=== vga_write_ctrl ===
===== src/rtl/vga_write_ctrl.sv =====
// Frame-memory write arbiter: CPU and keyboard round-robin, plus a full-screen clear sequencer.
// Latency: a grant decided at a clock edge drives ACK and the write port in the same registered cycle.
// Backpressure: requesters hold REQ until ACK; the clear stalls both requesters for MEM_SIZE cycles.
module vga_write_ctrl #(
  parameter int MEM_SIZE = 20000
) (
  input  logic        CLK,
  input  logic        RST,
  input  logic        CPU_REQ,
  input  logic [15:0] CPU_ADDR,
  input  logic [15:0] CPU_DATA,
  output logic        CPU_ACK,
  input  logic        KB_REQ,
  input  logic [15:0] KB_DATA,
  output logic        KB_ACK,
  input  logic        CLR_REQ,
  output logic        BUSY,
  output logic [15:0] KB_CURSOR,
  output logic        ADDR_ERR,
  output logic        MW_VGA_ON,
  output logic [15:0] WADDR_VGA,
  output logic [15:0] DATA_IN_VGA
);

  // 17-bit size so a full 64K-word memory still compares correctly.
  localparam logic [16:0] MEM_SIZE_W = 17'(MEM_SIZE);
  localparam logic [15:0] LAST_ADDR  = 16'(MEM_SIZE - 1);

  typedef enum logic {
    ST_IDLE,
    ST_CLEAR
  } state_t;

  state_t      state_q, state_d;
  logic        busy_q, busy_d;
  logic        cpu_ack_q, cpu_ack_d;
  logic        kb_ack_q, kb_ack_d;
  logic        mw_q, mw_d;
  logic [15:0] waddr_q, waddr_d;
  logic [15:0] wdata_q, wdata_d;
  logic [15:0] kb_cursor_q, kb_cursor_d;
  logic        addr_err_q, addr_err_d;
  // 1 = keyboard was granted most recently, so the CPU wins the next tie.
  logic        kb_last_q, kb_last_d;

  logic        cpu_elig;
  logic        kb_elig;
  logic        cpu_addr_ok;

  // A requester's REQ is still high in the cycle right after its ACK; mask it there.
  assign cpu_elig    = CPU_REQ && !cpu_ack_q;
  assign kb_elig     = KB_REQ && !kb_ack_q;
  assign cpu_addr_ok = ({1'b0, CPU_ADDR} < MEM_SIZE_W);

  // Next-state: clear sequencing in CLEAR, priority clear then round-robin grant in IDLE.
  always_comb begin
    state_d     = state_q;
    busy_d      = busy_q;
    cpu_ack_d   = 1'b0;
    kb_ack_d    = 1'b0;
    mw_d        = 1'b0;
    waddr_d     = waddr_q;
    wdata_d     = wdata_q;
    kb_cursor_d = kb_cursor_q;
    addr_err_d  = addr_err_q;
    kb_last_d   = kb_last_q;

    case (state_q)
      ST_IDLE: begin
        if (CLR_REQ) begin
          // Address 0 is written in the entry cycle so the clear spans exactly MEM_SIZE cycles.
          state_d = ST_CLEAR;
          busy_d  = 1'b1;
          mw_d    = 1'b1;
          waddr_d = 16'h0000;
          wdata_d = 16'h0000;
        end else if (cpu_elig && (!kb_elig || kb_last_q)) begin
          cpu_ack_d = 1'b1;
          kb_last_d = 1'b0;
          if (cpu_addr_ok) begin
            mw_d    = 1'b1;
            waddr_d = CPU_ADDR;
            wdata_d = CPU_DATA;
          end else begin
            // Out-of-range write is acknowledged but dropped; the address port keeps its old value.
            addr_err_d = 1'b1;
          end
        end else if (kb_elig) begin
          kb_ack_d    = 1'b1;
          kb_last_d   = 1'b1;
          mw_d        = 1'b1;
          waddr_d     = kb_cursor_q;
          wdata_d     = KB_DATA;
          kb_cursor_d = (kb_cursor_q == LAST_ADDR) ? 16'h0000 : kb_cursor_q + 16'd1;
        end
      end

      ST_CLEAR: begin
        // The write address register doubles as the clear counter.
        if (waddr_q == LAST_ADDR) begin
          state_d     = ST_IDLE;
          busy_d      = 1'b0;
          kb_cursor_d = 16'h0000;
        end else begin
          mw_d    = 1'b1;
          waddr_d = waddr_q + 16'd1;
          wdata_d = 16'h0000;
        end
      end

      default: begin
        state_d = ST_IDLE;
        busy_d  = 1'b0;
      end
    endcase
  end

  // State and registered outputs; reset aborts any clear in progress.
  always_ff @(posedge CLK or posedge RST) begin
    if (RST) begin
      state_q     <= ST_IDLE;
      busy_q      <= 1'b0;
      cpu_ack_q   <= 1'b0;
      kb_ack_q    <= 1'b0;
      mw_q        <= 1'b0;
      waddr_q     <= 16'h0000;
      wdata_q     <= 16'h0000;
      kb_cursor_q <= 16'h0000;
      addr_err_q  <= 1'b0;
      kb_last_q   <= 1'b1;
    end else begin
      state_q     <= state_d;
      busy_q      <= busy_d;
      cpu_ack_q   <= cpu_ack_d;
      kb_ack_q    <= kb_ack_d;
      mw_q        <= mw_d;
      waddr_q     <= waddr_d;
      wdata_q     <= wdata_d;
      kb_cursor_q <= kb_cursor_d;
      addr_err_q  <= addr_err_d;
      kb_last_q   <= kb_last_d;
    end
  end

  assign CPU_ACK     = cpu_ack_q;
  assign KB_ACK      = kb_ack_q;
  assign BUSY        = busy_q;
  assign KB_CURSOR   = kb_cursor_q;
  assign ADDR_ERR    = addr_err_q;
  assign MW_VGA_ON   = mw_q;
  assign WADDR_VGA   = waddr_q;
  assign DATA_IN_VGA = wdata_q;

endmodule


===== config.mk =====
export PLATFORM = sky130hd
export DESIGN_NAME = vga_write_ctrl
export DESIGN_NICKNAME = d
export VERILOG_FILES = /design/src/rtl/vga_write_ctrl.sv
export SDC_FILE = /design/constraint.sdc
export NUM_CORES = 1
export LEC_CHECK = 0
export CAP_MARGIN = 0
export CORE_AREA = 2 2 88 90
export CTS_CLUSTER_DIAMETER = 150
export DETAILED_ROUTE_END_ITERATION = 12
export DIE_AREA = 0 0 90 92
export PLACE_DENSITY_LB_ADDON = 0.15
export SLEW_MARGIN = 20
export SYNTH_ARGS = -nofsm -noshare
export SYNTH_HDL_FRONTEND = slang
export SYNTH_SLANG_ARGS = --single-unit

===== constraint.sdc =====
create_clock -name CLK -period 3.7 [get_ports CLK]
set_input_delay 0.37 -clock CLK [delete_from_list [all_inputs] [get_ports CLK]]
set_output_delay 0.37 -clock CLK [all_outputs]
set_load 0.02 [all_outputs]

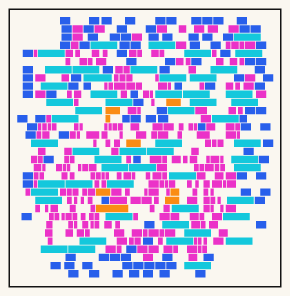
**Above:** vga_write_ctrl (cells colored by class).
(3 px per um)
legend:
  clock drivers and dummy loads:
    color: orange
    cells: 8
    share_of_their_area: 2.6%
  remaining buffers and delay cells:
    color: blue
    cells: 113
    share_of_their_area: 26%
  registers:
    color: cyan
    cells: 55
    share_of_their_area: 32%
  remaining logic cells:
    color: magenta
    cells: 264
    share_of_their_area: 40%

==> flow_results.org <==
#+TITLE: Flow metrics

** Placed design
- According to the dpl log, the detail-placed design has an HPWL of about 6700 um.
- Port-buffer cells :: roughly 110

** Setup path
- The critical path in this run is classified as reg2reg.
- Top cell family by delay on the critical path :: simple AND/OR/NAND/NOR gates
- The critical path goes through ha_1 -> and3_1 -> nand3_1 -> nor2_1 -> buf_4 -> or2_1 -> buf_4 -> mux2_2.
- CP startpoint :: WADDR_VGA[0]
- Together, buffers and inverters on the worst path number 2.
- STA puts the critical path data arrival time at 2870 ps.
- STA classifies the critical path startpoint as a register.
- STA puts the critical path data required time at 3910 ps.
- Critical register-to-register path startpoint :: WADDR_VGA[0]

** Clock network
- After clock tree synthesis, the setup repair step added 0 buffers.
- Quantity of hold-fixing buffers added after cts :: 0
- Total number of H-tree levels :: 2
- The clock tree has to reach 55 sinks.

** Floorplan
- The floorplan report lists the tap cell count as 102.
- The die covers 8280 um^2.
- Pin placement for this block handled 106 I/O pins.

** Detailed routing
- The iteration count recorded for the first detailed-route pass is 5.
- Vias :: between 3,000 and 4,000
- After detailed routing, the average wire length per cell comes to 17.1 um.
- Once iteration 0 of detailed routing completed, the report listed around 220 DRC markers.
- Per the detail_route report, vias per standard cell equal roughly 5.7.

** Pwr
- Power Combinational :: 0.000401 W
- Power dissipated by switching net loads :: 0.000465 W
- Power per Cell Area :: around 350 nW/um^2
- The internal portion of the total power is 0.00108 W.

** Final timing
- Setup repair after global routing left no endpoint under its margin.
- Post-route fraction of the period consumed by the critical path :: 0.719
- Per the timing report, the achievable frequency comes out to 376 MHz.
- Setup slack closes at 1040 ps.
- Final setup TNS :: 0 ps

** Synth
- The net count after synthesis is 398.
- Async S/R FF share, synth :: 1.00
- The synthesized design spends more area on one cell type than any other, namely sky130_fd_sc_hd__dfrtp_1.
- In the synthesized netlist, the number of instances is 343.
- Netlist Area Pre-Place :: 3230 um^2

** Min path
- The endpoint of the worst hold path is reported as ADDR_ERR.
- Along the worst hold path, the cell count comes to 1.

** Run status
- The run finished with clean final reports.

** Global route
- Overall routing resource usage :: 0.228

** Finish
- Layout sequential cell count :: 55
- The layout summary lists the proportion of cells stronger than drive strength 1 as 0.0614.
- Registers take 1380 um^2.
- Cell class ranked first by area :: combinational gates
- After the flow finishes, the layout carries non-filler instances totaling 542.

** Job
- The report counts max-capacitance violations totalling 0.
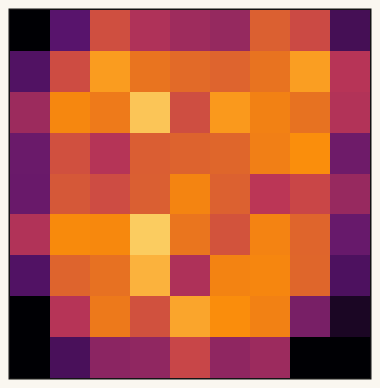
**Above:** vga_write_ctrl (placement density heat map).
(4 px per um) The die is cut into 9 by 9 equal tiles; black is low, pale yellow is high, 0 to 100% covered.
fullest tile: 89%
tiles over 75% full: 11%
mean over tiles: 52%
densest ninth of the die: center
nearly empty tiles: 6.2%

routing by layer:
metal,track usage,part of all wire
met3,0.0370,0.051
met4,0.0538,0.013
met5,0,0
met1,0.322,0.44
met2,0.370,0.49
kinds of logic after synthesis:
logic type                 count (synthesis)  share of synthesized area
DFF                                       55                      0.427
muxes                                     34                      0.106
and+or+nand+nor                          115                      0.184
xor gates and xnor gates                   9                     0.0244
adders and majority gates                  2                    0.00775
buffers and inverters                     33                     0.0512
AOI/OAI and AO/OA                         95                      0.200

=== seq_divider ===
<file path="src/rtl/seq_divider.sv">
// Sequential radix-2 restoring divider, one quotient bit per clock, start/busy/done handshake.
// Optional macro DIVZERO_CHECK_EN: short-circuit divide-by-zero with a div_by_zero flag.
module seq_divider #(
    parameter int WIDTH = 8
) (
    input  logic             clk,
    input  logic             rst,
    input  logic             start,
    input  logic [WIDTH-1:0] dividend,
    input  logic [WIDTH-1:0] divisor,
    output logic [WIDTH-1:0] quotient,
    output logic [WIDTH-1:0] remainder,
    output logic             busy,
    output logic             done,
    output logic             div_by_zero
);

    localparam int CW = $clog2(WIDTH + 1);

    typedef enum logic [1:0] {
        IDLE,
        CALC,
        DONE
    } state_t;

    state_t state, state_nxt;

    logic [WIDTH-1:0] q_reg;
    logic [WIDTH-1:0] d_reg;
    logic [WIDTH:0]   r_reg;
    logic [CW-1:0]    count;
    logic [WIDTH:0]   r_shift;
    logic [WIDTH:0]   trial;
    logic             accept;
    logic             dz_start;
    logic             iterate;

    assign accept  = start && (state != CALC);
    assign iterate = (state == CALC) && (count != '0);

`ifdef DIVZERO_CHECK_EN
    assign dz_start = (divisor == '0);
`else
    assign dz_start = 1'b0;
`endif

    // Trial subtraction as a two's-complement add with carry-in 1.
    always_comb begin
        r_shift = {r_reg[WIDTH-1:0], q_reg[WIDTH-1]};
        trial   = r_shift + ~{1'b0, d_reg} + {{WIDTH{1'b0}}, 1'b1};
    end

    always_ff @(posedge clk or posedge rst) begin
        if (rst) begin
            state <= IDLE;
        end else begin
            state <= state_nxt;
        end
    end

    always_comb begin
        state_nxt = state;
        case (state)
            IDLE: begin
                if (start) begin
                    state_nxt = dz_start ? DONE : CALC;
                end
            end
            CALC: begin
                if (count == '0) begin
                    state_nxt = DONE;
                end
            end
            DONE: begin
                if (start) begin
                    state_nxt = dz_start ? DONE : CALC;
                end else begin
                    state_nxt = IDLE;
                end
            end
            default: state_nxt = IDLE;
        endcase
    end

    always_ff @(posedge clk or posedge rst) begin
        if (rst) begin
            q_reg <= '0;
            d_reg <= '0;
            r_reg <= '0;
            count <= '0;
        end else if (accept) begin
            d_reg <= divisor;
            if (dz_start) begin
                q_reg <= '1;
                r_reg <= {1'b0, dividend};
                count <= '0;
            end else begin
                q_reg <= dividend;
                r_reg <= '0;
                count <= CW'(WIDTH);
            end
        end else if (iterate) begin
            if (!trial[WIDTH]) begin
                r_reg <= trial;
                q_reg <= {q_reg[WIDTH-2:0], 1'b1};
            end else begin
                r_reg <= r_shift;
                q_reg <= {q_reg[WIDTH-2:0], 1'b0};
            end
            count <= count - CW'(1);
        end
    end

`ifdef DIVZERO_CHECK_EN
    logic dz_reg;

    always_ff @(posedge clk or posedge rst) begin
        if (rst) begin
            dz_reg <= 1'b0;
        end else if (accept) begin
            dz_reg <= dz_start;
        end
    end

    assign div_by_zero = dz_reg;
`else
    assign div_by_zero = 1'b0;
`endif

    // The count==0 CALC cycle is a settle cycle: busy drops one cycle before done.
    assign busy      = iterate;
    assign done      = (state == DONE);
    assign quotient  = q_reg;
    assign remainder = r_reg[WIDTH-1:0];

endmodule
</file>
<file path="config.mk">
export PLATFORM = sky130hd
export DESIGN_NAME = seq_divider
export DESIGN_NICKNAME = d
export VERILOG_FILES = /design/src/rtl/seq_divider.sv
export SDC_FILE = /design/constraint.sdc
export NUM_CORES = 1
export LEC_CHECK = 0
export ABC_AREA = 0
export CORE_MARGIN = 4
export CORE_UTILIZATION = 35
export CTS_CLUSTER_DIAMETER = 40
export DETAILED_ROUTE_END_ITERATION = 8
export GPL_ROUTABILITY_DRIVEN = 1
export GPL_TIMING_DRIVEN = 0
export PLACE_DENSITY = 0.67
export SLEW_MARGIN = 10
export SYNTH_ARGS = -nofsm -noshare
export SYNTH_HDL_FRONTEND = slang
export SYNTH_SLANG_ARGS = --single-unit
</file>
<file path="constraint.sdc">
create_clock -name clk -period 3.05 [get_ports clk]
set_input_delay 0.7625 -clock clk [delete_from_list [all_inputs] [get_ports clk]]
set_output_delay 0.7625 -clock clk [all_outputs]
set_load 0.05 [all_outputs]
</file>
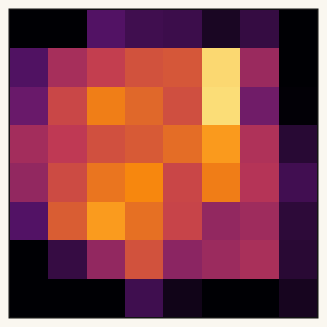
**Above:** seq_divider (placement density heat map).
(4 px per um) The die is cut into 8 by 8 equal tiles; black is low, pale yellow is high, 0 to 100% covered.
densest ninth of the die: center
tiles over 75% full: 6.2%
nearly empty tiles: 17%
fullest tile: 93%
mean over tiles: 37%

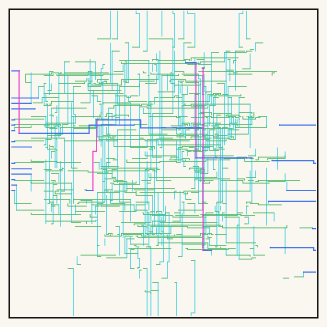
**Above:** seq_divider (metal layers overlaid).
(4 px per um)
legend:
  M2:
    color: cyan
    wire_length: 1,760 um
  M4:
    color: magenta
    wire_length: 104 um
  M1:
    color: green
    wire_length: 1,880 um
  M3:
    color: blue
    wire_length: 174 um

[worst register-to-register path, delay by kind of cell (launching register included)]
kind            cells  cell delay [ps]
compound gates      2              390
fa+ha+maj           2              610
buf+inv             2              170
flops               1              400
mux                 2              450
simple gates        2              390
[metrics by stage]
stage / utilization / setup slack [ps] / cells / hold WS (ps)
6_report: 0.496 / 272 / 275 / 499
3_3_place_gp: 0.465 / 53.9 / 267 / 466
4_1_cts: 0.496 / 9.30 / 275 / 500
3_5_place_dp: 0.465 / 42.0 / 267 / 483
2_1_floorplan: - / 589 / 179 / 450
5_1_grt: 0.496 / 169 / 275 / 524
==> flow_results.org <==
#+TITLE: Flow metrics

** Run status
- The run finished with clean final reports.

** Global route
- Wire length of the first global-routing pass :: 6520 um
- The global route stage reports its total congestion overflow as 0.
- Antenna violations before repair :: 0

** Clock network
- Looking at the clock tree report, the H-tree level count equals 2.

** Finish
- Footprint of the multi-input gates :: 811 um^2
- For this run, the script counts the antenna cells in the layout as 0.
- Number of fill cells :: 417

** Min path
- Min-delay worst type :: reg2reg
- Along the worst hold path, the cell count comes to 2.

** Floorplan
- Area of the core region :: roughly 4500 um^2
- The design received a total of around 52 well taps at floorplan.

** Synth
- Yosys cell count :: 179
- Cell with the most instances after synthesis :: sky130_fd_sc_hd__dfrtp_1
- Per the synthesis report, the AND-OR/OR-AND share of the synthesized area is 0.165.
- Per the synthesis report, the simple-gate share of the synthesized area is 0.176.

** Final timing
- Final max-slew violation count :: 0

** Setup path
- Arrival time worst endpoint :: 2020 ps
- Counting both buffers and inverters, the worst setup path holds a total of 5.

** Detailed routing
- The pre-antenna-repair detailed-routing pass consisted of 4 iterations.

=== hd63701_intc ===
[src/rtl/hd63701_intc_pkg.sv]
// Shared definitions for the HD63701 interrupt controller.
// Holds the sequencer state encodings and the vector address helper.
package hd63701_intc_pkg;

  typedef enum logic [1:0] {
    IC_IDLE  = 2'd0,
    IC_OFFER = 2'd1,
    IC_GAP   = 2'd2
  } ic_state_e;

  // Vector of source idx: base + step*idx, wrapping at 8 bits.
  function automatic logic [7:0] vec_addr(input logic [7:0]  base,
                                          input logic [7:0]  step,
                                          input int unsigned idx);
    logic [31:0] prod;
    prod = 32'(step) * idx;
    return base + prod[7:0];
  endfunction

endpackage

[src/rtl/hd63701_intc_src.sv]
// One interrupt source: input sampling, edge/level pending logic and
// acknowledge clearing, with a new edge taking precedence over a clear.
module hd63701_intc_src (
  input  logic clk_i,
  input  logic rst_i,
  input  logic src_i,
  input  logic mode_i,
  input  logic clr_i,
  output logic pend_o
);

  logic prev_q;
  logic pend_q;
  logic pend_d;

  // NOTE: every variable assigned in always_comb gets a default first, so no latch is inferred.
  always_comb begin
    pend_d = src_i;
    if (mode_i) begin
      pend_d = (src_i & ~prev_q) | (pend_q & ~clr_i);
    end
  end

  // NOTE: sequential state uses non-blocking assignments so all flops update together.
  always_ff @(posedge clk_i) begin
    if (rst_i) begin
      prev_q <= 1'b0;
      pend_q <= 1'b0;
    end else begin
      prev_q <= src_i;
      pend_q <= pend_d;
    end
  end

  assign pend_o = pend_q;

endmodule

[src/rtl/hd63701_intc.sv]
// Interrupt capture and arbitration for the HD63701 sequencer: per-source
// pending latches, fixed priority (highest index wins), registered offer/ack.
module hd63701_intc
  import hd63701_intc_pkg::*;
#(
  parameter int unsigned NSRC   = 4,
  parameter logic [7:0]  VBASE  = 8'hF0,
  parameter logic [7:0]  VSTEP  = 8'd4,
  parameter bit          NMI_EN = 1'b1
) (
  input  logic                    clk_i,
  input  logic                    rst_i,
  input  logic [NSRC-1:0]         src_i,
  input  logic [NSRC-1:0]         mode_i,
  input  logic [NSRC-1:0]         mask_i,
  input  logic                    inte_i,
  input  logic                    ack_i,
  output logic                    req_o,
  output logic [7:0]              vec_o,
  output logic [$clog2(NSRC)-1:0] id_o,
  output logic [NSRC-1:0]         pend_o
);

  localparam int IDW = $clog2(NSRC);

  ic_state_e       state_q, state_d;
  logic            req_q, req_d;
  logic [7:0]      vec_q, vec_d;
  logic [IDW-1:0]  id_q, id_d;
  logic [NSRC-1:0] pend;
  logic [NSRC-1:0] elig;
  logic [NSRC-1:0] clr;
  logic [IDW-1:0]  win;

  for (genvar gi = 0; gi < NSRC; gi++) begin : g_src
    hd63701_intc_src u_src (
      .clk_i  (clk_i),
      .rst_i  (rst_i),
      .src_i  (src_i[gi]),
      .mode_i (mode_i[gi]),
      .clr_i  (clr[gi]),
      .pend_o (pend[gi])
    );
    // The top source bypasses masking when it is configured as NMI.
    assign elig[gi] = pend[gi] & ((mask_i[gi] & inte_i) | (NMI_EN && (gi == NSRC - 1)));
  end

  always_comb begin
    win = '0;
    for (int i = 0; i < NSRC; i++) begin
      if (elig[i]) win = IDW'(i);
    end
  end

  always_comb begin
    state_d = state_q;
    req_d   = req_q;
    vec_d   = vec_q;
    id_d    = id_q;
    clr     = '0;
    case (state_q)
      IC_IDLE: begin
        if (|elig) begin
          state_d = IC_OFFER;
          req_d   = 1'b1;
          id_d    = win;
          vec_d   = vec_addr(VBASE, VSTEP, 32'(win));
        end
      end
      IC_OFFER: begin
        // Acknowledge outranks a simultaneous withdrawal; no preemption here.
        if (ack_i) begin
          clr[id_q] = 1'b1;
          req_d     = 1'b0;
          state_d   = IC_GAP;
        end else if (!elig[id_q]) begin
          req_d   = 1'b0;
          state_d = IC_IDLE;
        end
      end
      IC_GAP: begin
        state_d = IC_IDLE;
      end
      default: begin
        req_d   = 1'b0;
        state_d = IC_IDLE;
      end
    endcase
  end

  always_ff @(posedge clk_i) begin
    if (rst_i) begin
      state_q <= IC_IDLE;
      req_q   <= 1'b0;
      vec_q   <= 8'h00;
      id_q    <= '0;
    end else begin
      state_q <= state_d;
      req_q   <= req_d;
      vec_q   <= vec_d;
      id_q    <= id_d;
    end
  end

  assign req_o  = req_q;
  assign vec_o  = vec_q;
  assign id_o   = id_q;
  assign pend_o = pend;

endmodule

[config.mk]
export PLATFORM = sky130hd
export DESIGN_NAME = hd63701_intc
export DESIGN_NICKNAME = d
export VERILOG_FILES = /design/src/rtl/hd63701_intc_pkg.sv /design/src/rtl/hd63701_intc_src.sv /design/src/rtl/hd63701_intc.sv
export SDC_FILE = /design/constraint.sdc
export NUM_CORES = 1
export LEC_CHECK = 0
export CAP_MARGIN = 20
export CORE_MARGIN = 2
export CORE_UTILIZATION = 35
export DETAILED_ROUTE_END_ITERATION = 8
export GPL_ROUTABILITY_DRIVEN = 0
export GPL_TIMING_DRIVEN = 1
export PLACE_DENSITY = 0.69
export SETUP_SLACK_MARGIN = 0.15
export SKIP_CTS_REPAIR_TIMING = 1
export SLEW_MARGIN = 0
export SYNTH_ARGS = -nofsm -noshare
export SYNTH_HDL_FRONTEND = slang
export SYNTH_SLANG_ARGS = --single-unit
[constraint.sdc]
create_clock -name clk_i -period 1.25 [get_ports clk_i]
set_input_delay 0.375 -clock clk_i [delete_from_list [all_inputs] [get_ports clk_i]]
set_output_delay 0.375 -clock clk_i [all_outputs]
set_load 0.02 [all_outputs]
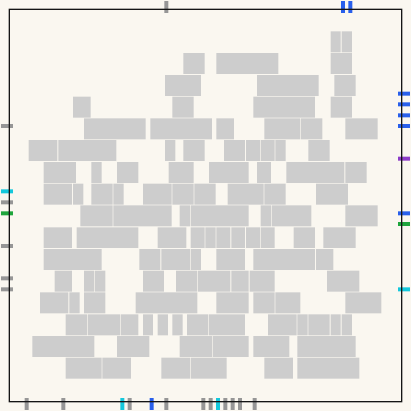
**Above:** hd63701_intc (ports around the boundary).
(8 px per um) Pins as bars across the die edge, other pins in gray.
legend:
  pend_o:
    color: cyan
    pins: 4
    direction: output
    edge: 2 south, 1 east, 1 west
  id_o:
    color: green
    pins: 2
    direction: output
    edge: 1 west, 1 east
  req_o:
    color: purple
    pins: 1
    direction: output
    edge: east
  vec_o:
    color: blue
    pins: 8
    direction: output
    edge: 5 east, 2 north, 1 south
all pins by edge: 13 south, 8 east, 7 west, 3 north

==> flow_results.org <==
#+TITLE: Flow metrics

** Run status
- The run finished, with violations left.
- Violations in the final reports :: setup timing

** Global route
- Largest net degree at the start of global routing :: 10
- Global routing finished with a remaining overflow of 0.
- Wire length of the first global-routing pass :: 2750 um
- Antenna violations before repair :: 0
- Vias in the first global route :: 667
- On met2, the global router reports a usage of 0.249.

** Finish
- Total non-filler cell area in the finished layout :: between 1000 and 1500 um^2
- The post-route utilization of the core is recorded as 0.583.

** Synth
- Counting the warning lines in the Yosys log gives 0.
- After synthesis, the netlist uses 26 different library cells.
- Per the synthesis report, the dominant area consumer among library cells is sky130_fd_sc_hd__dfxtp_1.
- For this run the top cell type by instance count after synthesis was sky130_fd_sc_hd__dfxtp_1.
- Synthesis produced a netlist whose cell count is around 80.

** Pwr
- Power per Cell Area :: 1030 nW/um^2
- The leakage component of the power was reported as slightly above 0.5 nW.
- Power dissipated by switching net loads :: 0.000352 W

** Setup path
- The OpenROAD report gives the critical path a required time of 1410 ps.
- Sort of element at the start of the critical path :: register
- The critical path is of the reg2reg type.
- Critical-path top delay cell :: sky130_fd_sc_hd__dfxtp_2

** Min path
- Along the worst hold path, the cell count comes to 3.

** Job
- Number of warnings in the stage logs :: 29

** Floorplan
- The floorplan step set the die width to slightly below 50 um.

** Clock network
- Looking at the worst setup and hold paths, the clock pins of their registers show a slew of 80 ps.

** Placed design
- Buffers placed on the I/O ports in this run total 27.
- In the placement report, post-DP HPWL is listed as 1250 um.

** Final timing
- Setup violations remaining at the end of the flow were counted as 3.
- The critical path in the final layout is reported with a setup slack of -61.1 ps.
- Fin crit period :: 1310 ps
- The final layout reports a setup TNS of -150 ps.
- Setup repair after global routing could not meet its margin everywhere.

** Detailed routing
- Drt wl/cell :: between 10 and 15 um
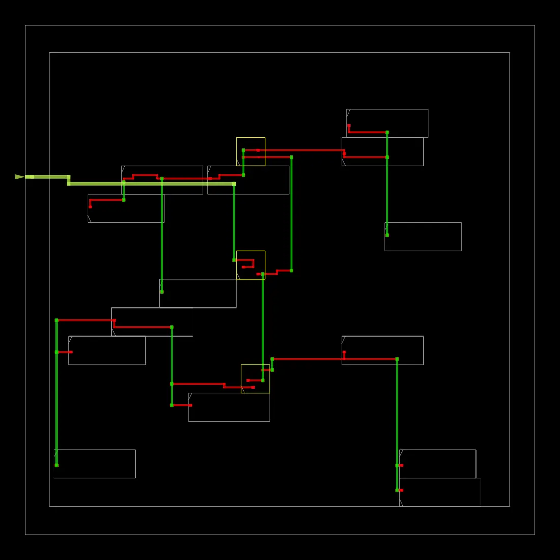
**Above:** hd63701_intc (clock nets).
Setup Skew: 5.82 ps
layout sequential cell count: 14
Insertion Delay late pin: 280 ps
number of buffers added by the clock tree synthesis step: 3
clock-net power: 0.000251 W

-- cells by family (layout without fill, tap and decap cells) --
logic type	after synthesis	after routing	share of synthesized area
AND-OR/OR-AND	18	18	0.197
buffers and inverters	15	44	0.144
flip-flops	14	14	0.398
other	1	2	0.00532
AND/OR/NAND/NOR	34	34	0.256
-- final cells by class --
cell class,count,area (um^2)
repair buffers,38,378
clock buffers,3,22.5
well taps,27,33.8
fillers,179,801
flip-flops and latches,14,292
inverters,3,11.3
multi-input cells,54,384
-- routing by layer --
metal	part of all wire	routed length [um]
met1	0.45	735
met2	0.51	835
met3	0.047	78
met4	0	0
met5	0	0

=== retire_order_queue ===
**retire_order_queue: placement density heat map**

(2 px per um) The die is cut into 16 by 16 equal tiles; black is low, pale yellow is high, 0 to 100% covered.
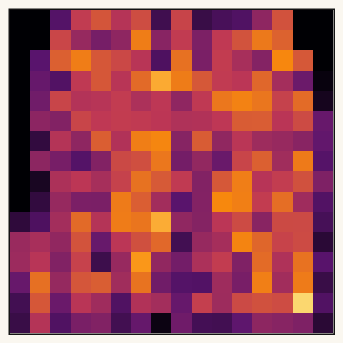
**retire_order_queue: cells colored by class**

(1.5 px per um)
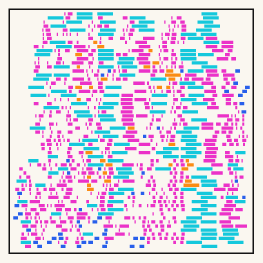
[src/rtl/retire_order_queue_pkg.sv]
// Shared constants and types for the retire-order queue (dispatch/retire widths, IQ index type).
`ifndef NUM_IQ_ENTRIES_LOG2
`define NUM_IQ_ENTRIES_LOG2 4
`endif

package retire_order_queue_pkg;
   localparam int NUM_IQ_ENTRIES_LOG2 = `NUM_IQ_ENTRIES_LOG2;
   localparam int DISPATCH_W          = 2;
   localparam int RETIRE_W            = 2;

   typedef logic [NUM_IQ_ENTRIES_LOG2-1:0] iq_idx_t;
endpackage

[src/rtl/retire_order_queue_order_ram.sv]
// Program-order index storage: DISPATCH_W sync write ports (higher port wins), RETIRE_W async reads, sync clear.
module order_ram
   import retire_order_queue_pkg::*;
#(
   parameter int IDX_WIDTH  = 4,
   parameter int DEPTH_LOG2 = 5,
   parameter int DEPTH      = 1 << DEPTH_LOG2
) (
   input  logic                                          clk,
   input  logic                                          clear,
   input  logic [DISPATCH_W-1:0]                         we,
   input  logic [DISPATCH_W-1:0][DEPTH_LOG2-1:0]         waddr,
   input  logic [DISPATCH_W-1:0][IDX_WIDTH-1:0]          wdata,
   input  logic [RETIRE_W-1:0][DEPTH_LOG2-1:0]           raddr,
   output logic [RETIRE_W-1:0][IDX_WIDTH-1:0]            rdata
);

   logic [IDX_WIDTH-1:0] mem [DEPTH];

   // Later ports overwrite earlier ones on a shared address.
   always_ff @(posedge clk) begin
      if (clear) begin
         for (int s = 0; s < DEPTH; s++) mem[s] <= '0;
      end else begin
         for (int i = 0; i < DISPATCH_W; i++) begin
            if (we[i]) mem[waddr[i]] <= wdata[i];
         end
      end
   end

   for (genvar r = 0; r < RETIRE_W; r++) begin : g_rd
      assign rdata[r] = mem[raddr[r]];
   end

endmodule

[src/rtl/retire_order_queue.sv]
// In-order dispatch-to-retire index queue, two pushes and two pops per cycle.
// Optional RETIRE_ORDER_QUEUE_FLUSH_EN adds a flush port that empties the queue without touching overflow.
`ifndef NUM_IQ_ENTRIES_LOG2
`define NUM_IQ_ENTRIES_LOG2 4
`endif

module retire_order_queue
   import retire_order_queue_pkg::*;
#(
   parameter int IDX_WIDTH  = `NUM_IQ_ENTRIES_LOG2,
   parameter int DEPTH_LOG2 = 5,
   parameter int DEPTH      = 1 << DEPTH_LOG2
) (
   input  logic                  clk,
   input  logic                  reset,
`ifdef RETIRE_ORDER_QUEUE_FLUSH_EN
   input  logic                  flush,
`endif
   input  logic                  dispatch0,
   input  logic [IDX_WIDTH-1:0]  dispatch_index0,
   input  logic                  dispatch1,
   input  logic [IDX_WIDTH-1:0]  dispatch_index1,
   input  logic                  retire0,
   input  logic                  retire1,
   output logic [IDX_WIDTH-1:0]  oldest0,
   output logic [IDX_WIDTH-1:0]  oldest1,
   output logic                  oldest_vld0,
   output logic                  oldest_vld1,
   output logic [DEPTH_LOG2:0]   count,
   output logic                  empty,
   output logic                  full,
   output logic                  almost_full,
   output logic                  overflow
);

   localparam int CW = DEPTH_LOG2 + 1;

   logic [DEPTH_LOG2-1:0] head, tail;
   logic [CW-1:0]         cnt, free;
   logic                  ovf, flush_i;
   logic                  acc0, acc1, pop0, pop1, drop;
   logic [1:0]            n_push, n_pop;

`ifdef RETIRE_ORDER_QUEUE_FLUSH_EN
   assign flush_i = flush;
`else
   assign flush_i = 1'b0;
`endif

   // Room comes only from the registered count; same-cycle pops never make space.
   assign free = CW'(DEPTH) - cnt;
   assign acc0 = dispatch0 && !flush_i && (free != '0);
   assign acc1 = dispatch1 && !flush_i && (free >= (acc0 ? CW'(2) : CW'(1)));
   assign drop = !flush_i && ((dispatch0 && !acc0) || (dispatch1 && !acc1));

   assign pop0 = retire0 && oldest_vld0 && !flush_i;
   assign pop1 = retire1 && pop0 && oldest_vld1;

   assign n_push = {1'b0, acc0} + {1'b0, acc1};
   assign n_pop  = {1'b0, pop0} + {1'b0, pop1};

   always_ff @(posedge clk) begin
      if (reset) begin
         head <= '0;
         tail <= '0;
         cnt  <= '0;
         ovf  <= 1'b0;
      end else if (flush_i) begin
         head <= '0;
         tail <= '0;
         cnt  <= '0;
      end else begin
         head <= head + DEPTH_LOG2'(n_pop);
         tail <= tail + DEPTH_LOG2'(n_push);
         cnt  <= cnt + CW'(n_push) - CW'(n_pop);
         if (drop) ovf <= 1'b1;
      end
   end

   logic [DISPATCH_W-1:0]                 we;
   logic [DISPATCH_W-1:0][DEPTH_LOG2-1:0] waddr;
   logic [DISPATCH_W-1:0][IDX_WIDTH-1:0]  wdata;
   logic [RETIRE_W-1:0][DEPTH_LOG2-1:0]   raddr;
   logic [RETIRE_W-1:0][IDX_WIDTH-1:0]    rdata;

   // Compaction: a lone dispatch1 lands at tail, so ports never collide.
   assign we       = {acc1, acc0};
   assign waddr[0] = tail;
   assign waddr[1] = tail + DEPTH_LOG2'(acc0);
   assign wdata[0] = dispatch_index0;
   assign wdata[1] = dispatch_index1;
   assign raddr[0] = head;
   assign raddr[1] = head + DEPTH_LOG2'(1);

   order_ram #(
      .IDX_WIDTH  (IDX_WIDTH),
      .DEPTH_LOG2 (DEPTH_LOG2),
      .DEPTH      (DEPTH)
   ) u_ram (
      .clk   (clk),
      .clear (reset),
      .we    (we),
      .waddr (waddr),
      .wdata (wdata),
      .raddr (raddr),
      .rdata (rdata)
   );

   assign oldest0     = rdata[0];
   assign oldest1     = rdata[1];
   assign oldest_vld0 = (cnt != '0);
   assign oldest_vld1 = (cnt >= CW'(2));
   assign count       = cnt;
   assign empty       = (cnt == '0);
   assign full        = (cnt == CW'(DEPTH));
   assign almost_full = (free < CW'(2));
   assign overflow    = ovf;

endmodule

[config.mk]
export PLATFORM = sky130hd
export DESIGN_NAME = retire_order_queue
export DESIGN_NICKNAME = d
export VERILOG_FILES = /design/src/rtl/retire_order_queue_pkg.sv /design/src/rtl/retire_order_queue_order_ram.sv /design/src/rtl/retire_order_queue.sv
export SDC_FILE = /design/constraint.sdc
export NUM_CORES = 1
export LEC_CHECK = 0
export CAP_MARGIN = 10
export CELL_PAD_IN_SITES_DETAIL_PLACEMENT = 1
export CELL_PAD_IN_SITES_GLOBAL_PLACEMENT = 1
export CORE_MARGIN = 1
export CORE_UTILIZATION = 41
export CTS_BUF_LIST = sky130_fd_sc_hd__clkbuf_2 sky130_fd_sc_hd__clkbuf_4 sky130_fd_sc_hd__clkbuf_8
export CTS_CLUSTER_SIZE = 16
export DETAILED_ROUTE_END_ITERATION = 16
export GPL_ROUTABILITY_DRIVEN = 0
export PLACE_DENSITY_LB_ADDON = 0.1
export SYNTH_ARGS = -nofsm -noshare
export SYNTH_HDL_FRONTEND = slang
export SYNTH_SLANG_ARGS = --single-unit
[constraint.sdc]
create_clock -name clk -period 5.4 [get_ports clk]
set_input_delay 0.81 -clock clk [delete_from_list [all_inputs] [get_ports clk]]
set_output_delay 0.81 -clock clk [all_outputs]
set_load 0.02 [all_outputs]
==> flow_results.org <==
#+TITLE: Flow metrics

** Finish
- In the final layout, the clock buffer count is 18.
- The fraction of cell area in sequential cells is reported as 0.366.
- Measured on the final layout, buffering overhead outside the clock network stands at 0.0396.

** Synth
- When the netlist entered floorplanning its net count stood at 955.
- In this run, the synthesized area fraction spent on xor and xnor cells is recorded as 0.0101.

** Final timing
- The slew check shows that the tightest pin keeps a relative margin of 0.190.
- For this run, the final setup violation count is recorded as 0.

** Setup path
- Per the post-run analysis, buffers plus inverters along the critical path come to 3.
- Crit Path Max Fanout :: 11

** Pwr
- Switching power as a fraction of the total was reported as 0.428.
- Power per Cell Area :: around 460 nW/um^2
- Power dissipated in sequential cells :: 0.00147 W

** Detailed routing
- Detailed routing placed a total of roughly 17,000 um of wire on met2.
- After detailed routing, no signal wire sits above met4.

** Global route
- Wire length of the first global-routing pass :: 52,900 um

** Run status
- The run finished with clean final reports.
## Picture notes: 'placement density heat map' of retire_order_queue
fullest tile: 91%
tiles over 75% full: 1.6%
mean over tiles: 42%
nearly empty tiles: 6.6%

## Picture notes: 'cells colored by class' of retire_order_queue
legend:
  remaining logic cells:
    color: magenta
    cells: 689
    share_of_their_area: 54%
  registers:
    color: cyan
    cells: 145
    share_of_their_area: 38%
  remaining buffers and delay cells:
    color: blue
    cells: 50
    share_of_their_area: 4.1%
  clock drivers and dummy loads:
    color: orange
    cells: 32
    share_of_their_area: 3.7%

## path summary, 6_finish.rpt
kind,from,to,slack (ps)
worst max-delay path,count[2],count[5],630
worst min-delay path,overflow,overflow,500
worst min register to register,overflow,overflow,500
worst max register to register,count[2],count[5],630
## metrics by stage
step                hold WS (ps)  std cells
global route                 544       1246
global placement             456       1214
detailed placement           470       1214
floorplan                    559        912
finish                       500       1246
CTS                          499       1246
## flip-flops by register name (all words and copies together), names as in the netlist
| name | cells |
|---|---|
| count | 6 |
| head | 5 |
| overflow | 1 |
| tail | 5 |
| u_ram.mem | 128 |

=== stepper_seq_ctrl_flat ===
**stepper_seq_ctrl_flat: cells colored by class**

(3 px per um)
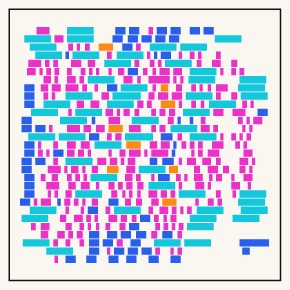
**stepper_seq_ctrl_flat: clock nets**

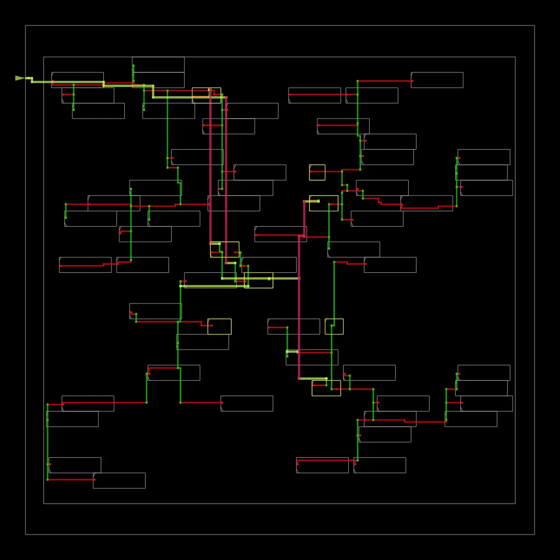
<file path="src/rtl/stepper_cmd_if.sv">
// Move-command channel between the panel/rotary logic and the stepper sequencer.
// Handshake: a command transfers on a rising clk edge where cmd_valid and cmd_ready
// are both 1. The master holds cmd_steps/cmd_dir/cmd_mode stable while cmd_valid=1.
// The slave drives cmd_ready from a register; it never depends on cmd_valid.
interface stepper_cmd_if #(
  parameter int STEP_CNT_W = 16
);
  logic                  cmd_valid;
  logic                  cmd_ready;
  logic [STEP_CNT_W-1:0] cmd_steps;
  logic                  cmd_dir;
  logic [1:0]            cmd_mode;

  modport master (
    output cmd_valid,
    output cmd_steps,
    output cmd_dir,
    output cmd_mode,
    input  cmd_ready
  );

  modport slave (
    input  cmd_valid,
    input  cmd_steps,
    input  cmd_dir,
    input  cmd_mode,
    output cmd_ready
  );
endinterface

</file>
<file path="src/rtl/stepper_seq_ctrl.sv">
// Stepper sequencer for one dual H-bridge channel: accepts move commands, walks the
// half-step phase index at a fixed period, drives the bridge pins, standby and the
// VREF current-limit PWM. All outputs are registered.
module stepper_seq_ctrl #(
  parameter int STEP_PERIOD = 50000,
  parameter int STEP_CNT_W  = 16,
  parameter int VREF_W      = 4,
  parameter int HOLD_SHIFT  = 1
) (
  input  logic                  clk,
  input  logic                  rst_n,
  stepper_cmd_if.slave          cmd,
  input  logic                  abort,
  input  logic                  hold_en,
  input  logic [VREF_W-1:0]     vref_level,
  output logic                  busy,
  output logic                  done,
  output logic [STEP_CNT_W-1:0] steps_left,
  output logic [2:0]            phase_idx,
  output logic                  ina1,
  output logic                  ina2,
  output logic                  inb1,
  output logic                  inb2,
  output logic                  standby,
  output logic                  vref_pwm,
  output logic                  dbg_run
);

  localparam int TMR_W = (STEP_PERIOD > 1) ? $clog2(STEP_PERIOD) : 1;
  localparam logic [TMR_W-1:0] TMR_LAST = TMR_W'(STEP_PERIOD - 1);

  localparam logic [1:0] MODE_WAVE = 2'd0;
  localparam logic [1:0] MODE_FULL = 2'd1;
  localparam logic [1:0] MODE_HALF = 2'd2;
  localparam logic [1:0] MODE_OFF  = 2'd3;

  typedef enum logic {S_IDLE = 1'b0, S_RUN = 1'b1} state_t;

  state_t                state, state_d;
  logic                  ready_q, ready_d;
  logic                  busy_d, done_d;
  logic [STEP_CNT_W-1:0] steps_d;
  logic [2:0]            idx_d;
  logic                  dir_q, dir_d;
  logic [1:0]            mode_q, mode_d;
  logic [TMR_W-1:0]      timer, timer_d;
  logic                  run_d, hold_d, standby_d;
  logic [3:0]            pins_d;
  logic [VREF_W-1:0]     cnt, cnt_n, lvl_q, lvl_sel, lvl_d;
  logic                  pwm_d;

  // Stride is 1 for half-step, or when the index parity does not match the
  // latched mode (wave lives on even indices, full on odd), otherwise 2.
  function automatic logic [2:0] next_idx(input logic [2:0] idx, input logic dir,
                                          input logic [1:0] mode);
    logic [2:0] stride;
    stride = 3'd2;
    if (mode == MODE_HALF)                  stride = 3'd1;
    else if (mode == MODE_WAVE && idx[0])   stride = 3'd1;
    else if (mode == MODE_FULL && !idx[0])  stride = 3'd1;
    next_idx = dir ? idx + stride : idx - stride;
  endfunction

  // Coil table as {ina1, ina2, inb1, inb2}; '+' = 10, '-' = 01, '0' = 00.
  function automatic logic [3:0] coil_pins(input logic [2:0] idx);
    case (idx)
      3'd0:    coil_pins = 4'b10_00;
      3'd1:    coil_pins = 4'b10_10;
      3'd2:    coil_pins = 4'b00_10;
      3'd3:    coil_pins = 4'b01_10;
      3'd4:    coil_pins = 4'b01_00;
      3'd5:    coil_pins = 4'b01_01;
      3'd6:    coil_pins = 4'b00_01;
      default: coil_pins = 4'b10_01;
    endcase
  endfunction

  assign cmd.cmd_ready = ready_q;
  assign dbg_run       = (state == S_RUN);

  // Command acceptance, step timing, index walk and move termination.
  always_comb begin
    state_d = state;
    ready_d = ready_q;
    busy_d  = busy;
    done_d  = 1'b0;
    steps_d = steps_left;
    idx_d   = phase_idx;
    dir_d   = dir_q;
    mode_d  = mode_q;
    timer_d = timer;
    case (state)
      S_IDLE: begin
        ready_d = 1'b1;
        busy_d  = 1'b0;
        if (cmd.cmd_valid && ready_q) begin
          dir_d   = cmd.cmd_dir;
          mode_d  = cmd.cmd_mode;
          timer_d = '0;
          if (cmd.cmd_steps == '0 || cmd.cmd_mode == MODE_OFF) begin
            done_d = 1'b1;
          end else begin
            state_d = S_RUN;
            busy_d  = 1'b1;
            ready_d = 1'b0;
            steps_d = cmd.cmd_steps;
          end
        end
      end
      S_RUN: begin
        // abort takes priority over a step landing on the same edge
        if (abort) begin
          state_d = S_IDLE;
          busy_d  = 1'b0;
          ready_d = 1'b1;
        end else if (timer == TMR_LAST) begin
          timer_d = '0;
          idx_d   = next_idx(phase_idx, dir_q, mode_q);
          steps_d = steps_left - 1'b1;
          if (steps_left == STEP_CNT_W'(1)) begin
            state_d = S_IDLE;
            busy_d  = 1'b0;
            ready_d = 1'b1;
            done_d  = 1'b1;
          end
        end else begin
          timer_d = timer + 1'b1;
        end
      end
      default: state_d = S_IDLE;
    endcase
  end

  // Bridge energising and VREF level, computed from next-state values so pins,
  // standby and PWM change on the same edge as phase_idx and state.
  always_comb begin
    run_d     = (state_d == S_RUN);
    hold_d    = !run_d && hold_en && (mode_d != MODE_OFF);
    standby_d = run_d || hold_d;
    pins_d    = standby_d ? coil_pins(idx_d) : 4'b0000;
    lvl_sel   = '0;
    if (run_d)       lvl_sel = vref_level;
    else if (hold_d) lvl_sel = vref_level >> HOLD_SHIFT;
    cnt_n = cnt + 1'b1;
    // the level for the period starting at cnt=0 is captured on the wrap edge
    lvl_d = (cnt == '1) ? lvl_sel : lvl_q;
    pwm_d = standby_d && (cnt_n < lvl_d);
  end

  // State and output registers; async reset de-energises the bridge at once.
  always_ff @(posedge clk or negedge rst_n) begin
    if (!rst_n) begin
      state      <= S_IDLE;
      ready_q    <= 1'b0;
      busy       <= 1'b0;
      done       <= 1'b0;
      steps_left <= '0;
      phase_idx  <= 3'd0;
      dir_q      <= 1'b0;
      mode_q     <= MODE_OFF;
      timer      <= '0;
      {ina1, ina2, inb1, inb2} <= 4'b0000;
      standby    <= 1'b0;
      cnt        <= '0;
      lvl_q      <= '0;
      vref_pwm   <= 1'b0;
    end else begin
      state      <= state_d;
      ready_q    <= ready_d;
      busy       <= busy_d;
      done       <= done_d;
      steps_left <= steps_d;
      phase_idx  <= idx_d;
      dir_q      <= dir_d;
      mode_q     <= mode_d;
      timer      <= timer_d;
      {ina1, ina2, inb1, inb2} <= pins_d;
      standby    <= standby_d;
      cnt        <= cnt_n;
      lvl_q      <= lvl_d;
      vref_pwm   <= pwm_d;
    end
  end

endmodule
</file>
<file path="src/flat_wrapper.sv">
// flat-port wrapper written by rule: the top's interface ports become plain ports
module stepper_seq_ctrl_flat 
#(
  parameter int STEP_PERIOD = 50000,
  parameter int STEP_CNT_W  = 16,
  parameter int VREF_W      = 4,
  parameter int HOLD_SHIFT  = 1
)
  (clk, rst_n, abort, hold_en, vref_level, busy, done, steps_left, phase_idx, ina1, ina2, inb1, inb2, standby, vref_pwm, dbg_run, cmd_cmd_valid, cmd_cmd_steps, cmd_cmd_dir, cmd_cmd_mode, cmd_cmd_ready);
  stepper_cmd_if #(.STEP_CNT_W(STEP_CNT_W)) cmd_i ();
  input  logic clk;
  input  logic rst_n;
  input  logic abort;
  input  logic hold_en;
  input  logic [VREF_W-1:0] vref_level;
  output logic busy;
  output logic done;
  output logic [STEP_CNT_W-1:0] steps_left;
  output logic [2:0] phase_idx;
  output logic ina1;
  output logic ina2;
  output logic inb1;
  output logic inb2;
  output logic standby;
  output logic vref_pwm;
  output logic dbg_run;
  input wire logic [$bits(cmd_i.cmd_valid)-1:0] cmd_cmd_valid;
  input wire logic [$bits(cmd_i.cmd_steps)-1:0] cmd_cmd_steps;
  input wire logic [$bits(cmd_i.cmd_dir)-1:0] cmd_cmd_dir;
  input wire logic [$bits(cmd_i.cmd_mode)-1:0] cmd_cmd_mode;
  output wire logic [$bits(cmd_i.cmd_ready)-1:0] cmd_cmd_ready;
  assign cmd_i.cmd_valid = cmd_cmd_valid;
  assign cmd_i.cmd_steps = cmd_cmd_steps;
  assign cmd_i.cmd_dir = cmd_cmd_dir;
  assign cmd_i.cmd_mode = cmd_cmd_mode;
  assign cmd_cmd_ready = cmd_i.cmd_ready;
  stepper_seq_ctrl #(.STEP_PERIOD(STEP_PERIOD), .STEP_CNT_W(STEP_CNT_W), .VREF_W(VREF_W), .HOLD_SHIFT(HOLD_SHIFT)) u_core (.clk(clk), .rst_n(rst_n), .cmd(cmd_i), .abort(abort), .hold_en(hold_en), .vref_level(vref_level), .busy(busy), .done(done), .steps_left(steps_left), .phase_idx(phase_idx), .ina1(ina1), .ina2(ina2), .inb1(inb1), .inb2(inb2), .standby(standby), .vref_pwm(vref_pwm), .dbg_run(dbg_run));
endmodule
</file>
<file path="config.mk">
export PLATFORM = sky130hd
export DESIGN_NAME = stepper_seq_ctrl_flat
export DESIGN_NICKNAME = d
export VERILOG_FILES = /design/src/rtl/stepper_cmd_if.sv /design/src/rtl/stepper_seq_ctrl.sv /design/src/flat_wrapper.sv
export SDC_FILE = /design/constraint.sdc
export NUM_CORES = 1
export LEC_CHECK = 0
export ABC_AREA = 0
export CELL_PAD_IN_SITES_DETAIL_PLACEMENT = 1
export CELL_PAD_IN_SITES_GLOBAL_PLACEMENT = 1
export CORE_MARGIN = 3
export CORE_UTILIZATION = 43
export DETAILED_ROUTE_END_ITERATION = 8
export GPL_TIMING_DRIVEN = 0
export PLACE_DENSITY = 0.93
export SLEW_MARGIN = 20
export SYNTH_ARGS = -nofsm -noshare
export SYNTH_HDL_FRONTEND = slang
export SYNTH_SLANG_ARGS = --single-unit
</file>
<file path="constraint.sdc">
create_clock -name clk -period 8.99 [get_ports clk]
set_input_delay 2.2475 -clock clk [delete_from_list [all_inputs] [get_ports clk]]
set_output_delay 2.2475 -clock clk [all_outputs]
set_load 0.005 [all_outputs]
</file>
==> flow_results.org <==
#+TITLE: Flow metrics

** Run status
- The run finished with clean final reports.

** Detailed routing
- Dividing the detail-routed wire length by the instance count gives 19.6 um.
- Number of DRC violations after detailed routing :: 0

** Setup path
- Sort of element at the start of the critical path :: input port
- Register-to-Register Setup Slack :: 5070 ps
- Critical path's most frequent cell :: sky130_fd_sc_hd__nand2_1
- The startpoint identified for the worst register-to-register timing path is u_core.timer[7].
- According to the timing report, the data required time at the worst endpoint equals 9230 ps.
- Arrival time worst endpoint :: 5450 ps
- The critical path ends at u_core.vref_pwm.
- The critical path starts at cmd_cmd_steps[14].
- Worst Setup End Kind :: register
- Per the post-run analysis, buffers plus inverters along the critical path come to 1.

** Finish
- Number of standard cells in the final layout excluding fillers :: 483
- Top flop regs :: u_core.steps_left: 16 flops, u_core.timer: 16 flops
- Layout cells sized above 1 :: 0.0641
- The repair_antennas step left the layout with diodes totalling 0.
- Total non-filler cell area in the finished layout :: roughly 3800 um^2
- Between the synthesized netlist and the finished layout, the area growth was recorded as 26.4%.

** Synth
- Cell count after synthesis :: between 300 and 400
- Yosys mapped the design onto around 51 distinct sky130hd cell types.
- In this run the cell area of the synthesized design comes to 3030 um^2.
- The Yosys step of the flow raised 0 warnings.
- Library cell occupying the most area in the post-synthesis netlist :: sky130_fd_sc_hd__dfrtp_1
- Of the post-synthesis cell area, the dominant cell type holds 0.447.
- Count of flip-flops with a built-in enable after synthesis :: 0
- Per the synthesis report, the adder-cell share of the synthesized area is 0.0356.
- Ranked by total cell area, the synthesized netlist is headed by sky130_fd_sc_hd__dfrtp_1, sky130_fd_sc_hd__o21ai_0, sky130_fd_sc_hd__nor2_1.
- Async S/R FF share, synth :: 1.00
- In the synthesis report, Yosys lists the chip area as approximately 3000 um^2.
- A synthesized cell averages between 9 and 10 um^2.
- Among all flip-flop cells after synthesis, the most frequent one is sky130_fd_sc_hd__dfrtp_1.
- sky130_fd_sc_hd__dfrtp_1 is the most common cell in the netlist.
- Most frequent cells after synthesis :: sky130_fd_sc_hd__dfrtp_1, sky130_fd_sc_hd__nor2_1, sky130_fd_sc_hd__o21ai_0

** Clock network
- On the worst setup and hold paths after CTS, the clock-pin slew comes to 110 ps.
- Total number of H-tree levels :: 2
- CTS tree :: done

** Final timing
- Final max-slew violation count :: 0
- The worst-case max-slew headroom was logged as 0.532.
- The transition time recorded at the tightest slew-check pin is 700 ps.
- The flow reports an fmax of 192 MHz.
- Final setup TNS :: 0 ps
- For this run, the final setup violation count is recorded as 0.

** Pwr
- Of the total power, registers draw 0.453.
- The share of total power dissipated in the clock network is 0.175.
- Share of total power consumed by net switching :: 0.378
- Power per Cell Area :: roughly 220 nW/um^2
- Leak pwr :: around 1.5 nW
- Biggest consumer :: sequential cells
- Power attributed to the clock group is ~0.00015 W.
- Per the OpenROAD power report, switching power amounts to 0.000322 W.

** Min path
- Along the worst hold path, the cell count comes to 2.
- Critical hold path startpoint :: u_core.lvl_q[2]

** Floorplan
- FP Core Util :: 0.461
- Die Y :: approximately 90 um
- According to the floorplan report, the total die area is 8080 um^2.

** Global route
- The first global-routing pass estimated 15,700 um of wire.
- On met1, the global router reports a usage of 0.295.
- met2 track demand over resource after global routing is 0.410.
- Overall routing resource usage recorded by global route was 0.237.

** Job
- Number of warnings in the stage logs :: 27
Notes on 'cells colored by class' of stepper_seq_ctrl_flat above:
legend:
  remaining buffers and delay cells:
    color: blue
    cells: 69
    share_of_their_area: 18%
  remaining logic cells:
    color: magenta
    cells: 257
    share_of_their_area: 42%
  registers:
    color: cyan
    cells: 56
    share_of_their_area: 38%
  clock drivers and dummy loads:
    color: orange
    cells: 8
    share_of_their_area: 2.6%

Notes on 'clock nets' of stepper_seq_ctrl_flat above:
Setup Skew: 9.55 ps
Insertion Delay late pin: 320 ps
layout sequential cell count: 56
clk_buf instances: 5

==> layout make-up <==
type                            count  area [um^2]  area share
Sequential cell                    56         1400       0.367
Tap cell                           93          116      0.0304
Timing Repair Buffer               57          586       0.153
Clock inverter                      3         27.5     0.00720
Inverter                           12         45.0      0.0118
Buffer                             12         71.3      0.0187
Clock buffer                        5         68.8      0.0180
Multi-Input combinational cell    245         1510       0.394
==> metrics by stage <==
step	util	setup WS [ps]	hold WS (ps)
2_1_floorplan	-	4550	444
3_5_place_dp	0.568	3580	482
6_report	0.582	3780	500
5_1_grt	0.582	3520	552
4_1_cts	0.582	3850	506
3_3_place_gp	0.564	3660	458

=== mds_mix_unit_flat ===
**mds_mix_unit_flat: cells colored by class**

(2 px per um)
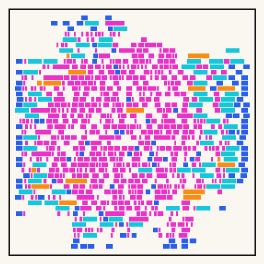
**mds_mix_unit_flat: clock nets**

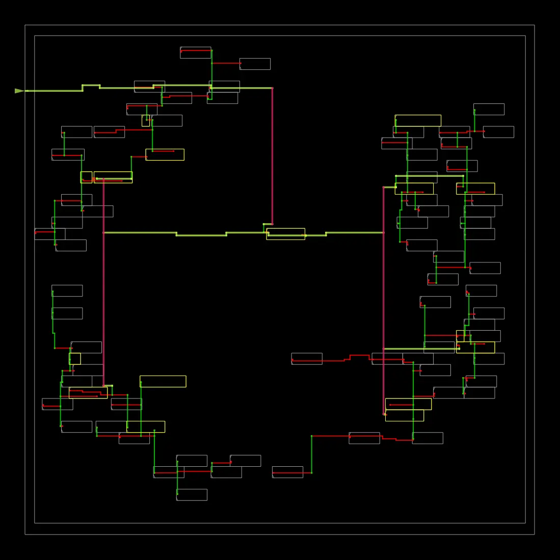
### src/rtl/twofish_pkg.sv
// Shared Twofish constants: GF(2^8) reduction polynomial, MDS matrix and the
// control states used by the iterative MDS stage.
package twofish_pkg;

  // Low byte of x^8 + x^6 + x^5 + x^3 + 1 (0x169); x^8 is implied.
  localparam logic [7:0] GF_POLY = 8'h69;

  // MDS_M[row][col]
  localparam logic [7:0] MDS_M [4][4] = '{
    '{8'h01, 8'hEF, 8'h5B, 8'h5B},
    '{8'h5B, 8'hEF, 8'hEF, 8'h01},
    '{8'hEF, 8'h5B, 8'h01, 8'hEF},
    '{8'hEF, 8'h01, 8'hEF, 8'h5B}
  };

  typedef enum logic [1:0] {
    IDLE = 2'd0,
    CALC = 2'd1,
    DONE = 2'd2
  } state_t;

endpackage

### src/rtl/mds_mix_unit_if.sv
// Input and output streams of the MDS stage. Both sides use valid/ready: a
// transfer happens on a rising edge where valid and ready are both high; a
// producer holds valid and data stable until that edge; ready never depends on
// the same side's valid.
interface mds_mix_unit_if;
  logic        s_valid;
  logic        s_ready;
  logic [31:0] s_data;
  logic        m_valid;
  logic        m_ready;
  logic [31:0] m_data;

  modport master (
    output s_valid, s_data, m_ready,
    input  s_ready, m_valid, m_data
  );

  modport slave (
    input  s_valid, s_data, m_ready,
    output s_ready, m_valid, m_data
  );
endinterface

### src/rtl/gf256_mul_const.sv
// Combinational GF(2^8) multiply p = a * k by shift-and-add; when k is a
// constant the unused partial products fold away.
module gf256_mul_const #(
  parameter logic [7:0] POLY = 8'h69
) (
  input  logic [7:0] a,
  input  logic [7:0] k,
  output logic [7:0] p
);

  logic [7:0] acc;
  logic [7:0] sh;

  always_comb begin
    acc = 8'h00;
    sh  = a;
    for (int i = 0; i < 8; i++) begin
      if (k[i]) acc = acc ^ sh;
      // Multiply by x: shift, then reduce if the old bit 7 falls off.
      sh = {sh[6:0], 1'b0} ^ (sh[7] ? POLY : 8'h00);
    end
  end

  assign p = acc;

endmodule

### src/rtl/mds_mix_unit.sv
// Twofish MDS diffusion stage: z = MDS * y over GF(2^8), one output byte
// (matrix row) per clock, valid/ready on both sides.
module mds_mix_unit
  import twofish_pkg::*;
#(
  parameter logic [7:0] POLY = GF_POLY
) (
  input  logic           clk,
  input  logic           rst,
  mds_mix_unit_if.slave  bus,
  output logic           busy,
  output state_t         dbg_state
);

  state_t      state, state_n;
  logic [1:0]  row, row_n;
  logic [31:0] y_reg, y_n;
  logic [31:0] z_reg, z_n;
  logic [7:0]  prod [4];
  logic [7:0]  z_row;
  logic        s_ready_c;

  for (genvar c = 0; c < 4; c++) begin : g_col
    gf256_mul_const #(.POLY(POLY)) u_mul (
      .a (y_reg[8*c +: 8]),
      .k (MDS_M[row][c]),
      .p (prod[c])
    );
  end

  assign z_row = prod[0] ^ prod[1] ^ prod[2] ^ prod[3];

  always_ff @(posedge clk) begin
    if (rst) begin
      state <= IDLE;
      row   <= 2'd0;
      y_reg <= 32'h0;
      z_reg <= 32'h0;
    end else begin
      state <= state_n;
      row   <= row_n;
      y_reg <= y_n;
      z_reg <= z_n;
    end
  end

  always_comb begin
    state_n   = state;
    row_n     = row;
    y_n       = y_reg;
    z_n       = z_reg;
    s_ready_c = 1'b0;
    case (state)
      IDLE: begin
        s_ready_c = 1'b1;
        if (bus.s_valid) begin
          y_n     = bus.s_data;
          row_n   = 2'd0;
          state_n = CALC;
        end
      end
      CALC: begin
        z_n[{row, 3'b000} +: 8] = z_row;
        row_n = row + 2'd1;
        if (row == 2'd3) state_n = DONE;
      end
      DONE: begin
        // Accepting in the release cycle keeps throughput at one word per 5 clocks.
        if (bus.m_ready) begin
          s_ready_c = 1'b1;
          if (bus.s_valid) begin
            y_n     = bus.s_data;
            row_n   = 2'd0;
            state_n = CALC;
          end else begin
            state_n = IDLE;
          end
        end
      end
      default: state_n = IDLE;
    endcase
  end

  assign bus.s_ready = s_ready_c;
  assign bus.m_valid = (state == DONE);
  assign bus.m_data  = z_reg;
  assign busy        = (state == CALC) || (state == DONE);
  assign dbg_state   = state;

endmodule

### src/flat_wrapper.sv
// flat-port wrapper written by rule: the top's interface ports become plain ports
module mds_mix_unit_flat import twofish_pkg::*;
#(
  parameter logic [7:0] POLY = GF_POLY
)
  (clk, rst, busy, dbg_state, bus_s_valid, bus_s_data, bus_m_ready, bus_s_ready, bus_m_valid, bus_m_data);
  mds_mix_unit_if bus_i ();
  input  logic clk;
  input  logic rst;
  output logic busy;
  output state_t dbg_state;
  input wire logic [$bits(bus_i.s_valid)-1:0] bus_s_valid;
  input wire logic [$bits(bus_i.s_data)-1:0] bus_s_data;
  input wire logic [$bits(bus_i.m_ready)-1:0] bus_m_ready;
  output wire logic [$bits(bus_i.s_ready)-1:0] bus_s_ready;
  output wire logic [$bits(bus_i.m_valid)-1:0] bus_m_valid;
  output wire logic [$bits(bus_i.m_data)-1:0] bus_m_data;
  assign bus_i.s_valid = bus_s_valid;
  assign bus_i.s_data = bus_s_data;
  assign bus_i.m_ready = bus_m_ready;
  assign bus_s_ready = bus_i.s_ready;
  assign bus_m_valid = bus_i.m_valid;
  assign bus_m_data = bus_i.m_data;
  mds_mix_unit #(.POLY(POLY)) u_core (.clk(clk), .rst(rst), .bus(bus_i), .busy(busy), .dbg_state(dbg_state));
endmodule
### config.mk
export PLATFORM = sky130hd
export DESIGN_NAME = mds_mix_unit_flat
export DESIGN_NICKNAME = d
export VERILOG_FILES = /design/src/rtl/twofish_pkg.sv /design/src/rtl/mds_mix_unit_if.sv /design/src/rtl/gf256_mul_const.sv /design/src/rtl/mds_mix_unit.sv /design/src/flat_wrapper.sv
export SDC_FILE = /design/constraint.sdc
export NUM_CORES = 1
export LEC_CHECK = 0
export ABC_AREA = 0
export CORE_MARGIN = 2
export CORE_UTILIZATION = 44
export DETAILED_ROUTE_END_ITERATION = 10
export GPL_ROUTABILITY_DRIVEN = 1
export MAX_ROUTING_LAYER = met4
export PLACE_DENSITY = 0.73
export SLEW_MARGIN = 20
export SYNTH_ARGS = -nofsm -noshare
export SYNTH_HDL_FRONTEND = slang
export SYNTH_SLANG_ARGS = --single-unit
### constraint.sdc
create_clock -name clk -period 3.1 [get_ports clk]
set_input_delay 0.62 -clock clk [delete_from_list [all_inputs] [get_ports clk]]
set_output_delay 0.62 -clock clk [all_outputs]
set_load 0.01 [all_outputs]
==> flow_results.org <==
#+TITLE: Flow metrics

** Detailed routing
- Per the detail_route log, met3 wirelength is 933 um.
- Vias :: 5,098
- Pre-Repair DR Iteration Count :: 6

** Pwr
- Ranked by power, first place goes to combinational logic.
- Clock share of power :: 0.202
- Power dissipated in sequential cells :: 0.00111 W
- Summed over all cells, the static leakage comes to 2.67 nW.
- Share of total power consumed by net switching :: 0.414

** Final timing
- Hold slack :: 445 ps
- The clock arrives with 6.97 ps of skew.
- In the final timing run, aggregate negative setup slack is 0 ps.
- In the post-route analysis, the smallest setup slack over all paths is 153 ps.
- Per the final timing report, the hold violations number 0.
- Post-route fraction of the period consumed by the critical path :: 0.951
- Fin crit period :: 2950 ps
- Final max-slew violation count :: 0
- Unrepaired setup endpoints after global routing :: no

** Synth
- Yosys attributes the largest share of cell area to sky130_fd_sc_hd__xnor2_1, sky130_fd_sc_hd__dfxtp_1, sky130_fd_sc_hd__nand2_1.
- In the synthesized netlist the dominant register cell turns out to be sky130_fd_sc_hd__dfxtp_1.
- Of the post-synthesis cell area, the dominant cell type holds 0.268.
- Per the post-synthesis report, the number of cells in the design is 763.
- Synthesized chip area reported by yosys :: 6150 um^2
- For reference, the top cells by count after synthesis are sky130_fd_sc_hd__xnor2_1, sky130_fd_sc_hd__nand2_1, sky130_fd_sc_hd__dfxtp_1, sky130_fd_sc_hd__nor2_1, sky130_fd_sc_hd__a21oi_1.
- Number of unique standard cell types used by synthesis :: roughly 47
- Library cell occupying the most area in the post-synthesis netlist :: sky130_fd_sc_hd__xnor2_1

** Finish
- For this run, combinational gates with multiple inputs come to 622.
- After routing the design area is 7430 um^2.
- Layout sequential cell count :: a little under 70
- Area added between synthesis and finish :: 20.8%
- In the final layout, the share of cells above drive strength 1 is 0.0929.
- Leaving out filler cells and counting taps, the final layout contains 1,009.
- At the end of the flow the core is filled with cells to 0.540.
- Summing all multi-input logic gate instances after layout gives ~4400 um^2.
- ClkCell Share :: 0.0458
- The final layout report lists a non-clock buffer count of 112.
- The most common logic cell in the final layout is sky130_fd_sc_hd__xnor2_1.

** Setup path
- Arrival time worst endpoint :: 3240 ps
- Crit Path Max Fanout :: 11
- Per STA, the endpoint of the critical path is u_core.bus.m_data[17].
- CP startpoint :: u_core.row[1]
- The setup path with the least slack is of type reg2reg.
- Critical register-to-register path startpoint :: u_core.row[1]
- Per the STA report, the cell with the highest stage delay on the worst path is sky130_fd_sc_hd__dfxtp_1.
- Together, buffers and inverters on the worst path number 2.
- Critical path's largest stage delay :: 440 ps
- STA classifies the critical path startpoint as a register.
- Critical path's most frequent cell :: sky130_fd_sc_hd__xnor2_1
- Critical path required time :: ~3400 ps
- The critical path runs through a total of 10 cells.

** Global route
- Top Usage Layer GRT :: met2
- The global route stage reports its total congestion overflow as 0.
- The number of antenna violations at the first check in global routing is 0.
- For this run, global-route usage on met3 was measured as 0.0432.

** Min path
- Looking at the hold checks, the worst path lands on u_core.bus.m_data[8].
- Cells on Worst Hold Path :: 2

** Clock network
- Clock slew seen by the registers of the worst setup and hold paths :: 60 ps
- Maximum clock insertion buffer count :: 2
- Post-CTS repair ended up resizing 0 cells.
- The clock tree synthesis step divided the H-tree into 3 levels.
- Clock tree synthesis selected as its root buffer the cell sky130_fd_sc_hd__clkbuf_16.

** Floorplan
- According to the tapcell log, the count of inserted taps is 180.
- The vertical die dimension reported for this design is roughly 120 um.
- The share of the core area taken by cells at floorplan is 0.447.
- DIE AREA :: 14,900 um^2
- Std-Cell Rows :: 43
- Die width :: 122 um

** Placed design
- The buffer_ports step reported a buffer count of 72.
- Detailed-placement wirelength estimate :: 13,000 um
- Detailed placement reports a standard cell area of 7080 um^2.

** Run status
- The flow ran to the end, and the final reports show no timing, DRC or antenna violations.
Notes on 'cells colored by class' of mds_mix_unit_flat above:
legend:
  registers:
    color: cyan
    cells: 68
    share_of_their_area: 19%
  remaining buffers and delay cells:
    color: blue
    cells: 112
    share_of_their_area: 14%
  remaining logic cells:
    color: magenta
    cells: 633
    share_of_their_area: 62%
  clock drivers and dummy loads:
    color: orange
    cells: 16
    share_of_their_area: 4.7%

Notes on 'clock nets' of mds_mix_unit_flat above:
number of buffers added by the clock tree synthesis step: 9
clock-net power: 0.00117 W

## kinds of logic (layout without fill, tap and decap cells)
| kind of cell | count (synthesis) | count (layout) | synth area share |
|---|---|---|---|
| flops | 68 | 68 | 0.221 |
| buf+inv | 73 | 139 | 0.0574 |
| simple gates | 228 | 228 | 0.154 |
| mux | 14 | 14 | 0.0228 |
| compound gates | 112 | 112 | 0.110 |
| xor+xnor | 256 | 256 | 0.410 |
| fa+ha+maj | 12 | 12 | 0.0244 |

=== decoder3_8_seq ===
**decoder3_8_seq: placement density heat map**

(4 px per um) The die is cut into 8 by 8 equal tiles; black is low, pale yellow is high, 0 to 100% covered.
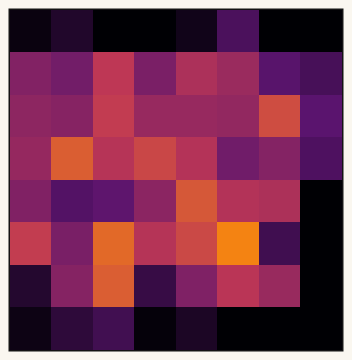
**decoder3_8_seq: ports around the boundary**

(4 px per um) Pins as bars across the die edge, other pins in gray.
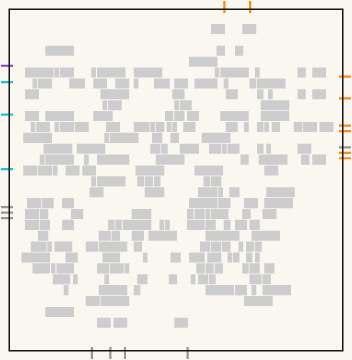
**decoder3_8_seq: metal layers overlaid**

(3 px per um)
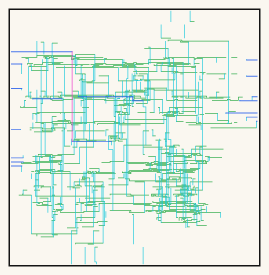
`config.mk`:
```
export PLATFORM = sky130hd
export DESIGN_NAME = decoder3_8_seq
export DESIGN_NICKNAME = d
export VERILOG_FILES = /design/src/rtl/decoder3_8_seq.sv
export SDC_FILE = /design/constraint.sdc
export NUM_CORES = 1
export LEC_CHECK = 0
export CAP_MARGIN = 10
export CELL_PAD_IN_SITES_DETAIL_PLACEMENT = 0
export CELL_PAD_IN_SITES_GLOBAL_PLACEMENT = 1
export CORE_AREA = 2 2 81 83
export CTS_CLUSTER_DIAMETER = 120
export DETAILED_ROUTE_END_ITERATION = 7
export DIE_AREA = 0 0 83 85
export PLACE_DENSITY_LB_ADDON = 0.25
export SYNTH_ARGS = -nofsm -noshare
export SYNTH_HDL_FRONTEND = slang
export SYNTH_SLANG_ARGS = --single-unit
```
`constraint.sdc`:
```
create_clock -name clk -period 3.04 [get_ports clk]
set_input_delay 0.304 -clock clk [delete_from_list [all_inputs] [get_ports clk]]
set_output_delay 0.304 -clock clk [all_outputs]
set_load 0.01 [all_outputs]
```
`src/rtl/decoder3_8_seq.sv`:
```
// Sequential 3-to-8 decoder: buffers 3-bit codes in a small FIFO and replays
// each one as an active-high one-hot word on Y for HOLD cycles.
module decoder3_8_seq #(
  parameter int unsigned HOLD  = 4,
  parameter int unsigned DEPTH = 4,
  parameter int unsigned CW    = 3
) (
  input  logic          clk,
  input  logic          rst,
  input  logic          in_valid,
  output logic          in_ready,
  input  logic [2:0]    A,
  input  logic          EN,
  output logic [7:0]    Y,
  output logic          busy,
  output logic [CW-1:0] count
);

  localparam int unsigned AW = 3;
  localparam int unsigned YW = 8;
  localparam int unsigned PW = $clog2(DEPTH);
  localparam int unsigned TW = 8;

  typedef enum logic {
    ST_IDLE = 1'b0,
    ST_HOLD = 1'b1
  } state_t;

  state_t          state_q, state_d;
  logic [TW-1:0]   timer_q, timer_d;
  logic [YW-1:0]   y_q, y_d;
  logic [AW-1:0]   mem_q [DEPTH];
  logic [AW-1:0]   mem_d [DEPTH];
  logic [PW-1:0]   wr_ptr_q, wr_ptr_d;
  logic [PW-1:0]   rd_ptr_q, rd_ptr_d;
  logic [CW-1:0]   count_q, count_d;

  logic            full;
  logic            empty;
  logic            push;
  logic            pop;

  // Handshake and occupancy flags, derived from registered state only
  assign full     = (count_q == CW'(DEPTH));
  assign empty    = (count_q == '0);
  assign in_ready = !full && !rst;
  assign push     = in_valid && in_ready;

  // Hold sequencer: loads the FIFO head as a one-hot word and times its hold
  always_comb begin
    state_d = state_q;
    timer_d = timer_q;
    y_d     = y_q;
    pop     = 1'b0;
    unique case (state_q)
      ST_IDLE: begin
        y_d = '0;
        if (!empty) begin
          pop     = 1'b1;
          y_d     = YW'(1) << mem_q[rd_ptr_q];
          timer_d = TW'(HOLD - 1);
          state_d = ST_HOLD;
        end
      end
      ST_HOLD: begin
        if (timer_q != '0) begin
          timer_d = timer_q - TW'(1);
        end else if (!empty) begin
          // Chain straight into the next code with no idle gap
          pop     = 1'b1;
          y_d     = YW'(1) << mem_q[rd_ptr_q];
          timer_d = TW'(HOLD - 1);
        end else begin
          y_d     = '0;
          state_d = ST_IDLE;
        end
      end
      default: begin
        y_d     = '0;
        timer_d = '0;
        state_d = ST_IDLE;
      end
    endcase
  end

  // FIFO storage, pointers and occupancy
  always_comb begin
    mem_d    = mem_q;
    wr_ptr_d = wr_ptr_q;
    rd_ptr_d = rd_ptr_q;
    count_d  = count_q;
    if (push) begin
      mem_d[wr_ptr_q] = A;
      wr_ptr_d        = wr_ptr_q + PW'(1);
    end
    if (pop) begin
      rd_ptr_d = rd_ptr_q + PW'(1);
    end
    unique case ({push, pop})
      2'b10:   count_d = count_q + CW'(1);
      2'b01:   count_d = count_q - CW'(1);
      default: count_d = count_q;
    endcase
  end

  // State registers with synchronous reset that discards all pending codes
  always_ff @(posedge clk) begin
    if (rst) begin
      state_q  <= ST_IDLE;
      timer_q  <= '0;
      y_q      <= '0;
      wr_ptr_q <= '0;
      rd_ptr_q <= '0;
      count_q  <= '0;
      for (int i = 0; i < int'(DEPTH); i++) begin
        mem_q[i] <= '0;
      end
    end else begin
      state_q  <= state_d;
      timer_q  <= timer_d;
      y_q      <= y_d;
      wr_ptr_q <= wr_ptr_d;
      rd_ptr_q <= rd_ptr_d;
      count_q  <= count_d;
      mem_q    <= mem_d;
    end
  end

  // Output mask and status
  assign Y     = y_q & {YW{EN}};
  assign busy  = (state_q == ST_HOLD) || !empty;
  assign count = count_q;

endmodule

```
==> flow_results.org <==
#+TITLE: Flow metrics

** Finish
- ClkCell Share :: 0.0425
- Per the layout report, the design carries 5 clock buffers.
- Non-clock buffers in the final layout number 23.
- Number of fill cells :: 646
- Area added between synthesis and finish :: 20.2%
- In the final design, more cell area goes to combinational gates than to any other class.
- In the layout the tool counted multi-input logic cells amounting to about 140.
- Per the layout area report, the combinational gate area comes to ~1000 um^2.
- mem_q holds more flip-flops than any other register.
- Non-CTS inverters :: 6
- Layout cells sized above 1 :: 0.103

** Pwr
- The worst VDD IR drop from the latest analysis is 269 uV.
- Biggest consumer :: combinational logic
- For this design the total switching power over the nets is 0.000679 W.
- Cell internal power was estimated by the tool at 0.00107 W.

** Final timing
- The worst path in the final design needs a cycle of 2270 ps, including I/O delays and setup.
- Final setup TNS :: 0 ps
- The final report lists the setup-violating endpoint count as 0.
- Hold slack :: between 400 and 500 ps

** Global route
- Met3 track demand over resource in global routing :: 0.0302
- Entering global routing, the biggest net connects 37 pins.
- Per the GRT log, the top usage layer is met2.
- Remaining global-route overflow :: 0

** Synth
- Per the synthesis report, the dominant area consumer among library cells is sky130_fd_sc_hd__dfxtp_1.
- Most frequent cells after synthesis :: sky130_fd_sc_hd__dfxtp_1, sky130_fd_sc_hd__nor2_1, sky130_fd_sc_hd__mux2i_1
- Post-synth area hogs :: sky130_fd_sc_hd__dfxtp_1, sky130_fd_sc_hd__mux2i_1, sky130_fd_sc_hd__nor2_1
- The cell-mix breakdown from Yosys lists the simple-gate area share as 0.224.
- The number of cells reported by Yosys stat comes to between 150 and 200.
- Of the post-synthesis cell area, the part taken by muxes is 0.120.
- When the netlist entered floorplanning its net count stood at 207.
- After synthesis, the netlist uses 45 different library cells.
- The synthesized netlist occupies a cell area of 1810 um^2.

** Detailed routing
- After detailed routing, the total wire length is 3640 um.
- Routed length on met2 :: ~1600 um
- The script logs the mean routed wire length per placed instance as approximately 13 um.
- Via density :: about 4.8
- Nets still carrying antenna violations after routing amount to 0.
- For this run, the detailed router's first-pass iteration total came to 5.

** Placed design
- The placement report lists the number of port buffers as 19.
- After its last routability iteration, the placer logged a weighted congestion of 0.718.

** Clock network
- CTS tree :: done
- Total number of H-tree levels :: 2
- The timing report gives the clock slew at the launch and capture registers of the worst setup and hold paths as 80 ps.
- Total number of clock tree sinks :: 36

** Setup path
- Critical-path top delay cell :: sky130_fd_sc_hd__fa_1
- The STA report counts the stages on the worst setup path as 10.
- STA shows the worst reg2reg path with a cell count of 10.
- Worst setup path category :: reg2reg
- Worst reg2reg path endpoint :: count[2]
- Buf/Inv on CP :: 1
- Critical path required time :: between 3000 and 4000 ps

** Floorplan
- In this run the vertical extent of the chip is 85 um.
- FP Core Util :: 0.292
- During tapcell insertion the tool placed slightly below 80 well taps.
- Std-Cell Rows :: 29
- Count of boundary I/O pins :: 20

** Min path
- In the hold report, the worst path ends at y_q[1].

** Job
- In this run the maximum-capacitance check reported violations numbering 0.

** Run status
- The flow ran to the end, and the final reports show no timing, DRC or antenna violations.
About 'placement density heat map' of decoder3_8_seq:
emptiest ninth of the die: south-east
fullest tile: 72%
densest ninth of the die: center
mean over tiles: 30%
nearly empty tiles: 17%

About 'ports around the boundary' of decoder3_8_seq:
legend:
  A:
    color: cyan
    pins: 3
    direction: input
    edge: west
  clk:
    color: purple
    pins: 1
    direction: input
    edge: west
  Y:
    color: orange
    pins: 8
    direction: output
    edge: 6 east, 2 north
all pins by edge: 7 west, 7 east, 4 south, 2 north

About 'metal layers overlaid' of decoder3_8_seq:
legend:
  M1:
    color: green
    wire_length: 1,900 um
  M2:
    color: cyan
    wire_length: 1,590 um
  M4:
    color: magenta
    wire_length: 29.9 um
  M3:
    color: blue
    wire_length: 115 um

-- metrics by stage --
| step | power, W | worst slack (ps) | util | std cells | cell area [um^2] |
|---|---|---|---|---|---|
| floorplan | 0.00119 | 610 | - | 192 | 1810 |
| global placement | 0.00142 | 737 | 0.336 | 282 | 2090 |
| detailed placement | 0.00141 | 702 | 0.336 | 282 | 2090 |
| CTS | 0.00177 | 775 | 0.351 | 290 | 2180 |
| global route | 0.00190 | 629 | 0.351 | 290 | 2180 |
| finish | 0.00175 | 773 | 0.351 | 290 | 2180 |

=== spmv_mem_rsp_fifo ===
**spmv_mem_rsp_fifo: placement density heat map**

(1 px per um) The die is cut into 32 by 32 equal tiles; black is low, pale yellow is high, 0 to 100% covered.
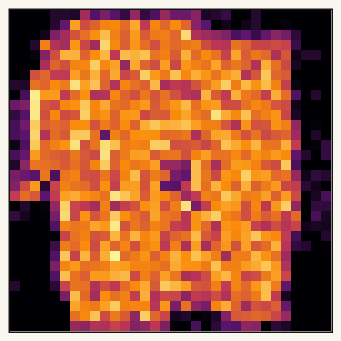
**spmv_mem_rsp_fifo: metal layers overlaid**

(1 px per um)
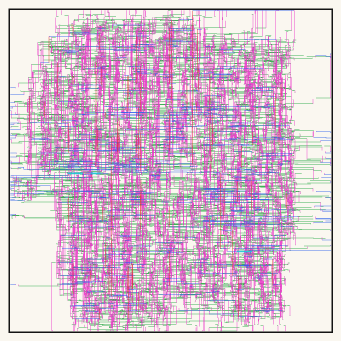
`src/rtl/spmv_mem_rsp_fifo.sv`:
```
// Per-channel response FIFO; the caller's credit scheme guarantees it never overflows.
module spmv_mem_rsp_fifo #(
  parameter int unsigned DEPTH = 16,
  parameter int unsigned WIDTH = 67
) (
  input  logic                    clk,
  input  logic                    rst_n,
  input  logic                    push,
  input  logic [WIDTH-1:0]        wdata,
  input  logic                    pop,
  output logic [WIDTH-1:0]        rdata,
  output logic [$clog2(DEPTH):0]  count
);

  localparam int unsigned PTR_W = $clog2(DEPTH);
  localparam int unsigned CNT_W = PTR_W + 1;

  logic [WIDTH-1:0] store_q [DEPTH];
  logic [PTR_W-1:0] wr_ptr_q, wr_ptr_d;
  logic [PTR_W-1:0] rd_ptr_q, rd_ptr_d;
  logic [CNT_W-1:0] count_q, count_d;

  always_comb begin
    wr_ptr_d = push ? wr_ptr_q + PTR_W'(1) : wr_ptr_q;
    rd_ptr_d = pop ? rd_ptr_q + PTR_W'(1) : rd_ptr_q;
    count_d  = count_q + CNT_W'(push) - CNT_W'(pop);
  end

  always_ff @(posedge clk or negedge rst_n) begin
    if (!rst_n) begin
      wr_ptr_q <= '0;
      rd_ptr_q <= '0;
      count_q  <= '0;
    end else begin
      wr_ptr_q <= wr_ptr_d;
      rd_ptr_q <= rd_ptr_d;
      count_q  <= count_d;
    end
  end

  // Storage carries no reset; only pointers and count define validity.
  always_ff @(posedge clk) begin
    if (push) store_q[wr_ptr_q] <= wdata;
  end

  assign rdata = store_q[rd_ptr_q];
  assign count = count_q;

endmodule

```
`config.mk`:
```
export PLATFORM = sky130hd
export DESIGN_NAME = spmv_mem_rsp_fifo
export DESIGN_NICKNAME = d
export VERILOG_FILES = /design/src/rtl/spmv_mem_rsp_fifo.sv
export SDC_FILE = /design/constraint.sdc
export NUM_CORES = 1
export LEC_CHECK = 0
export ABC_AREA = 1
export CORE_MARGIN = 2
export CORE_UTILIZATION = 46
export DETAILED_ROUTE_END_ITERATION = 7
export GPL_ROUTABILITY_DRIVEN = 1
export PLACE_DENSITY = 0.67
export SLEW_MARGIN = 20
export SYNTH_ARGS = -nofsm -noshare
export SYNTH_HDL_FRONTEND = slang
export SYNTH_SLANG_ARGS = --single-unit
```
`constraint.sdc`:
```
create_clock -name clk -period 4.2 [get_ports clk]
set_input_delay 0.84 -clock clk [delete_from_list [all_inputs] [get_ports clk]]
set_output_delay 0.84 -clock clk [all_outputs]
set_load 0.02 [all_outputs]
```
==> flow_results.org <==
#+TITLE: Flow metrics

** Run status
- Run status :: completed

** Clock network
- Cell at the root of the clock tree :: sky130_fd_sc_hd__clkbuf_16
- The CTS log lists the clock sinks for this run as 1,085.
- Once the clock tree was built, the setup fixing pass inserted 0 buffers.
- The clock tree synthesis step divided the H-tree into 3 levels.

** Placed design
- Port-buffer cells :: 142
- Worst setup slack after placement :: 796 ps

** Floorplan
- DIE AREA :: a little over 100,000 um^2
- The horizontal die dimension reported for this design is ~320 um.
- Count of boundary I/O pins :: 143
- FP Core Util :: 0.464

** Global route
- Overall routing resource usage :: 0.219
- Recorded from the global router log, the overflow total was 0.
- On met2, the global router reports a usage of 0.362.
- met1 track demand over resource after global routing is 0.307.
- The first global-routing pass estimated 172,000 um of wire.
- Vias in the first global route :: 29,000

** Setup path
- Buf/Inv on CP :: 2
- On the critical path the data arrives at 3240 ps.
- Critical path required time :: 3360 ps
- Critical-path top delay cell :: sky130_fd_sc_hd__clkdlybuf4s50_1
- R2R cell count :: 5
- On the critical path the largest part of the delay comes from buffers and inverters.
- In this run the critical register-to-register path is launched from wr_ptr_q[0].

** Final timing
- Headroom to the max-slew limit :: 0.341
- The clock arrives with around 26 ps of skew.
- Post-route fraction of the period consumed by the critical path :: 0.970
- In the final timing run, aggregate negative setup slack is 0 ps.

** Detailed routing
- After the first detailed-routing iteration, the DRC count stood at 3,101.
- The routed layout reports a DRC error count of 0.
- Vias :: 30,400

** Finish
- Net count of the finished layout :: 4,578
- The clock buffers instantiated in the layout total around 140.
- Commonest Layout Cell :: sky130_fd_sc_hd__nand2_1
- Footprint of the multi-input gates :: 9810 um^2
- Share of cell area taken by flip-flops and latches :: 0.614
- ClkCell Share :: 0.0650
- Area added between synthesis and finish :: 14.3%
- In the final layout, the fill cell count is 8,245.
- Per the final layout report, the fraction of cells sized above drive strength 1 comes to 0.0533.

** Synth
- Largest logic family :: simple AND/OR/NAND/NOR gates
- Async S/R FF share, synth :: 0.0120
- According to the Yosys statistics, the synthesized design has a chip area of between 40,000 and 50,000 um^2.
- Complex-gate fraction of the synthesized area :: 0.000432
- Of the total synthesized cell area, the portion taken by full adders, half adders and majority gates is 0.00313.
- For this run, the leading register cell type out of synthesis is sky130_fd_sc_hd__edfxtp_1.
- Most frequent cells after synthesis :: sky130_fd_sc_hd__nand2_1, sky130_fd_sc_hd__edfxtp_1, sky130_fd_sc_hd__inv_1
- Synthesis inferred ~1,100 register bits.
- In this run, the synthesized area fraction spent on and/or/nand/nor cells is recorded as 0.204.
- The share of synthesized area in the top cell type comes to 0.694.
- Of the total synthesized cell area, the portion taken by XOR and XNOR cells is 0.00189.
- Count of flip-flops with a built-in enable after synthesis :: 1,072
- Number of unique standard cell types used by synthesis :: 19

** Min path
- The worst hold path begins at wr_ptr_q[0].

** Pwr
- Summed over all nets, the switching power comes to 0.0136 W.
- Sequential cells consume a total of 0.0133 W.
- Of the total power, the clock network draws 0.260.

** Job
- Warnings raised by the tools during the run amount to roughly 44.
Notes on 'placement density heat map' of spmv_mem_rsp_fifo above:
densest ninth of the die: center
mean over tiles: 50%
nearly empty tiles: 17%

Notes on 'metal layers overlaid' of spmv_mem_rsp_fifo above:
legend:
  M2:
    color: magenta
    wire_length: 54.7 mm
  M4:
    color: red
    wire_length: 2,230 um
  M3:
    color: blue
    wire_length: 8,190 um
  M5:
    color: cyan
    wire_length: 35.9 um
  M1:
    color: green
    wire_length: 49.0 mm

worst max path at each step:
stage                      startpoint  slack (ps)             end  cells after the start
after detailed placement  rd_ptr_q[0]         800       rdata[13]                     10
final                     rd_ptr_q[0]         120       rdata[35]                      8
after global placement    rd_ptr_q[0]         790       rdata[16]                     10
after CTS                 rd_ptr_q[0]          80       rdata[16]                     10
after floorplan                  push        -360  store_q[11][0]                      3
after global routing      rd_ptr_q[0]        -0.6        rdata[6]                      8
metal layers:
metal / wire (um) / vias to the layer above
met5: 35 / -
met4: 2230 / 6
met3: 8190 / 172
met2: 54700 / 1156
met1: 49000 / 14700
li1: - / 14400

=== imem_stream_loader ===
`src/rtl/imem_stream_loader.sv`:
```
// Sequential program loader for cpu_pipelined instruction memory.
// Accepts a stream of instruction words, writes them from word address 0,
// appends HALT_WORD, then releases the CPU reset after RELEASE_DELAY cycles.
//
// Handshake: a beat transfers on a rising edge where s_valid && s_ready.
// s_ready never depends on s_valid. The producer holds s_data/s_last stable
// while s_valid is high and s_ready is low.
module imem_stream_loader #(
  parameter int          ADDR_WIDTH    = 10,
  parameter int          DEPTH         = 1024,
  parameter logic [31:0] HALT_WORD     = 32'h0000_0000,
  parameter int          RELEASE_DELAY = 4
) (
  input  logic                  clk,
  input  logic                  reset,
  input  logic                  start,
  input  logic                  s_valid,
  output logic                  s_ready,
  input  logic [31:0]           s_data,
  input  logic                  s_last,
  output logic                  imem_we,
  output logic [ADDR_WIDTH-1:0] imem_addr,
  output logic [31:0]           imem_wdata,
  output logic                  cpu_reset,
  output logic                  done,
  output logic [ADDR_WIDTH:0]   word_count,
  output logic                  overflow,
  output logic [1:0]            state_dbg
);

  localparam logic [1:0] S_IDLE = 2'd0;
  localparam logic [1:0] S_LOAD = 2'd1;
  localparam logic [1:0] S_TERM = 2'd2;
  localparam logic [1:0] S_DONE = 2'd3;

  // Last memory slot is reserved for the halt word.
  localparam logic [ADDR_WIDTH:0] LAST_SLOT  = (ADDR_WIDTH+1)'(DEPTH - 1);
  localparam logic [7:0]          DELAY_LAST = 8'(RELEASE_DELAY - 1);

  logic [1:0]            state_q,      state_d;
  logic                  imem_we_q,    imem_we_d;
  logic [ADDR_WIDTH-1:0] imem_addr_q,  imem_addr_d;
  logic [31:0]           imem_wdata_q, imem_wdata_d;
  logic                  cpu_reset_q,  cpu_reset_d;
  logic                  done_q,       done_d;
  logic [ADDR_WIDTH:0]   word_count_q, word_count_d;
  logic                  overflow_q,   overflow_d;
  logic [7:0]            delay_q,      delay_d;

  logic                  accept;
  logic [ADDR_WIDTH:0]   wc_inc;

  assign s_ready = (state_q == S_LOAD) && (word_count_q < LAST_SLOT);
  assign accept  = s_valid && s_ready;
  assign wc_inc  = word_count_q + (ADDR_WIDTH+1)'(1);

  // Next-state and next-output computation for the load sequence.
  always_comb begin
    state_d      = state_q;
    imem_we_d    = 1'b0;
    imem_addr_d  = imem_addr_q;
    imem_wdata_d = imem_wdata_q;
    cpu_reset_d  = cpu_reset_q;
    done_d       = done_q;
    word_count_d = word_count_q;
    overflow_d   = overflow_q;
    delay_d      = delay_q;
    case (state_q)
      S_IDLE: begin
        if (start) begin
          state_d      = S_LOAD;
          word_count_d = '0;
          overflow_d   = 1'b0;
        end
      end
      S_LOAD: begin
        if (accept) begin
          imem_we_d    = 1'b1;
          imem_addr_d  = word_count_q[ADDR_WIDTH-1:0];
          imem_wdata_d = s_data;
          word_count_d = wc_inc;
          if (s_last) begin
            state_d = S_TERM;
          end else if (wc_inc == LAST_SLOT) begin
            // Program does not fit: truncate and still terminate with halt.
            overflow_d = 1'b1;
            state_d    = S_TERM;
          end
        end
      end
      S_TERM: begin
        imem_we_d    = 1'b1;
        imem_addr_d  = word_count_q[ADDR_WIDTH-1:0];
        imem_wdata_d = HALT_WORD;
        done_d       = 1'b1;
        delay_d      = '0;
        state_d      = S_DONE;
      end
      default: begin
        if (start) begin
          state_d      = S_LOAD;
          cpu_reset_d  = 1'b1;
          done_d       = 1'b0;
          word_count_d = '0;
          overflow_d   = 1'b0;
          delay_d      = '0;
        end else if (cpu_reset_q) begin
          // delay_q counts DONE cycles already spent; release on the last one.
          if (delay_q == DELAY_LAST) begin
            cpu_reset_d = 1'b0;
          end else begin
            delay_d = delay_q + 8'd1;
          end
        end
      end
    endcase
  end

  // State and output registers with asynchronous active-low reset.
  always_ff @(posedge clk or negedge reset) begin
    if (!reset) begin
      state_q      <= S_IDLE;
      imem_we_q    <= 1'b0;
      imem_addr_q  <= '0;
      imem_wdata_q <= '0;
      cpu_reset_q  <= 1'b1;
      done_q       <= 1'b0;
      word_count_q <= '0;
      overflow_q   <= 1'b0;
      delay_q      <= '0;
    end else begin
      state_q      <= state_d;
      imem_we_q    <= imem_we_d;
      imem_addr_q  <= imem_addr_d;
      imem_wdata_q <= imem_wdata_d;
      cpu_reset_q  <= cpu_reset_d;
      done_q       <= done_d;
      word_count_q <= word_count_d;
      overflow_q   <= overflow_d;
      delay_q      <= delay_d;
    end
  end

  assign imem_we    = imem_we_q;
  assign imem_addr  = imem_addr_q;
  assign imem_wdata = imem_wdata_q;
  assign cpu_reset  = cpu_reset_q;
  assign done       = done_q;
  assign word_count = word_count_q;
  assign overflow   = overflow_q;
  assign state_dbg  = state_q;

endmodule

```
`config.mk`:
```
export PLATFORM = sky130hd
export DESIGN_NAME = imem_stream_loader
export DESIGN_NICKNAME = d
export VERILOG_FILES = /design/src/rtl/imem_stream_loader.sv
export SDC_FILE = /design/constraint.sdc
export NUM_CORES = 1
export LEC_CHECK = 0
export CAP_MARGIN = 10
export CORE_ASPECT_RATIO = 0.8
export CORE_MARGIN = 3
export CORE_UTILIZATION = 40
export CTS_CLUSTER_DIAMETER = 80
export CTS_CLUSTER_SIZE = 40
export DETAILED_ROUTE_END_ITERATION = 8
export MAX_ROUTING_LAYER = met4
export PLACE_DENSITY = 0.71
export RECOVER_POWER = 100
export SLEW_MARGIN = 20
export SYNTH_ARGS = -nofsm -noshare
export SYNTH_HDL_FRONTEND = slang
export SYNTH_SLANG_ARGS = --single-unit
export TNS_END_PERCENT = 1
```
`constraint.sdc`:
```
create_clock -name clk -period 3.5 [get_ports clk]
set_input_delay 0.875 -clock clk [delete_from_list [all_inputs] [get_ports clk]]
set_output_delay 0.875 -clock clk [all_outputs]
set_load 0.02 [all_outputs]
```
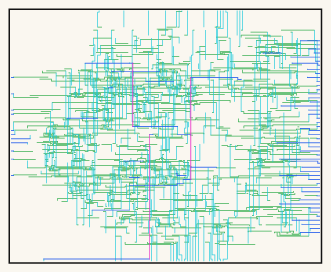
**Above:** imem_stream_loader (metal layers overlaid).
(3 px per um)
legend:
  M3:
    color: blue
    wire_length: 444 um
  M4:
    color: magenta
    wire_length: 96.6 um
  M2:
    color: cyan
    wire_length: 3,020 um
  M1:
    color: green
    wire_length: 3,620 um

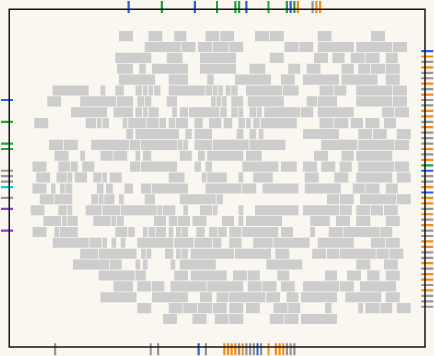
**Above:** imem_stream_loader (ports around the boundary).
(4 px per um) Pins as bars across the die edge, other pins in gray.
legend:
  s_last:
    color: cyan
    pins: 1
    direction: input
    edge: west
  s_data:
    color: orange
    pins: 32
    direction: input
    edge: 20 east, 9 south, 3 north
  state_dbg:
    color: purple
    pins: 2
    direction: output
    edge: west
  word_count:
    color: green
    pins: 11
    direction: output
    edge: 7 north, 3 west, 1 east
  imem_addr:
    color: blue
    pins: 10
    direction: output
    edge: 4 north, 3 east, 2 south, 1 west
all pins by edge: 48 east, 23 south, 15 north, 11 west

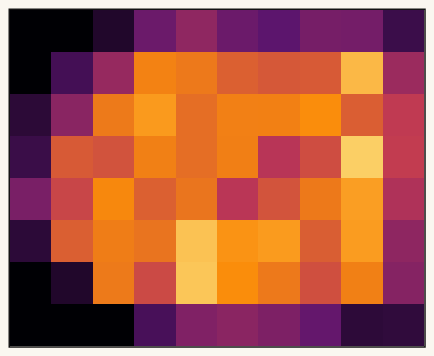
**Above:** imem_stream_loader (placement density heat map).
(4 px per um) The die is cut into 10 by 8 equal tiles; black is low, pale yellow is high, 0 to 100% covered.
tiles over 75% full: 14%
nearly empty tiles: 8.7%
fullest tile: 90%
mean over tiles: 48%

==> flow_results.org <==
#+TITLE: Flow metrics

** Placed design
- Area post-placement :: between 4000 and 5000 um^2
- Global placer's final weighted congestion :: about 0.86
- Worst setup slack after placement :: approximately 600 ps

** Synth
- Post-synth area hogs :: sky130_fd_sc_hd__dfrtp_1, sky130_fd_sc_hd__a22o_1, sky130_fd_sc_hd__nand2_1
- Yosys mapped a number of flops with a built-in enable equal to 0.
- In the synthesized netlist the async set-or-reset flop fraction comes to 1.00.
- XOR-XNOR Cells, Area Fraction :: 0.0201
- Of the total synthesized cell area, the portion taken by AND, OR, NAND and NOR gates is 0.134.
- Per Yosys stat, the portion of area used by sequential elements is 0.551.
- sky130_fd_sc_hd__dfrtp_1 takes more of the synthesized area than any other cell.
- Registers, synthesis :: 67
- Before any placement, the netlist area is recorded as roughly 3000 um^2.
- Arithmetic-cell share of the synthesized area counting full adders, half adders and majority gates :: 0.0329
- Area share of the largest cell type after synthesis :: 0.542

** Final timing
- Final max-slew violation count :: 32
- Across the routed clock network, the largest skew measured is 6.71 ps.
- Final setup violating endpoints :: 0
- The worst path in the final design needs a cycle of 3120 ps, including I/O delays and setup.
- Post-route fraction of the period consumed by the critical path :: 0.891

** Floorplan
- The die is between 80 and 90 um tall.
- The die covers 8700 um^2.

** Global route
- The via count of the first global-routing pass came to about 2,400.
- Entering global routing, the biggest net connects 38 pins.
- After global routing, the most crowded layer is met1.
- Met3 track demand over resource in global routing :: 0.0626
- Remaining global-route overflow :: 0

** Run status
- Violations in the final reports :: capacitance limit, slew limit
- The run finished, with violations left.

** Detailed routing
- The script logs the ratio of routed vias to standard cells as 5.19.
- Per the detail_route log, met3 wirelength is 444 um.
- The first detailed-routing pass took 4 iterations.
- The count of nets left with antenna violations once routing finished came out at 0.

** Setup path
- The worst setup path is of the reg2out kind.
- The endpoint identified for the worst register-to-register timing path is imem_wdata[31].
- Buf/Inv on CP :: 1
- Top cell family by delay on the critical path :: simple AND/OR/NAND/NOR gates
- Crit Path Max Fanout :: 10
- For reference, the critical path is launched at word_count[2].

** Clock network
- Looking at the post-CTS report, the setup buffer insertion count equals 0.
- TritonCTS built the clock tree.
- Number of buffers added by the clock tree synthesis step :: 9

** Finish
- The repair_antennas step left the layout with diodes totalling 0.
- The area taken by sequential standard cells is reported as 1680 um^2.
- The design has 67 sequential cells.

** Pwr
- Total chip power :: 0.00346 W

** Job
- Number of maximum-capacitance constraint violations :: 1

** Min path
- The most critical min-delay path falls under reg2reg.
## sequential cells by signal (all words and copies together), names as in the netlist
register    cells
delay_q         8
imem_wdata     32
cpu_reset       1
overflow        1
imem_we         1
imem_addr      10
done            1
word_count     11
state_dbg       2
## report_power, final
group	leakage, nW	internal (W)	total [W]	switching, W
Clock	0.121	0.000476	0.000773	0.000298
Sequential	0.893	0.00102	0.00117	0.000155
Combinational	1.02	0.000667	0.00151	0.000842
Total	2.04	0.00216	0.00346	0.00129

=== hs_npu_gk_sequencer ===
**hs_npu_gk_sequencer: ports around the boundary**

(3 px per um) Pins as bars across the die edge, other pins in gray.
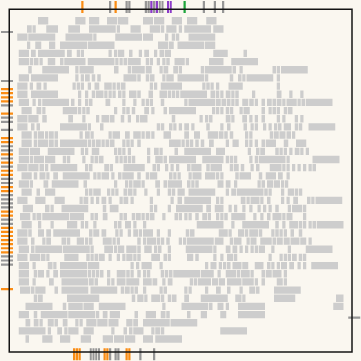
$ cat src/rtl/hs_npu_pkg.sv
// Shared types for the NPU gatekeeper sequencer.
// Holds the datapath word and the sequencer state encoding.
package hs_npu_pkg;

    typedef logic [31:0] uword;

    typedef enum logic [1:0] {
        IDLE      = 2'd0,
        WAIT_DATA = 2'd1,
        RUN       = 2'd2,
        DONE      = 2'd3
    } gk_seq_state_t;

endpackage

$ cat src/rtl/hs_npu_gk_sequencer.sv
// Job sequencer for the skewed gatekeeper chain: waits for data,
// fires the start pulse, times the run window and reports completion.
module hs_npu_gk_sequencer
    import hs_npu_pkg::*;
#(
    parameter int NUM_LANES = 4,
    parameter int CNT_W     = 32
) (
    input  logic                 clk_core,
    input  logic                 rst_core_n,
    input  logic                 job_valid,
    output logic                 job_ready,
    input  uword                 job_cycles,
    input  logic                 abort,
    input  logic [NUM_LANES-1:0] lane_valid,
    input  logic                 out_ready,
    output logic                 gk_start,
    output uword                 gk_enable_cycles,
    output logic                 fifo_flush,
    output logic                 busy,
    output logic                 done,
    output logic                 underrun
);

    localparam logic [CNT_W:0] LANE_EXTRA = (CNT_W + 1)'(NUM_LANES - 1);

    gk_seq_state_t    state_q, state_d;
    logic [CNT_W-1:0] cnt_q, cnt_d;
    uword             cyc_q, cyc_d;
    logic             und_q, und_d;
    logic             start_q, start_d;
    logic             flush_q, flush_d;
    logic             done_q, done_d;
    logic             busy_q, busy_d;
    logic             ready_q, ready_d;

    logic             all_ok;
    logic [CNT_W:0]   sum;
    logic [CNT_W-1:0] run_len;

    always_comb begin
        all_ok  = (&lane_valid) && out_ready;
        // Extra carry bit lets the skew add clamp instead of wrapping.
        sum     = {1'b0, CNT_W'(cyc_q)} + LANE_EXTRA;
        run_len = sum[CNT_W] ? '1 : sum[CNT_W-1:0];

        state_d = state_q;
        cnt_d   = cnt_q;
        cyc_d   = cyc_q;
        und_d   = und_q;
        start_d = 1'b0;
        flush_d = 1'b0;
        done_d  = 1'b0;

        unique case (state_q)
            IDLE: begin
                if (job_valid && ready_q) begin
                    cyc_d = job_cycles;
                    und_d = 1'b0;
                    if (job_cycles == '0) begin
                        state_d = DONE;
                        done_d  = 1'b1;
                    end else begin
                        state_d = WAIT_DATA;
                    end
                end
            end
            WAIT_DATA: begin
                if (abort) begin
                    state_d = IDLE;
                    flush_d = 1'b1;
                end else if (all_ok) begin
                    state_d = RUN;
                    start_d = 1'b1;
                    cnt_d   = run_len;
                end
            end
            RUN: begin
                // Gatekeepers cannot stall, so starvation is only flagged.
                if (!all_ok) begin
                    und_d = 1'b1;
                end
                if (abort) begin
                    state_d = IDLE;
                    flush_d = 1'b1;
                end else if (cnt_q == CNT_W'(1)) begin
                    state_d = DONE;
                    done_d  = 1'b1;
                    cnt_d   = '0;
                end else begin
                    cnt_d = cnt_q - CNT_W'(1);
                end
            end
            DONE: begin
                state_d = IDLE;
            end
            default: begin
                state_d = IDLE;
            end
        endcase

        busy_d  = (state_d != IDLE);
        ready_d = (state_d == IDLE);
    end

    always_ff @(posedge clk_core or negedge rst_core_n) begin
        if (!rst_core_n) begin
            state_q <= IDLE;
            cnt_q   <= '0;
            cyc_q   <= '0;
            und_q   <= 1'b0;
            start_q <= 1'b0;
            flush_q <= 1'b0;
            done_q  <= 1'b0;
            busy_q  <= 1'b0;
            ready_q <= 1'b0;
        end else begin
            state_q <= state_d;
            cnt_q   <= cnt_d;
            cyc_q   <= cyc_d;
            und_q   <= und_d;
            start_q <= start_d;
            flush_q <= flush_d;
            done_q  <= done_d;
            busy_q  <= busy_d;
            ready_q <= ready_d;
        end
    end

    assign job_ready        = ready_q;
    assign gk_start         = start_q;
    assign gk_enable_cycles = cyc_q;
    assign fifo_flush       = flush_q;
    assign busy             = busy_q;
    assign done             = done_q;
    assign underrun         = und_q;

endmodule

$ cat config.mk
export PLATFORM = sky130hd
export DESIGN_NAME = hs_npu_gk_sequencer
export DESIGN_NICKNAME = d
export VERILOG_FILES = /design/src/rtl/hs_npu_pkg.sv /design/src/rtl/hs_npu_gk_sequencer.sv
export SDC_FILE = /design/constraint.sdc
export NUM_CORES = 1
export LEC_CHECK = 0
export ABC_AREA = 1
export CORE_MARGIN = 2
export CORE_UTILIZATION = 45
export CTS_BUF_LIST = sky130_fd_sc_hd__clkbuf_8
export CTS_CLUSTER_SIZE = 28
export DETAILED_ROUTE_END_ITERATION = 10
export PLACE_DENSITY = 0.7
export SYNTH_ARGS = -nofsm -noshare
export SYNTH_HDL_FRONTEND = slang
export SYNTH_SLANG_ARGS = --single-unit
$ cat constraint.sdc
create_clock -name clk_core -period 2.25 [get_ports clk_core]
set_input_delay 0.3375 -clock clk_core [delete_from_list [all_inputs] [get_ports clk_core]]
set_output_delay 0.3375 -clock clk_core [all_outputs]
set_load 0.05 [all_outputs]
==> flow_results.org <==
#+TITLE: Flow metrics

** Setup path
- The worst setup path is launched from a register.
- Worst setup path endpoint :: gk_enable_cycles[3]
- Critical register-to-register path startpoint :: gk_enable_cycles[0]
- The STA report counts the stages on the worst setup path as 1.
- Critical-path top delay cell :: sky130_fd_sc_hd__clkdlybuf4s50_1
- The worst setup path is captured at an output port.

** Clock network
- Total number of H-tree levels :: 3
- The clock passes through at most 2 buffers.
- The number of clock sinks came to 72.

** Global route
- The number of antenna violations at the first check in global routing is 0.
- Remaining global-route overflow :: 0
- For this run, global-route usage on met3 was measured as 0.0351.
- Overall routing resource usage :: 0.241

** Final timing
- Pin slew with the least headroom to its limit :: 711 ps
- Final setup TNS :: 0 ps

** Detailed routing
- Vias :: 5,341
- Routed length on met3 :: 639 um
- Via density :: 4.97
- The DRC violation total left in the routed layout is recorded as 0.
- The wire length recorded after detailed routing is 14,500 um.

** Pwr
- Power per Cell Area :: between 1000 and 1500 nW/um^2
- Part of the total power dissipated in combinational logic :: 0.546

** Finish
- The library cells used most frequently in the layout, excluding fill and tap cells, are sky130_fd_sc_hd__nand2_1, sky130_fd_sc_hd__nor2_1, sky130_fd_sc_hd__inv_1.
- Footprint of the multi-input gates :: 3130 um^2
- Area added between synthesis and finish :: 20.9%

** Placed design
- Per the detailed placement report, the placed cell area equals 6340 um^2.
- Detailed-placement wirelength estimate :: 11,200 um

** Floorplan
- At the floorplan stage, the core utilization is reported as 0.457.
- Std-Cell Rows :: approximately 40
- Per the OpenROAD floorplan log, the area of the core is 11,900 um^2.

** Run status
- Run status :: completed

** Synth
- The synthesis report names the predominant flop master as sky130_fd_sc_hd__dfrtp_1.
- Library cell occupying the most area in the post-synthesis netlist :: sky130_fd_sc_hd__dfrtp_1
- Net count entering floorplan :: 892
- Number of unique standard cell types used by synthesis :: 33

** Min path
- Min-delay worst type :: in2async
Notes on 'ports around the boundary' of hs_npu_gk_sequencer above:
legend:
  lane_valid:
    color: purple
    pins: 4
    direction: input
    edge: north
  job_cycles:
    color: orange
    pins: 32
    direction: input
    edge: 23 west, 7 south, 2 north
  abort:
    color: green
    pins: 1
    direction: input
    edge: north
all pins by edge: 44 west, 18 north, 16 south, 1 east

## logic make-up (layout without fill, tap and decap cells)
family | Yosys count | count (layout) | synth area share
flops | 72 | 72 | 0.332
buf+inv | 113 | 196 | 0.0914
simple gates | 565 | 565 | 0.459
fa+ha+maj | 6 | 6 | 0.0138
xor+xnor | 22 | 22 | 0.0355
compound gates | 65 | 65 | 0.0637
mux | 2 | 2 | 0.00415
## layout make-up
cell class,instances,area share
Clock buffer,11,0.0231
Multi-Input combinational cell,660,0.478
Inverter,92,0.0527
Sequential cell,72,0.275
Tap cell,147,0.0281
Clock inverter,5,0.00725
Timing Repair Buffer,88,0.136

=== seg_scan_driver ===
**seg_scan_driver: placement density heat map**

(4 px per um) The die is cut into 8 by 8 equal tiles; black is low, pale yellow is high, 0 to 100% covered.
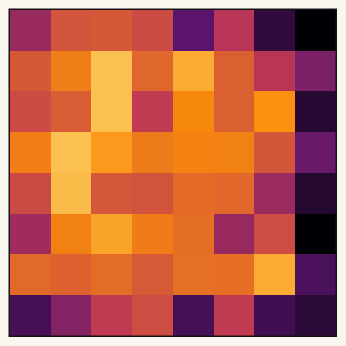
<file path="src/rtl/seg_scan_pkg.sv">
// ============================================================================
// Module   : seg_scan_pkg
// Purpose  : Segment patterns and the hex-to-segment function for seg_scan_driver
// Revision : 1.0 - initial release
// ============================================================================
`default_nettype none

package seg_scan_pkg;

    // Active-low patterns, bit order {g,f,e,d,c,b,a}
    localparam logic [6:0] SEG_0     = 7'h40;
    localparam logic [6:0] SEG_1     = 7'h79;
    localparam logic [6:0] SEG_2     = 7'h24;
    localparam logic [6:0] SEG_3     = 7'h30;
    localparam logic [6:0] SEG_4     = 7'h19;
    localparam logic [6:0] SEG_5     = 7'h12;
    localparam logic [6:0] SEG_6     = 7'h02;
    localparam logic [6:0] SEG_7     = 7'h78;
    localparam logic [6:0] SEG_8     = 7'h00;
    localparam logic [6:0] SEG_9     = 7'h10;
    localparam logic [6:0] SEG_A     = 7'h08;
    localparam logic [6:0] SEG_B     = 7'h03;
    localparam logic [6:0] SEG_C     = 7'h46;
    localparam logic [6:0] SEG_D     = 7'h21;
    localparam logic [6:0] SEG_E     = 7'h06;
    localparam logic [6:0] SEG_F     = 7'h0E;
    localparam logic [6:0] SEG_BLANK = 7'h7F;

    function automatic logic [6:0] hex_to_seg(input logic [3:0] nib);
        logic [6:0] pat;
        case (nib)
            4'h0:    pat = SEG_0;
            4'h1:    pat = SEG_1;
            4'h2:    pat = SEG_2;
            4'h3:    pat = SEG_3;
            4'h4:    pat = SEG_4;
            4'h5:    pat = SEG_5;
            4'h6:    pat = SEG_6;
            4'h7:    pat = SEG_7;
            4'h8:    pat = SEG_8;
            4'h9:    pat = SEG_9;
            4'hA:    pat = SEG_A;
            4'hB:    pat = SEG_B;
            4'hC:    pat = SEG_C;
            4'hD:    pat = SEG_D;
            4'hE:    pat = SEG_E;
            default: pat = SEG_F;
        endcase
        return pat;
    endfunction

endpackage

`default_nettype wire

</file>
<file path="src/rtl/seg_hex_decoder.sv">
// ============================================================================
// Module   : seg_hex_decoder
// Purpose  : Combinational nibble to active-low seven-segment pattern
// Revision : 1.0 - initial release
// ============================================================================
`default_nettype none

module seg_hex_decoder
    import seg_scan_pkg::*;
(
    input  logic [3:0] nibble_i,
    output logic [6:0] seg_o
);

    assign seg_o = hex_to_seg(nibble_i);

endmodule

`default_nettype wire

</file>
<file path="src/rtl/seg_scan_driver.sv">
// ============================================================================
// Module   : seg_scan_driver
// Purpose  : Time-multiplexed seven-segment scanner with PWM brightness and
//            frame-synchronous shadow registers. Optional leading-zero
//            blanking when SEG_SCAN_LZB_EN is defined.
// Revision : 1.0 - initial release
// ============================================================================
`default_nettype none

module seg_scan_driver
    import seg_scan_pkg::*;
#(
    parameter int DIGITS   = 4,
    parameter int TICK_DIV = 50000,
    parameter int BRIGHT_W = 3
) (
    input  logic                  CLK,
    input  logic                  RST_N,
    input  logic [4*DIGITS-1:0]   DATA,
    input  logic [DIGITS-1:0]     DP_IN,
    input  logic [DIGITS-1:0]     EN_MASK,
    input  logic [BRIGHT_W-1:0]   BRIGHT,
    output logic [DIGITS-1:0]     AN,
    output logic [6:0]            SEG,
    output logic                  DP,
    output logic                  FRAME
);

    localparam int PRESC_W = (TICK_DIV > 1) ? $clog2(TICK_DIV) : 1;
    localparam int DIG_W   = (DIGITS > 1) ? $clog2(DIGITS) : 1;

    localparam logic [PRESC_W-1:0]  PRESC_MAX = PRESC_W'(TICK_DIV - 1);
    localparam logic [BRIGHT_W-1:0] PHASE_MAX = '1;
    localparam logic [DIG_W-1:0]    DIGIT_MAX = DIG_W'(DIGITS - 1);

    logic [PRESC_W-1:0]  presc_q, presc_d;
    logic [BRIGHT_W-1:0] phase_q, phase_d;
    logic [DIG_W-1:0]    digit_q, digit_d;

    logic [4*DIGITS-1:0] sh_data_q;
    logic [DIGITS-1:0]   sh_dp_q;
    logic [DIGITS-1:0]   sh_en_q;
    logic [BRIGHT_W-1:0] sh_bright_q;

    logic [DIGITS-1:0]   an_q, an_d;
    logic [6:0]          seg_q, seg_d;
    logic                dp_q, dp_d;

    logic                sub_tick;
    logic                phase_wrap;
    logic                frame_wrap;
    logic                suppress;
    logic                lit;
    logic [3:0]          cur_nibble;
    logic [6:0]          cur_seg;

    assign sub_tick   = (presc_q == PRESC_MAX);
    assign phase_wrap = sub_tick && (phase_q == PHASE_MAX);
    assign frame_wrap = phase_wrap && (digit_q == DIGIT_MAX);

    always_comb begin
        presc_d = sub_tick ? '0 : presc_q + 1'b1;
        phase_d = sub_tick ? phase_q + 1'b1 : phase_q;
        digit_d = digit_q;
        // Explicit wrap so non-power-of-two digit counts never visit unused indices
        if (phase_wrap) begin
            digit_d = (digit_q == DIGIT_MAX) ? '0 : digit_q + 1'b1;
        end
    end

    assign cur_nibble = sh_data_q[{digit_q, 2'b00} +: 4];

    seg_hex_decoder u_dec (
        .nibble_i (cur_nibble),
        .seg_o    (cur_seg)
    );

`ifdef SEG_SCAN_LZB_EN
    logic [DIGITS-1:0] upper_nz;
    logic              nz_acc;

    // upper_nz[i] is set when any nibble at index i or above is non-zero
    always_comb begin
        upper_nz = '0;
        nz_acc   = 1'b0;
        for (int i = DIGITS - 1; i >= 0; i--) begin
            nz_acc      = nz_acc | (|sh_data_q[4*i +: 4]);
            upper_nz[i] = nz_acc;
        end
    end

    assign suppress = (digit_q != '0) && !upper_nz[digit_q];
`else
    assign suppress = 1'b0;
`endif

    assign lit = (phase_q != '0) && (phase_q <= sh_bright_q) &&
                 sh_en_q[digit_q] && !suppress;

    always_comb begin
        an_d = '1;
        if (lit) begin
            an_d[digit_q] = 1'b0;
        end
        seg_d = lit ? cur_seg : SEG_BLANK;
        dp_d  = lit ? ~sh_dp_q[digit_q] : 1'b1;
    end

    always_ff @(posedge CLK or negedge RST_N) begin
        if (!RST_N) begin
            presc_q     <= '0;
            phase_q     <= '0;
            digit_q     <= '0;
            sh_data_q   <= '0;
            sh_dp_q     <= '0;
            sh_en_q     <= '0;
            sh_bright_q <= '0;
            an_q        <= '1;
            seg_q       <= SEG_BLANK;
            dp_q        <= 1'b1;
        end else begin
            presc_q <= presc_d;
            phase_q <= phase_d;
            digit_q <= digit_d;
            if (frame_wrap) begin
                sh_data_q   <= DATA;
                sh_dp_q     <= DP_IN;
                sh_en_q     <= EN_MASK;
                sh_bright_q <= BRIGHT;
            end
            an_q  <= an_d;
            seg_q <= seg_d;
            dp_q  <= dp_d;
        end
    end

    assign AN    = an_q;
    assign SEG   = seg_q;
    assign DP    = dp_q;
    assign FRAME = frame_wrap;

endmodule

`default_nettype wire
</file>
<file path="config.mk">
export PLATFORM = sky130hd
export DESIGN_NAME = seg_scan_driver
export DESIGN_NICKNAME = d
export VERILOG_FILES = /design/src/rtl/seg_scan_pkg.sv /design/src/rtl/seg_hex_decoder.sv /design/src/rtl/seg_scan_driver.sv
export SDC_FILE = /design/constraint.sdc
export NUM_CORES = 1
export LEC_CHECK = 0
export CELL_PAD_IN_SITES_DETAIL_PLACEMENT = 0
export CELL_PAD_IN_SITES_GLOBAL_PLACEMENT = 1
export CORE_MARGIN = 1
export CORE_UTILIZATION = 48
export DETAILED_ROUTE_END_ITERATION = 10
export GPL_ROUTABILITY_DRIVEN = 0
export PLACE_DENSITY_LB_ADDON = 0.3
export SKIP_CTS_REPAIR_TIMING = 1
export SYNTH_ARGS = -nofsm -noshare
export SYNTH_HDL_FRONTEND = slang
export SYNTH_HIERARCHICAL = 1
export SYNTH_SLANG_ARGS = --single-unit
</file>
<file path="constraint.sdc">
create_clock -name CLK -period 5.4 [get_ports CLK]
set_input_delay 1.08 -clock CLK [delete_from_list [all_inputs] [get_ports CLK]]
set_output_delay 1.08 -clock CLK [all_outputs]
set_load 0.005 [all_outputs]
</file>
==> flow_results.org <==
#+TITLE: Flow metrics

** Clock network
- CTS built an H-tree with a depth of 3.
- The number of clock sinks came to about 60.

** Finish
- Footprint of the multi-input gates :: 1370 um^2
- Multi-Input Combinational :: about 150
- Count of plain and timing-repair buffers :: 44
- Total non-filler cell area in the finished layout :: 3650 um^2

** Pwr
- Part of the total power dissipated in combinational logic :: 0.033
- Share of total power consumed by net switching :: 0.210
- The completed layout was analyzed and its total power is 0.000892 W.
- Worst vdd rail ir drop :: 153 uV

** Setup path
- Worst reg2reg path endpoint :: sh_data_q[15]
- Arrival time worst endpoint :: 2930 ps
- Crit Path Max Fanout :: 28

** Global route
- Entering global routing, the biggest net connects approximately 61 pins.
- Antenna violations before repair :: 0
- met2 is the most crowded layer.

** Synth
- Yosys cell count :: 228
- Per the post-synthesis stats, the area per cell is approximately 13 um^2.
- Async S/R FF share, synth :: 1.00
- The number of different library cells used by synthesis comes to 35.
- Registers, synthesis :: approximately 60
- The biggest area contributor in the post-synthesis netlist is sky130_fd_sc_hd__dfrtp_1.
- Yosys reports the multiplexer fraction of the synthesized area as 0.204.

** Detailed routing
- Wires add up to 5220 um.
- Detailed-route iteration 0 reported a violation count of 89.

** Run status
- Run status :: completed

** Final timing
- FMAX :: 250 MHz
- Setup Skew :: between 10 and 15 ps

** Floorplan
- The floorplan step set the die width to 81.4 um.
About 'placement density heat map' of seg_scan_driver:
mean over tiles: 54%
fullest tile: 87%
nearly empty tiles: 3.1%
tiles over 75% full: 14%

## per-stage QoR
| stage | worst slack, ps | instances | util |
|---|---|---|---|
| after floorplan | 2760 | 228 | - |
| after global routing | 1210 | 353 | 0.610 |
| after detailed placement | 1740 | 337 | 0.576 |
| after CTS | 1350 | 353 | 0.610 |
| after global placement | 1760 | 337 | 0.576 |
| final | 1390 | 353 | 0.610 |
## logic make-up (layout without fill, tap and decap cells)
family	Yosys count	in the layout
flops	60	60
simple gates	60	60
mux	42	42
buf+inv	22	72
fa+ha+maj	18	18
xor+xnor	14	14
compound gates	12	12

=== alu_rr_arbiter ===
**alu_rr_arbiter: cells colored by class**

(2 px per um)
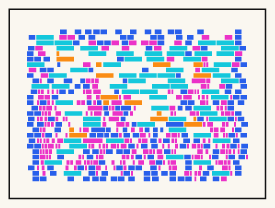
**alu_rr_arbiter: metal layers overlaid**

(2 px per um)
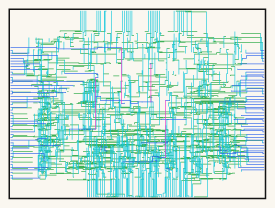
**alu_rr_arbiter: placement density heat map**

(3 px per um) The die is cut into 13 by 9 equal tiles; black is low, pale yellow is high, 0 to 100% covered.
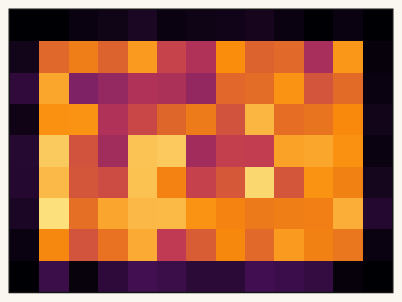
==> src/rtl/alu_rr_arbiter.sv <==
// alu_rr_arbiter: round-robin sharing of one ALU among NUM_REQ requesters.
// Owner tags travel alongside the ALU latency to steer the registered response.
module alu_rr_arbiter #(
    parameter int NUM_REQ   = 4,
    parameter int WIDTH     = 8,
    parameter int C_WIDTH   = 4,
    parameter int RES_WIDTH = 16,
    parameter int ALU_LAT   = 1
) (
    input  logic                       CLK,
    input  logic                       RST,
    input  logic                       hold,
    input  logic [NUM_REQ-1:0]         req_valid,
    output logic [NUM_REQ-1:0]         req_ready,
    input  logic [NUM_REQ-1:0]         req_mode,
    input  logic [NUM_REQ*C_WIDTH-1:0] req_cmd,
    input  logic [NUM_REQ*2-1:0]       req_inp_valid,
    input  logic [NUM_REQ*WIDTH-1:0]   req_opa,
    input  logic [NUM_REQ*WIDTH-1:0]   req_opb,
    input  logic [NUM_REQ-1:0]         req_cin,
    output logic                       alu_ce,
    output logic                       alu_mode,
    output logic [1:0]                 alu_inp_valid,
    output logic [C_WIDTH-1:0]         alu_cmd,
    output logic [WIDTH-1:0]           alu_opa,
    output logic [WIDTH-1:0]           alu_opb,
    output logic                       alu_cin,
    input  logic [RES_WIDTH-1:0]       alu_res,
    input  logic                       alu_cout,
    input  logic                       alu_oflow,
    input  logic                       alu_g,
    input  logic                       alu_l,
    input  logic                       alu_e,
    input  logic                       alu_err,
    output logic [NUM_REQ-1:0]         rsp_valid,
    output logic [RES_WIDTH-1:0]       rsp_res,
    output logic [5:0]                 rsp_flags,
    output logic [2:0]                 inflight
);

    localparam int IW    = (NUM_REQ > 1) ? $clog2(NUM_REQ) : 1;
    localparam int DEPTH = ALU_LAT + 1;

    typedef struct packed {
        logic          vld;
        logic [IW-1:0] own;
    } tag_t;

    logic [IW-1:0]      ptr;
    logic [IW-1:0]      ptr_next;
    logic [IW-1:0]      win;
    logic [IW-1:0]      idx;
    logic               found;
    logic               fire;
    int                 scan;
    logic [IW-1:0]      issue_own;
    tag_t               tag_q [DEPTH];
    tag_t               tail;
    logic [NUM_REQ-1:0] rsp_hot;

    logic               sel_mode;
    logic [1:0]         sel_iv;
    logic [C_WIDTH-1:0] sel_cmd;
    logic [WIDTH-1:0]   sel_opa;
    logic [WIDTH-1:0]   sel_opb;
    logic               sel_cin;

    // Scan from ptr upward, wrapping, and take the first valid requester.
    always_comb begin
        found = 1'b0;
        win   = ptr;
        scan  = 0;
        idx   = '0;
        for (int k = 0; k < NUM_REQ; k++) begin
            scan = int'(ptr) + k;
            if (scan >= NUM_REQ) begin
                scan = scan - NUM_REQ;
            end
            idx = IW'(scan);
            if (!found && req_valid[idx]) begin
                found = 1'b1;
                win   = idx;
            end
        end
    end

    assign fire = found & ~hold & RST;

    always_comb begin
        req_ready = '0;
        if (fire) begin
            req_ready[win] = 1'b1;
        end
    end

    always_comb begin
        ptr_next = ptr;
        if (fire) begin
            if (int'(win) == NUM_REQ - 1) begin
                ptr_next = '0;
            end else begin
                ptr_next = win + IW'(1);
            end
        end
    end

    // One-hot AND-OR mux of the winning payload.
    always_comb begin
        sel_mode = 1'b0;
        sel_iv   = '0;
        sel_cmd  = '0;
        sel_opa  = '0;
        sel_opb  = '0;
        sel_cin  = 1'b0;
        for (int i = 0; i < NUM_REQ; i++) begin
            if (req_ready[i]) begin
                sel_mode = req_mode[i];
                sel_iv   = req_inp_valid[i*2 +: 2];
                sel_cmd  = req_cmd[i*C_WIDTH +: C_WIDTH];
                sel_opa  = req_opa[i*WIDTH +: WIDTH];
                sel_opb  = req_opb[i*WIDTH +: WIDTH];
                sel_cin  = req_cin[i];
            end
        end
    end

    always_ff @(posedge CLK or negedge RST) begin
        if (!RST) begin
            ptr <= '0;
        end else begin
            ptr <= ptr_next;
        end
    end

    always_ff @(posedge CLK or negedge RST) begin
        if (!RST) begin
            alu_ce        <= 1'b0;
            alu_mode      <= 1'b0;
            alu_inp_valid <= '0;
            alu_cmd       <= '0;
            alu_opa       <= '0;
            alu_opb       <= '0;
            alu_cin       <= 1'b0;
            issue_own     <= '0;
        end else if (fire) begin
            alu_ce        <= 1'b1;
            alu_mode      <= sel_mode;
            alu_inp_valid <= sel_iv;
            alu_cmd       <= sel_cmd;
            alu_opa       <= sel_opa;
            alu_opb       <= sel_opb;
            alu_cin       <= sel_cin;
            issue_own     <= win;
        end else begin
            alu_ce        <= 1'b0;
            alu_inp_valid <= '0;
        end
    end

    // alu_ce doubles as the valid bit of the issue-stage tag.
    always_ff @(posedge CLK or negedge RST) begin
        if (!RST) begin
            for (int s = 0; s < DEPTH; s++) begin
                tag_q[s] <= '0;
            end
        end else begin
            tag_q[0].vld <= alu_ce;
            tag_q[0].own <= issue_own;
            for (int s = 1; s < DEPTH; s++) begin
                tag_q[s] <= tag_q[s-1];
            end
        end
    end

    assign tail = tag_q[DEPTH-1];

    always_comb begin
        rsp_hot = '0;
        rsp_hot[tail.own] = 1'b1;
    end

    always_ff @(posedge CLK or negedge RST) begin
        if (!RST) begin
            rsp_valid <= '0;
            rsp_res   <= '0;
            rsp_flags <= '0;
        end else if (tail.vld) begin
            rsp_valid <= rsp_hot;
            rsp_res   <= alu_res;
            rsp_flags <= {alu_err, alu_cout, alu_oflow, alu_g, alu_l, alu_e};
        end else begin
            rsp_valid <= '0;
        end
    end

    always_ff @(posedge CLK or negedge RST) begin
        if (!RST) begin
            inflight <= '0;
        end else begin
            case ({fire, tail.vld})
                2'b10:   inflight <= inflight + 3'd1;
                2'b01:   inflight <= inflight - 3'd1;
                default: inflight <= inflight;
            endcase
        end
    end

endmodule

==> config.mk <==
export PLATFORM = sky130hd
export DESIGN_NAME = alu_rr_arbiter
export DESIGN_NICKNAME = d
export VERILOG_FILES = /design/src/rtl/alu_rr_arbiter.sv
export SDC_FILE = /design/constraint.sdc
export NUM_CORES = 1
export LEC_CHECK = 0
export CORE_ASPECT_RATIO = 0.7
export CORE_MARGIN = 8
export CORE_UTILIZATION = 39
export DETAILED_ROUTE_END_ITERATION = 8
export HOLD_SLACK_MARGIN = 0.03
export PLACE_DENSITY = 0.8
export SLEW_MARGIN = 20
export SYNTH_ARGS = -nofsm -noshare
export SYNTH_HDL_FRONTEND = slang
export SYNTH_SLANG_ARGS = --single-unit
==> constraint.sdc <==
create_clock -name CLK -period 2.8 [get_ports CLK]
set_clock_uncertainty 0.05 [all_clocks]
set_input_delay 0.56 -clock CLK [delete_from_list [all_inputs] [get_ports CLK]]
set_output_delay 0.56 -clock CLK [all_outputs]
set_load 0.02 [all_outputs]
==> flow_results.org <==
#+TITLE: Flow metrics

** Setup path
- OpenSTA lists the critical path endpoint as req_ready[1].
- Sort of element at the start of the critical path :: input port
- On the critical path the largest part of the delay comes from simple AND/OR/NAND/NOR gates.

** Pwr
- Worst vdd rail ir drop :: between 300 and 400 uV
- The power report attributes to the sequential group a share of 0.306.

** Placed design
- Once placement completed, the tool counted placed cells totaling around 660.
- Detailed placement ended at an HPWL of 8530 um.

** Synth
- The commonest cells after synthesis are sky130_fd_sc_hd__dfrtp_1, sky130_fd_sc_hd__a21oi_1, sky130_fd_sc_hd__inv_1.
- Complex-gate fraction of the synthesized area :: 0.217
- Registers, synthesis :: 64
- Sequential element share of the synthesized area :: 0.473
- Synthesis produced 361 cells.
- The warning tally printed by Yosys for this design is 0.
- Netlist Area Pre-Place :: 3380 um^2
- After synthesis, the mean cell area works out to approximately 9.4 um^2.

** Finish
- Total non-filler cell area in the finished layout :: 5720 um^2
- After the last flow step, the layout net total stands at between 600 and 700.
- Per the layout area report, the combinational fraction of cell area is 0.265.
- Layout cells sized above 1 :: 0.170
- Register with the most flip-flops :: rsp_res
- Reg area :: 1600 um^2
- The register with the most flip-flops in the layout has 16 of them.
- Clk_buf instances :: 10

** Final timing
- Fin crit period :: 2590 ps
- Checking max transition, the worst relative margin is 0.449.
- FMAX :: 387 MHz
- Final max-slew violation count :: 0
- For reference, the final report shows the hold violation count at 0.

** Run status
- The run finished with clean final reports.

** Global route
- Wire length of the first global-routing pass :: roughly 17,000 um
- Overall routing resource usage :: 0.182

** Clock network
- The number of clock buffers added by TritonCTS is 9.
- Maximum clock insertion buffer count :: 2
- CTS built an H-tree with a depth of 3.
- Insertion Delay late pin :: 320 ps
## Picture notes: 'cells colored by class' of alu_rr_arbiter
legend:
  clock drivers and dummy loads:
    color: orange
    cells: 16
    share_of_their_area: 5.1%
  remaining buffers and delay cells:
    color: blue
    cells: 203
    share_of_their_area: 36%
  remaining logic cells:
    color: magenta
    cells: 271
    share_of_their_area: 30%
  registers:
    color: cyan
    cells: 64
    share_of_their_area: 29%

## Picture notes: 'metal layers overlaid' of alu_rr_arbiter
legend:
  M2:
    color: cyan
    wire_length: 5,370 um
  M4:
    color: magenta
    wire_length: 101 um
  M1:
    color: green
    wire_length: 4,650 um
  M3:
    color: blue
    wire_length: 1,120 um

## Picture notes: 'placement density heat map' of alu_rr_arbiter
mean over tiles: 47%
nearly empty tiles: 7.7%
tiles over 75% full: 22%
fullest tile: 93%

-- layer usage --
| layer | vias to the layer above | global-route usage | share of wire |
|---|---|---|---|
| met5 | - | 0 | 0 |
| met4 | 0 | 0.0434 | 0.0090 |
| met3 | 9 | 0.0839 | 0.10 |
| met2 | 126 | 0.309 | 0.48 |
| met1 | 1578 | 0.206 | 0.41 |
| li1 | 1598 | - | - |


## Gallery

Metal layers overlaid.
picture 1
(6 px per um)
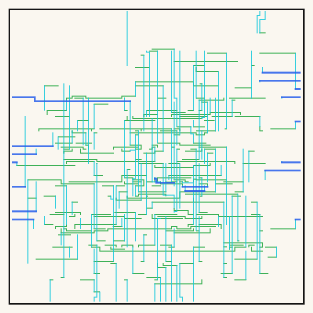
picture 2
(3 px per um)
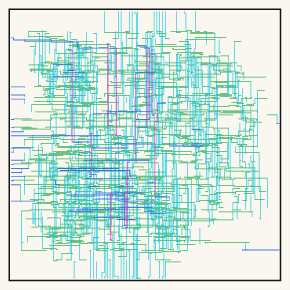
picture 3
(2 px per um)
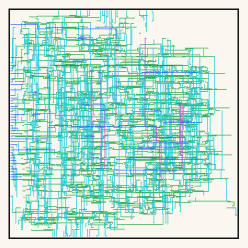
picture 4
(1.5 px per um)
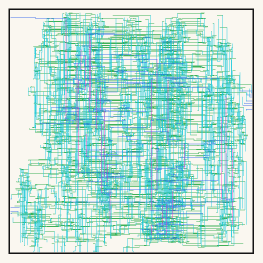
picture 5
(3 px per um)
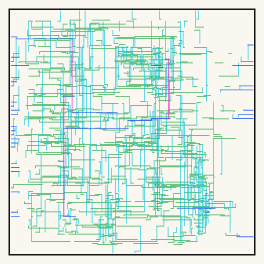
picture 6
(3 px per um)
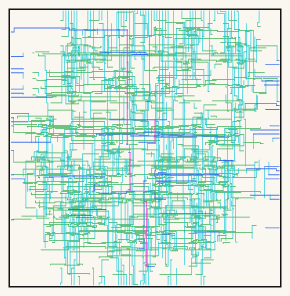
The one with the most wire is picture 4.
The one with the smallest die is picture 1.
| from | picture |
|---|---|
| hs_npu_gk_sequencer | picture 3 |
| vga_write_ctrl | picture 6 |
| hd63701_intc | picture 1 |
| stepper_seq_ctrl_flat | picture 2 |
| retire_order_queue | picture 4 |
| seg_scan_driver | picture 5 |

Key to picture 3:
legend:
  M4:
    color: magenta
    wire_length: 342 um
  M2:
    color: cyan
    wire_length: 6,680 um
  M3:
    color: blue
    wire_length: 639 um
  M1:
    color: green
    wire_length: 6,850 um


==> screenshots <==
Clock nets.
(a)
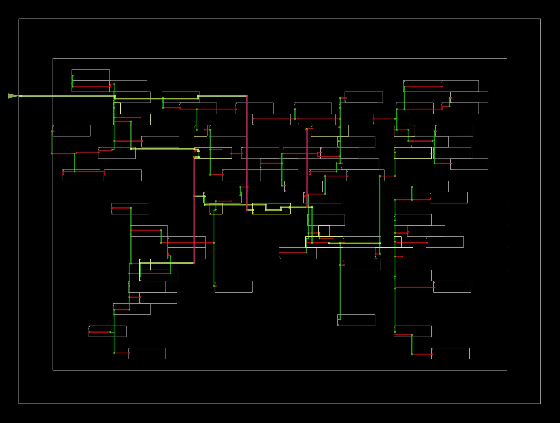
(b)
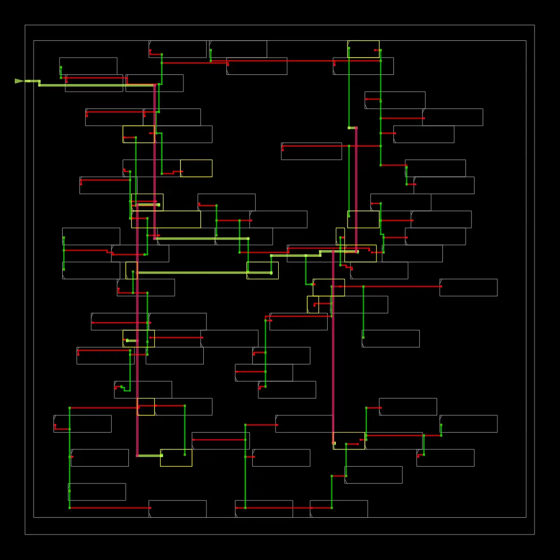
(c)
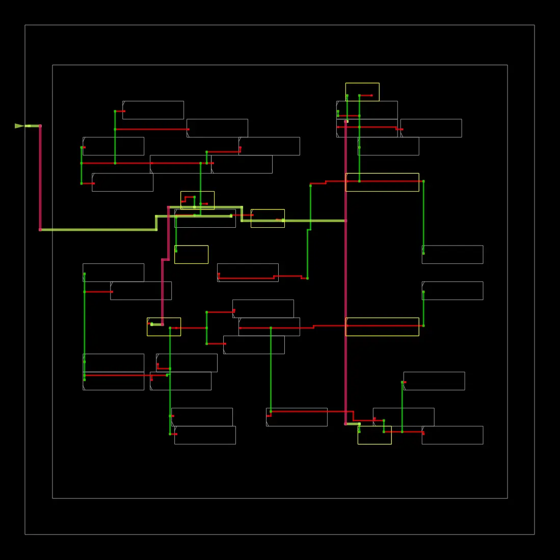
(d)
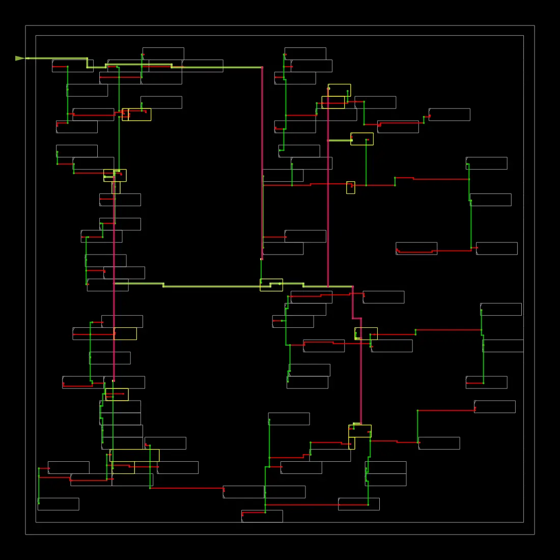
(e)
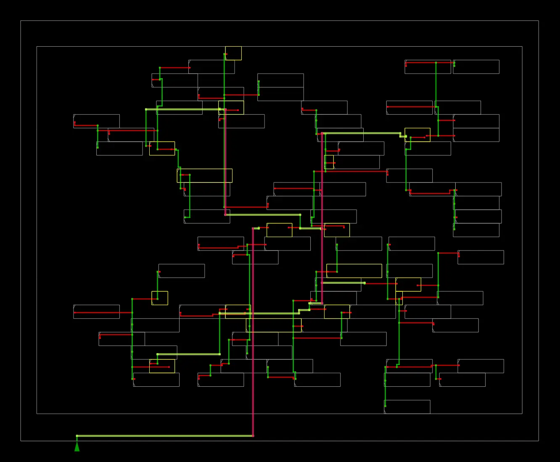
(f)
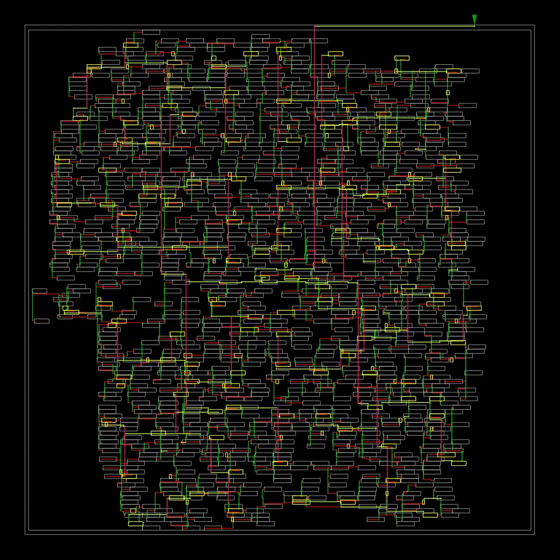
seq_divider -> (c)
alu_rr_arbiter -> (a)
hs_npu_gk_sequencer -> (d)
imem_stream_loader -> (e)
spmv_mem_rsp_fifo -> (f)
seg_scan_driver -> (b)

Power is estimated from default activity; no workload was simulated.
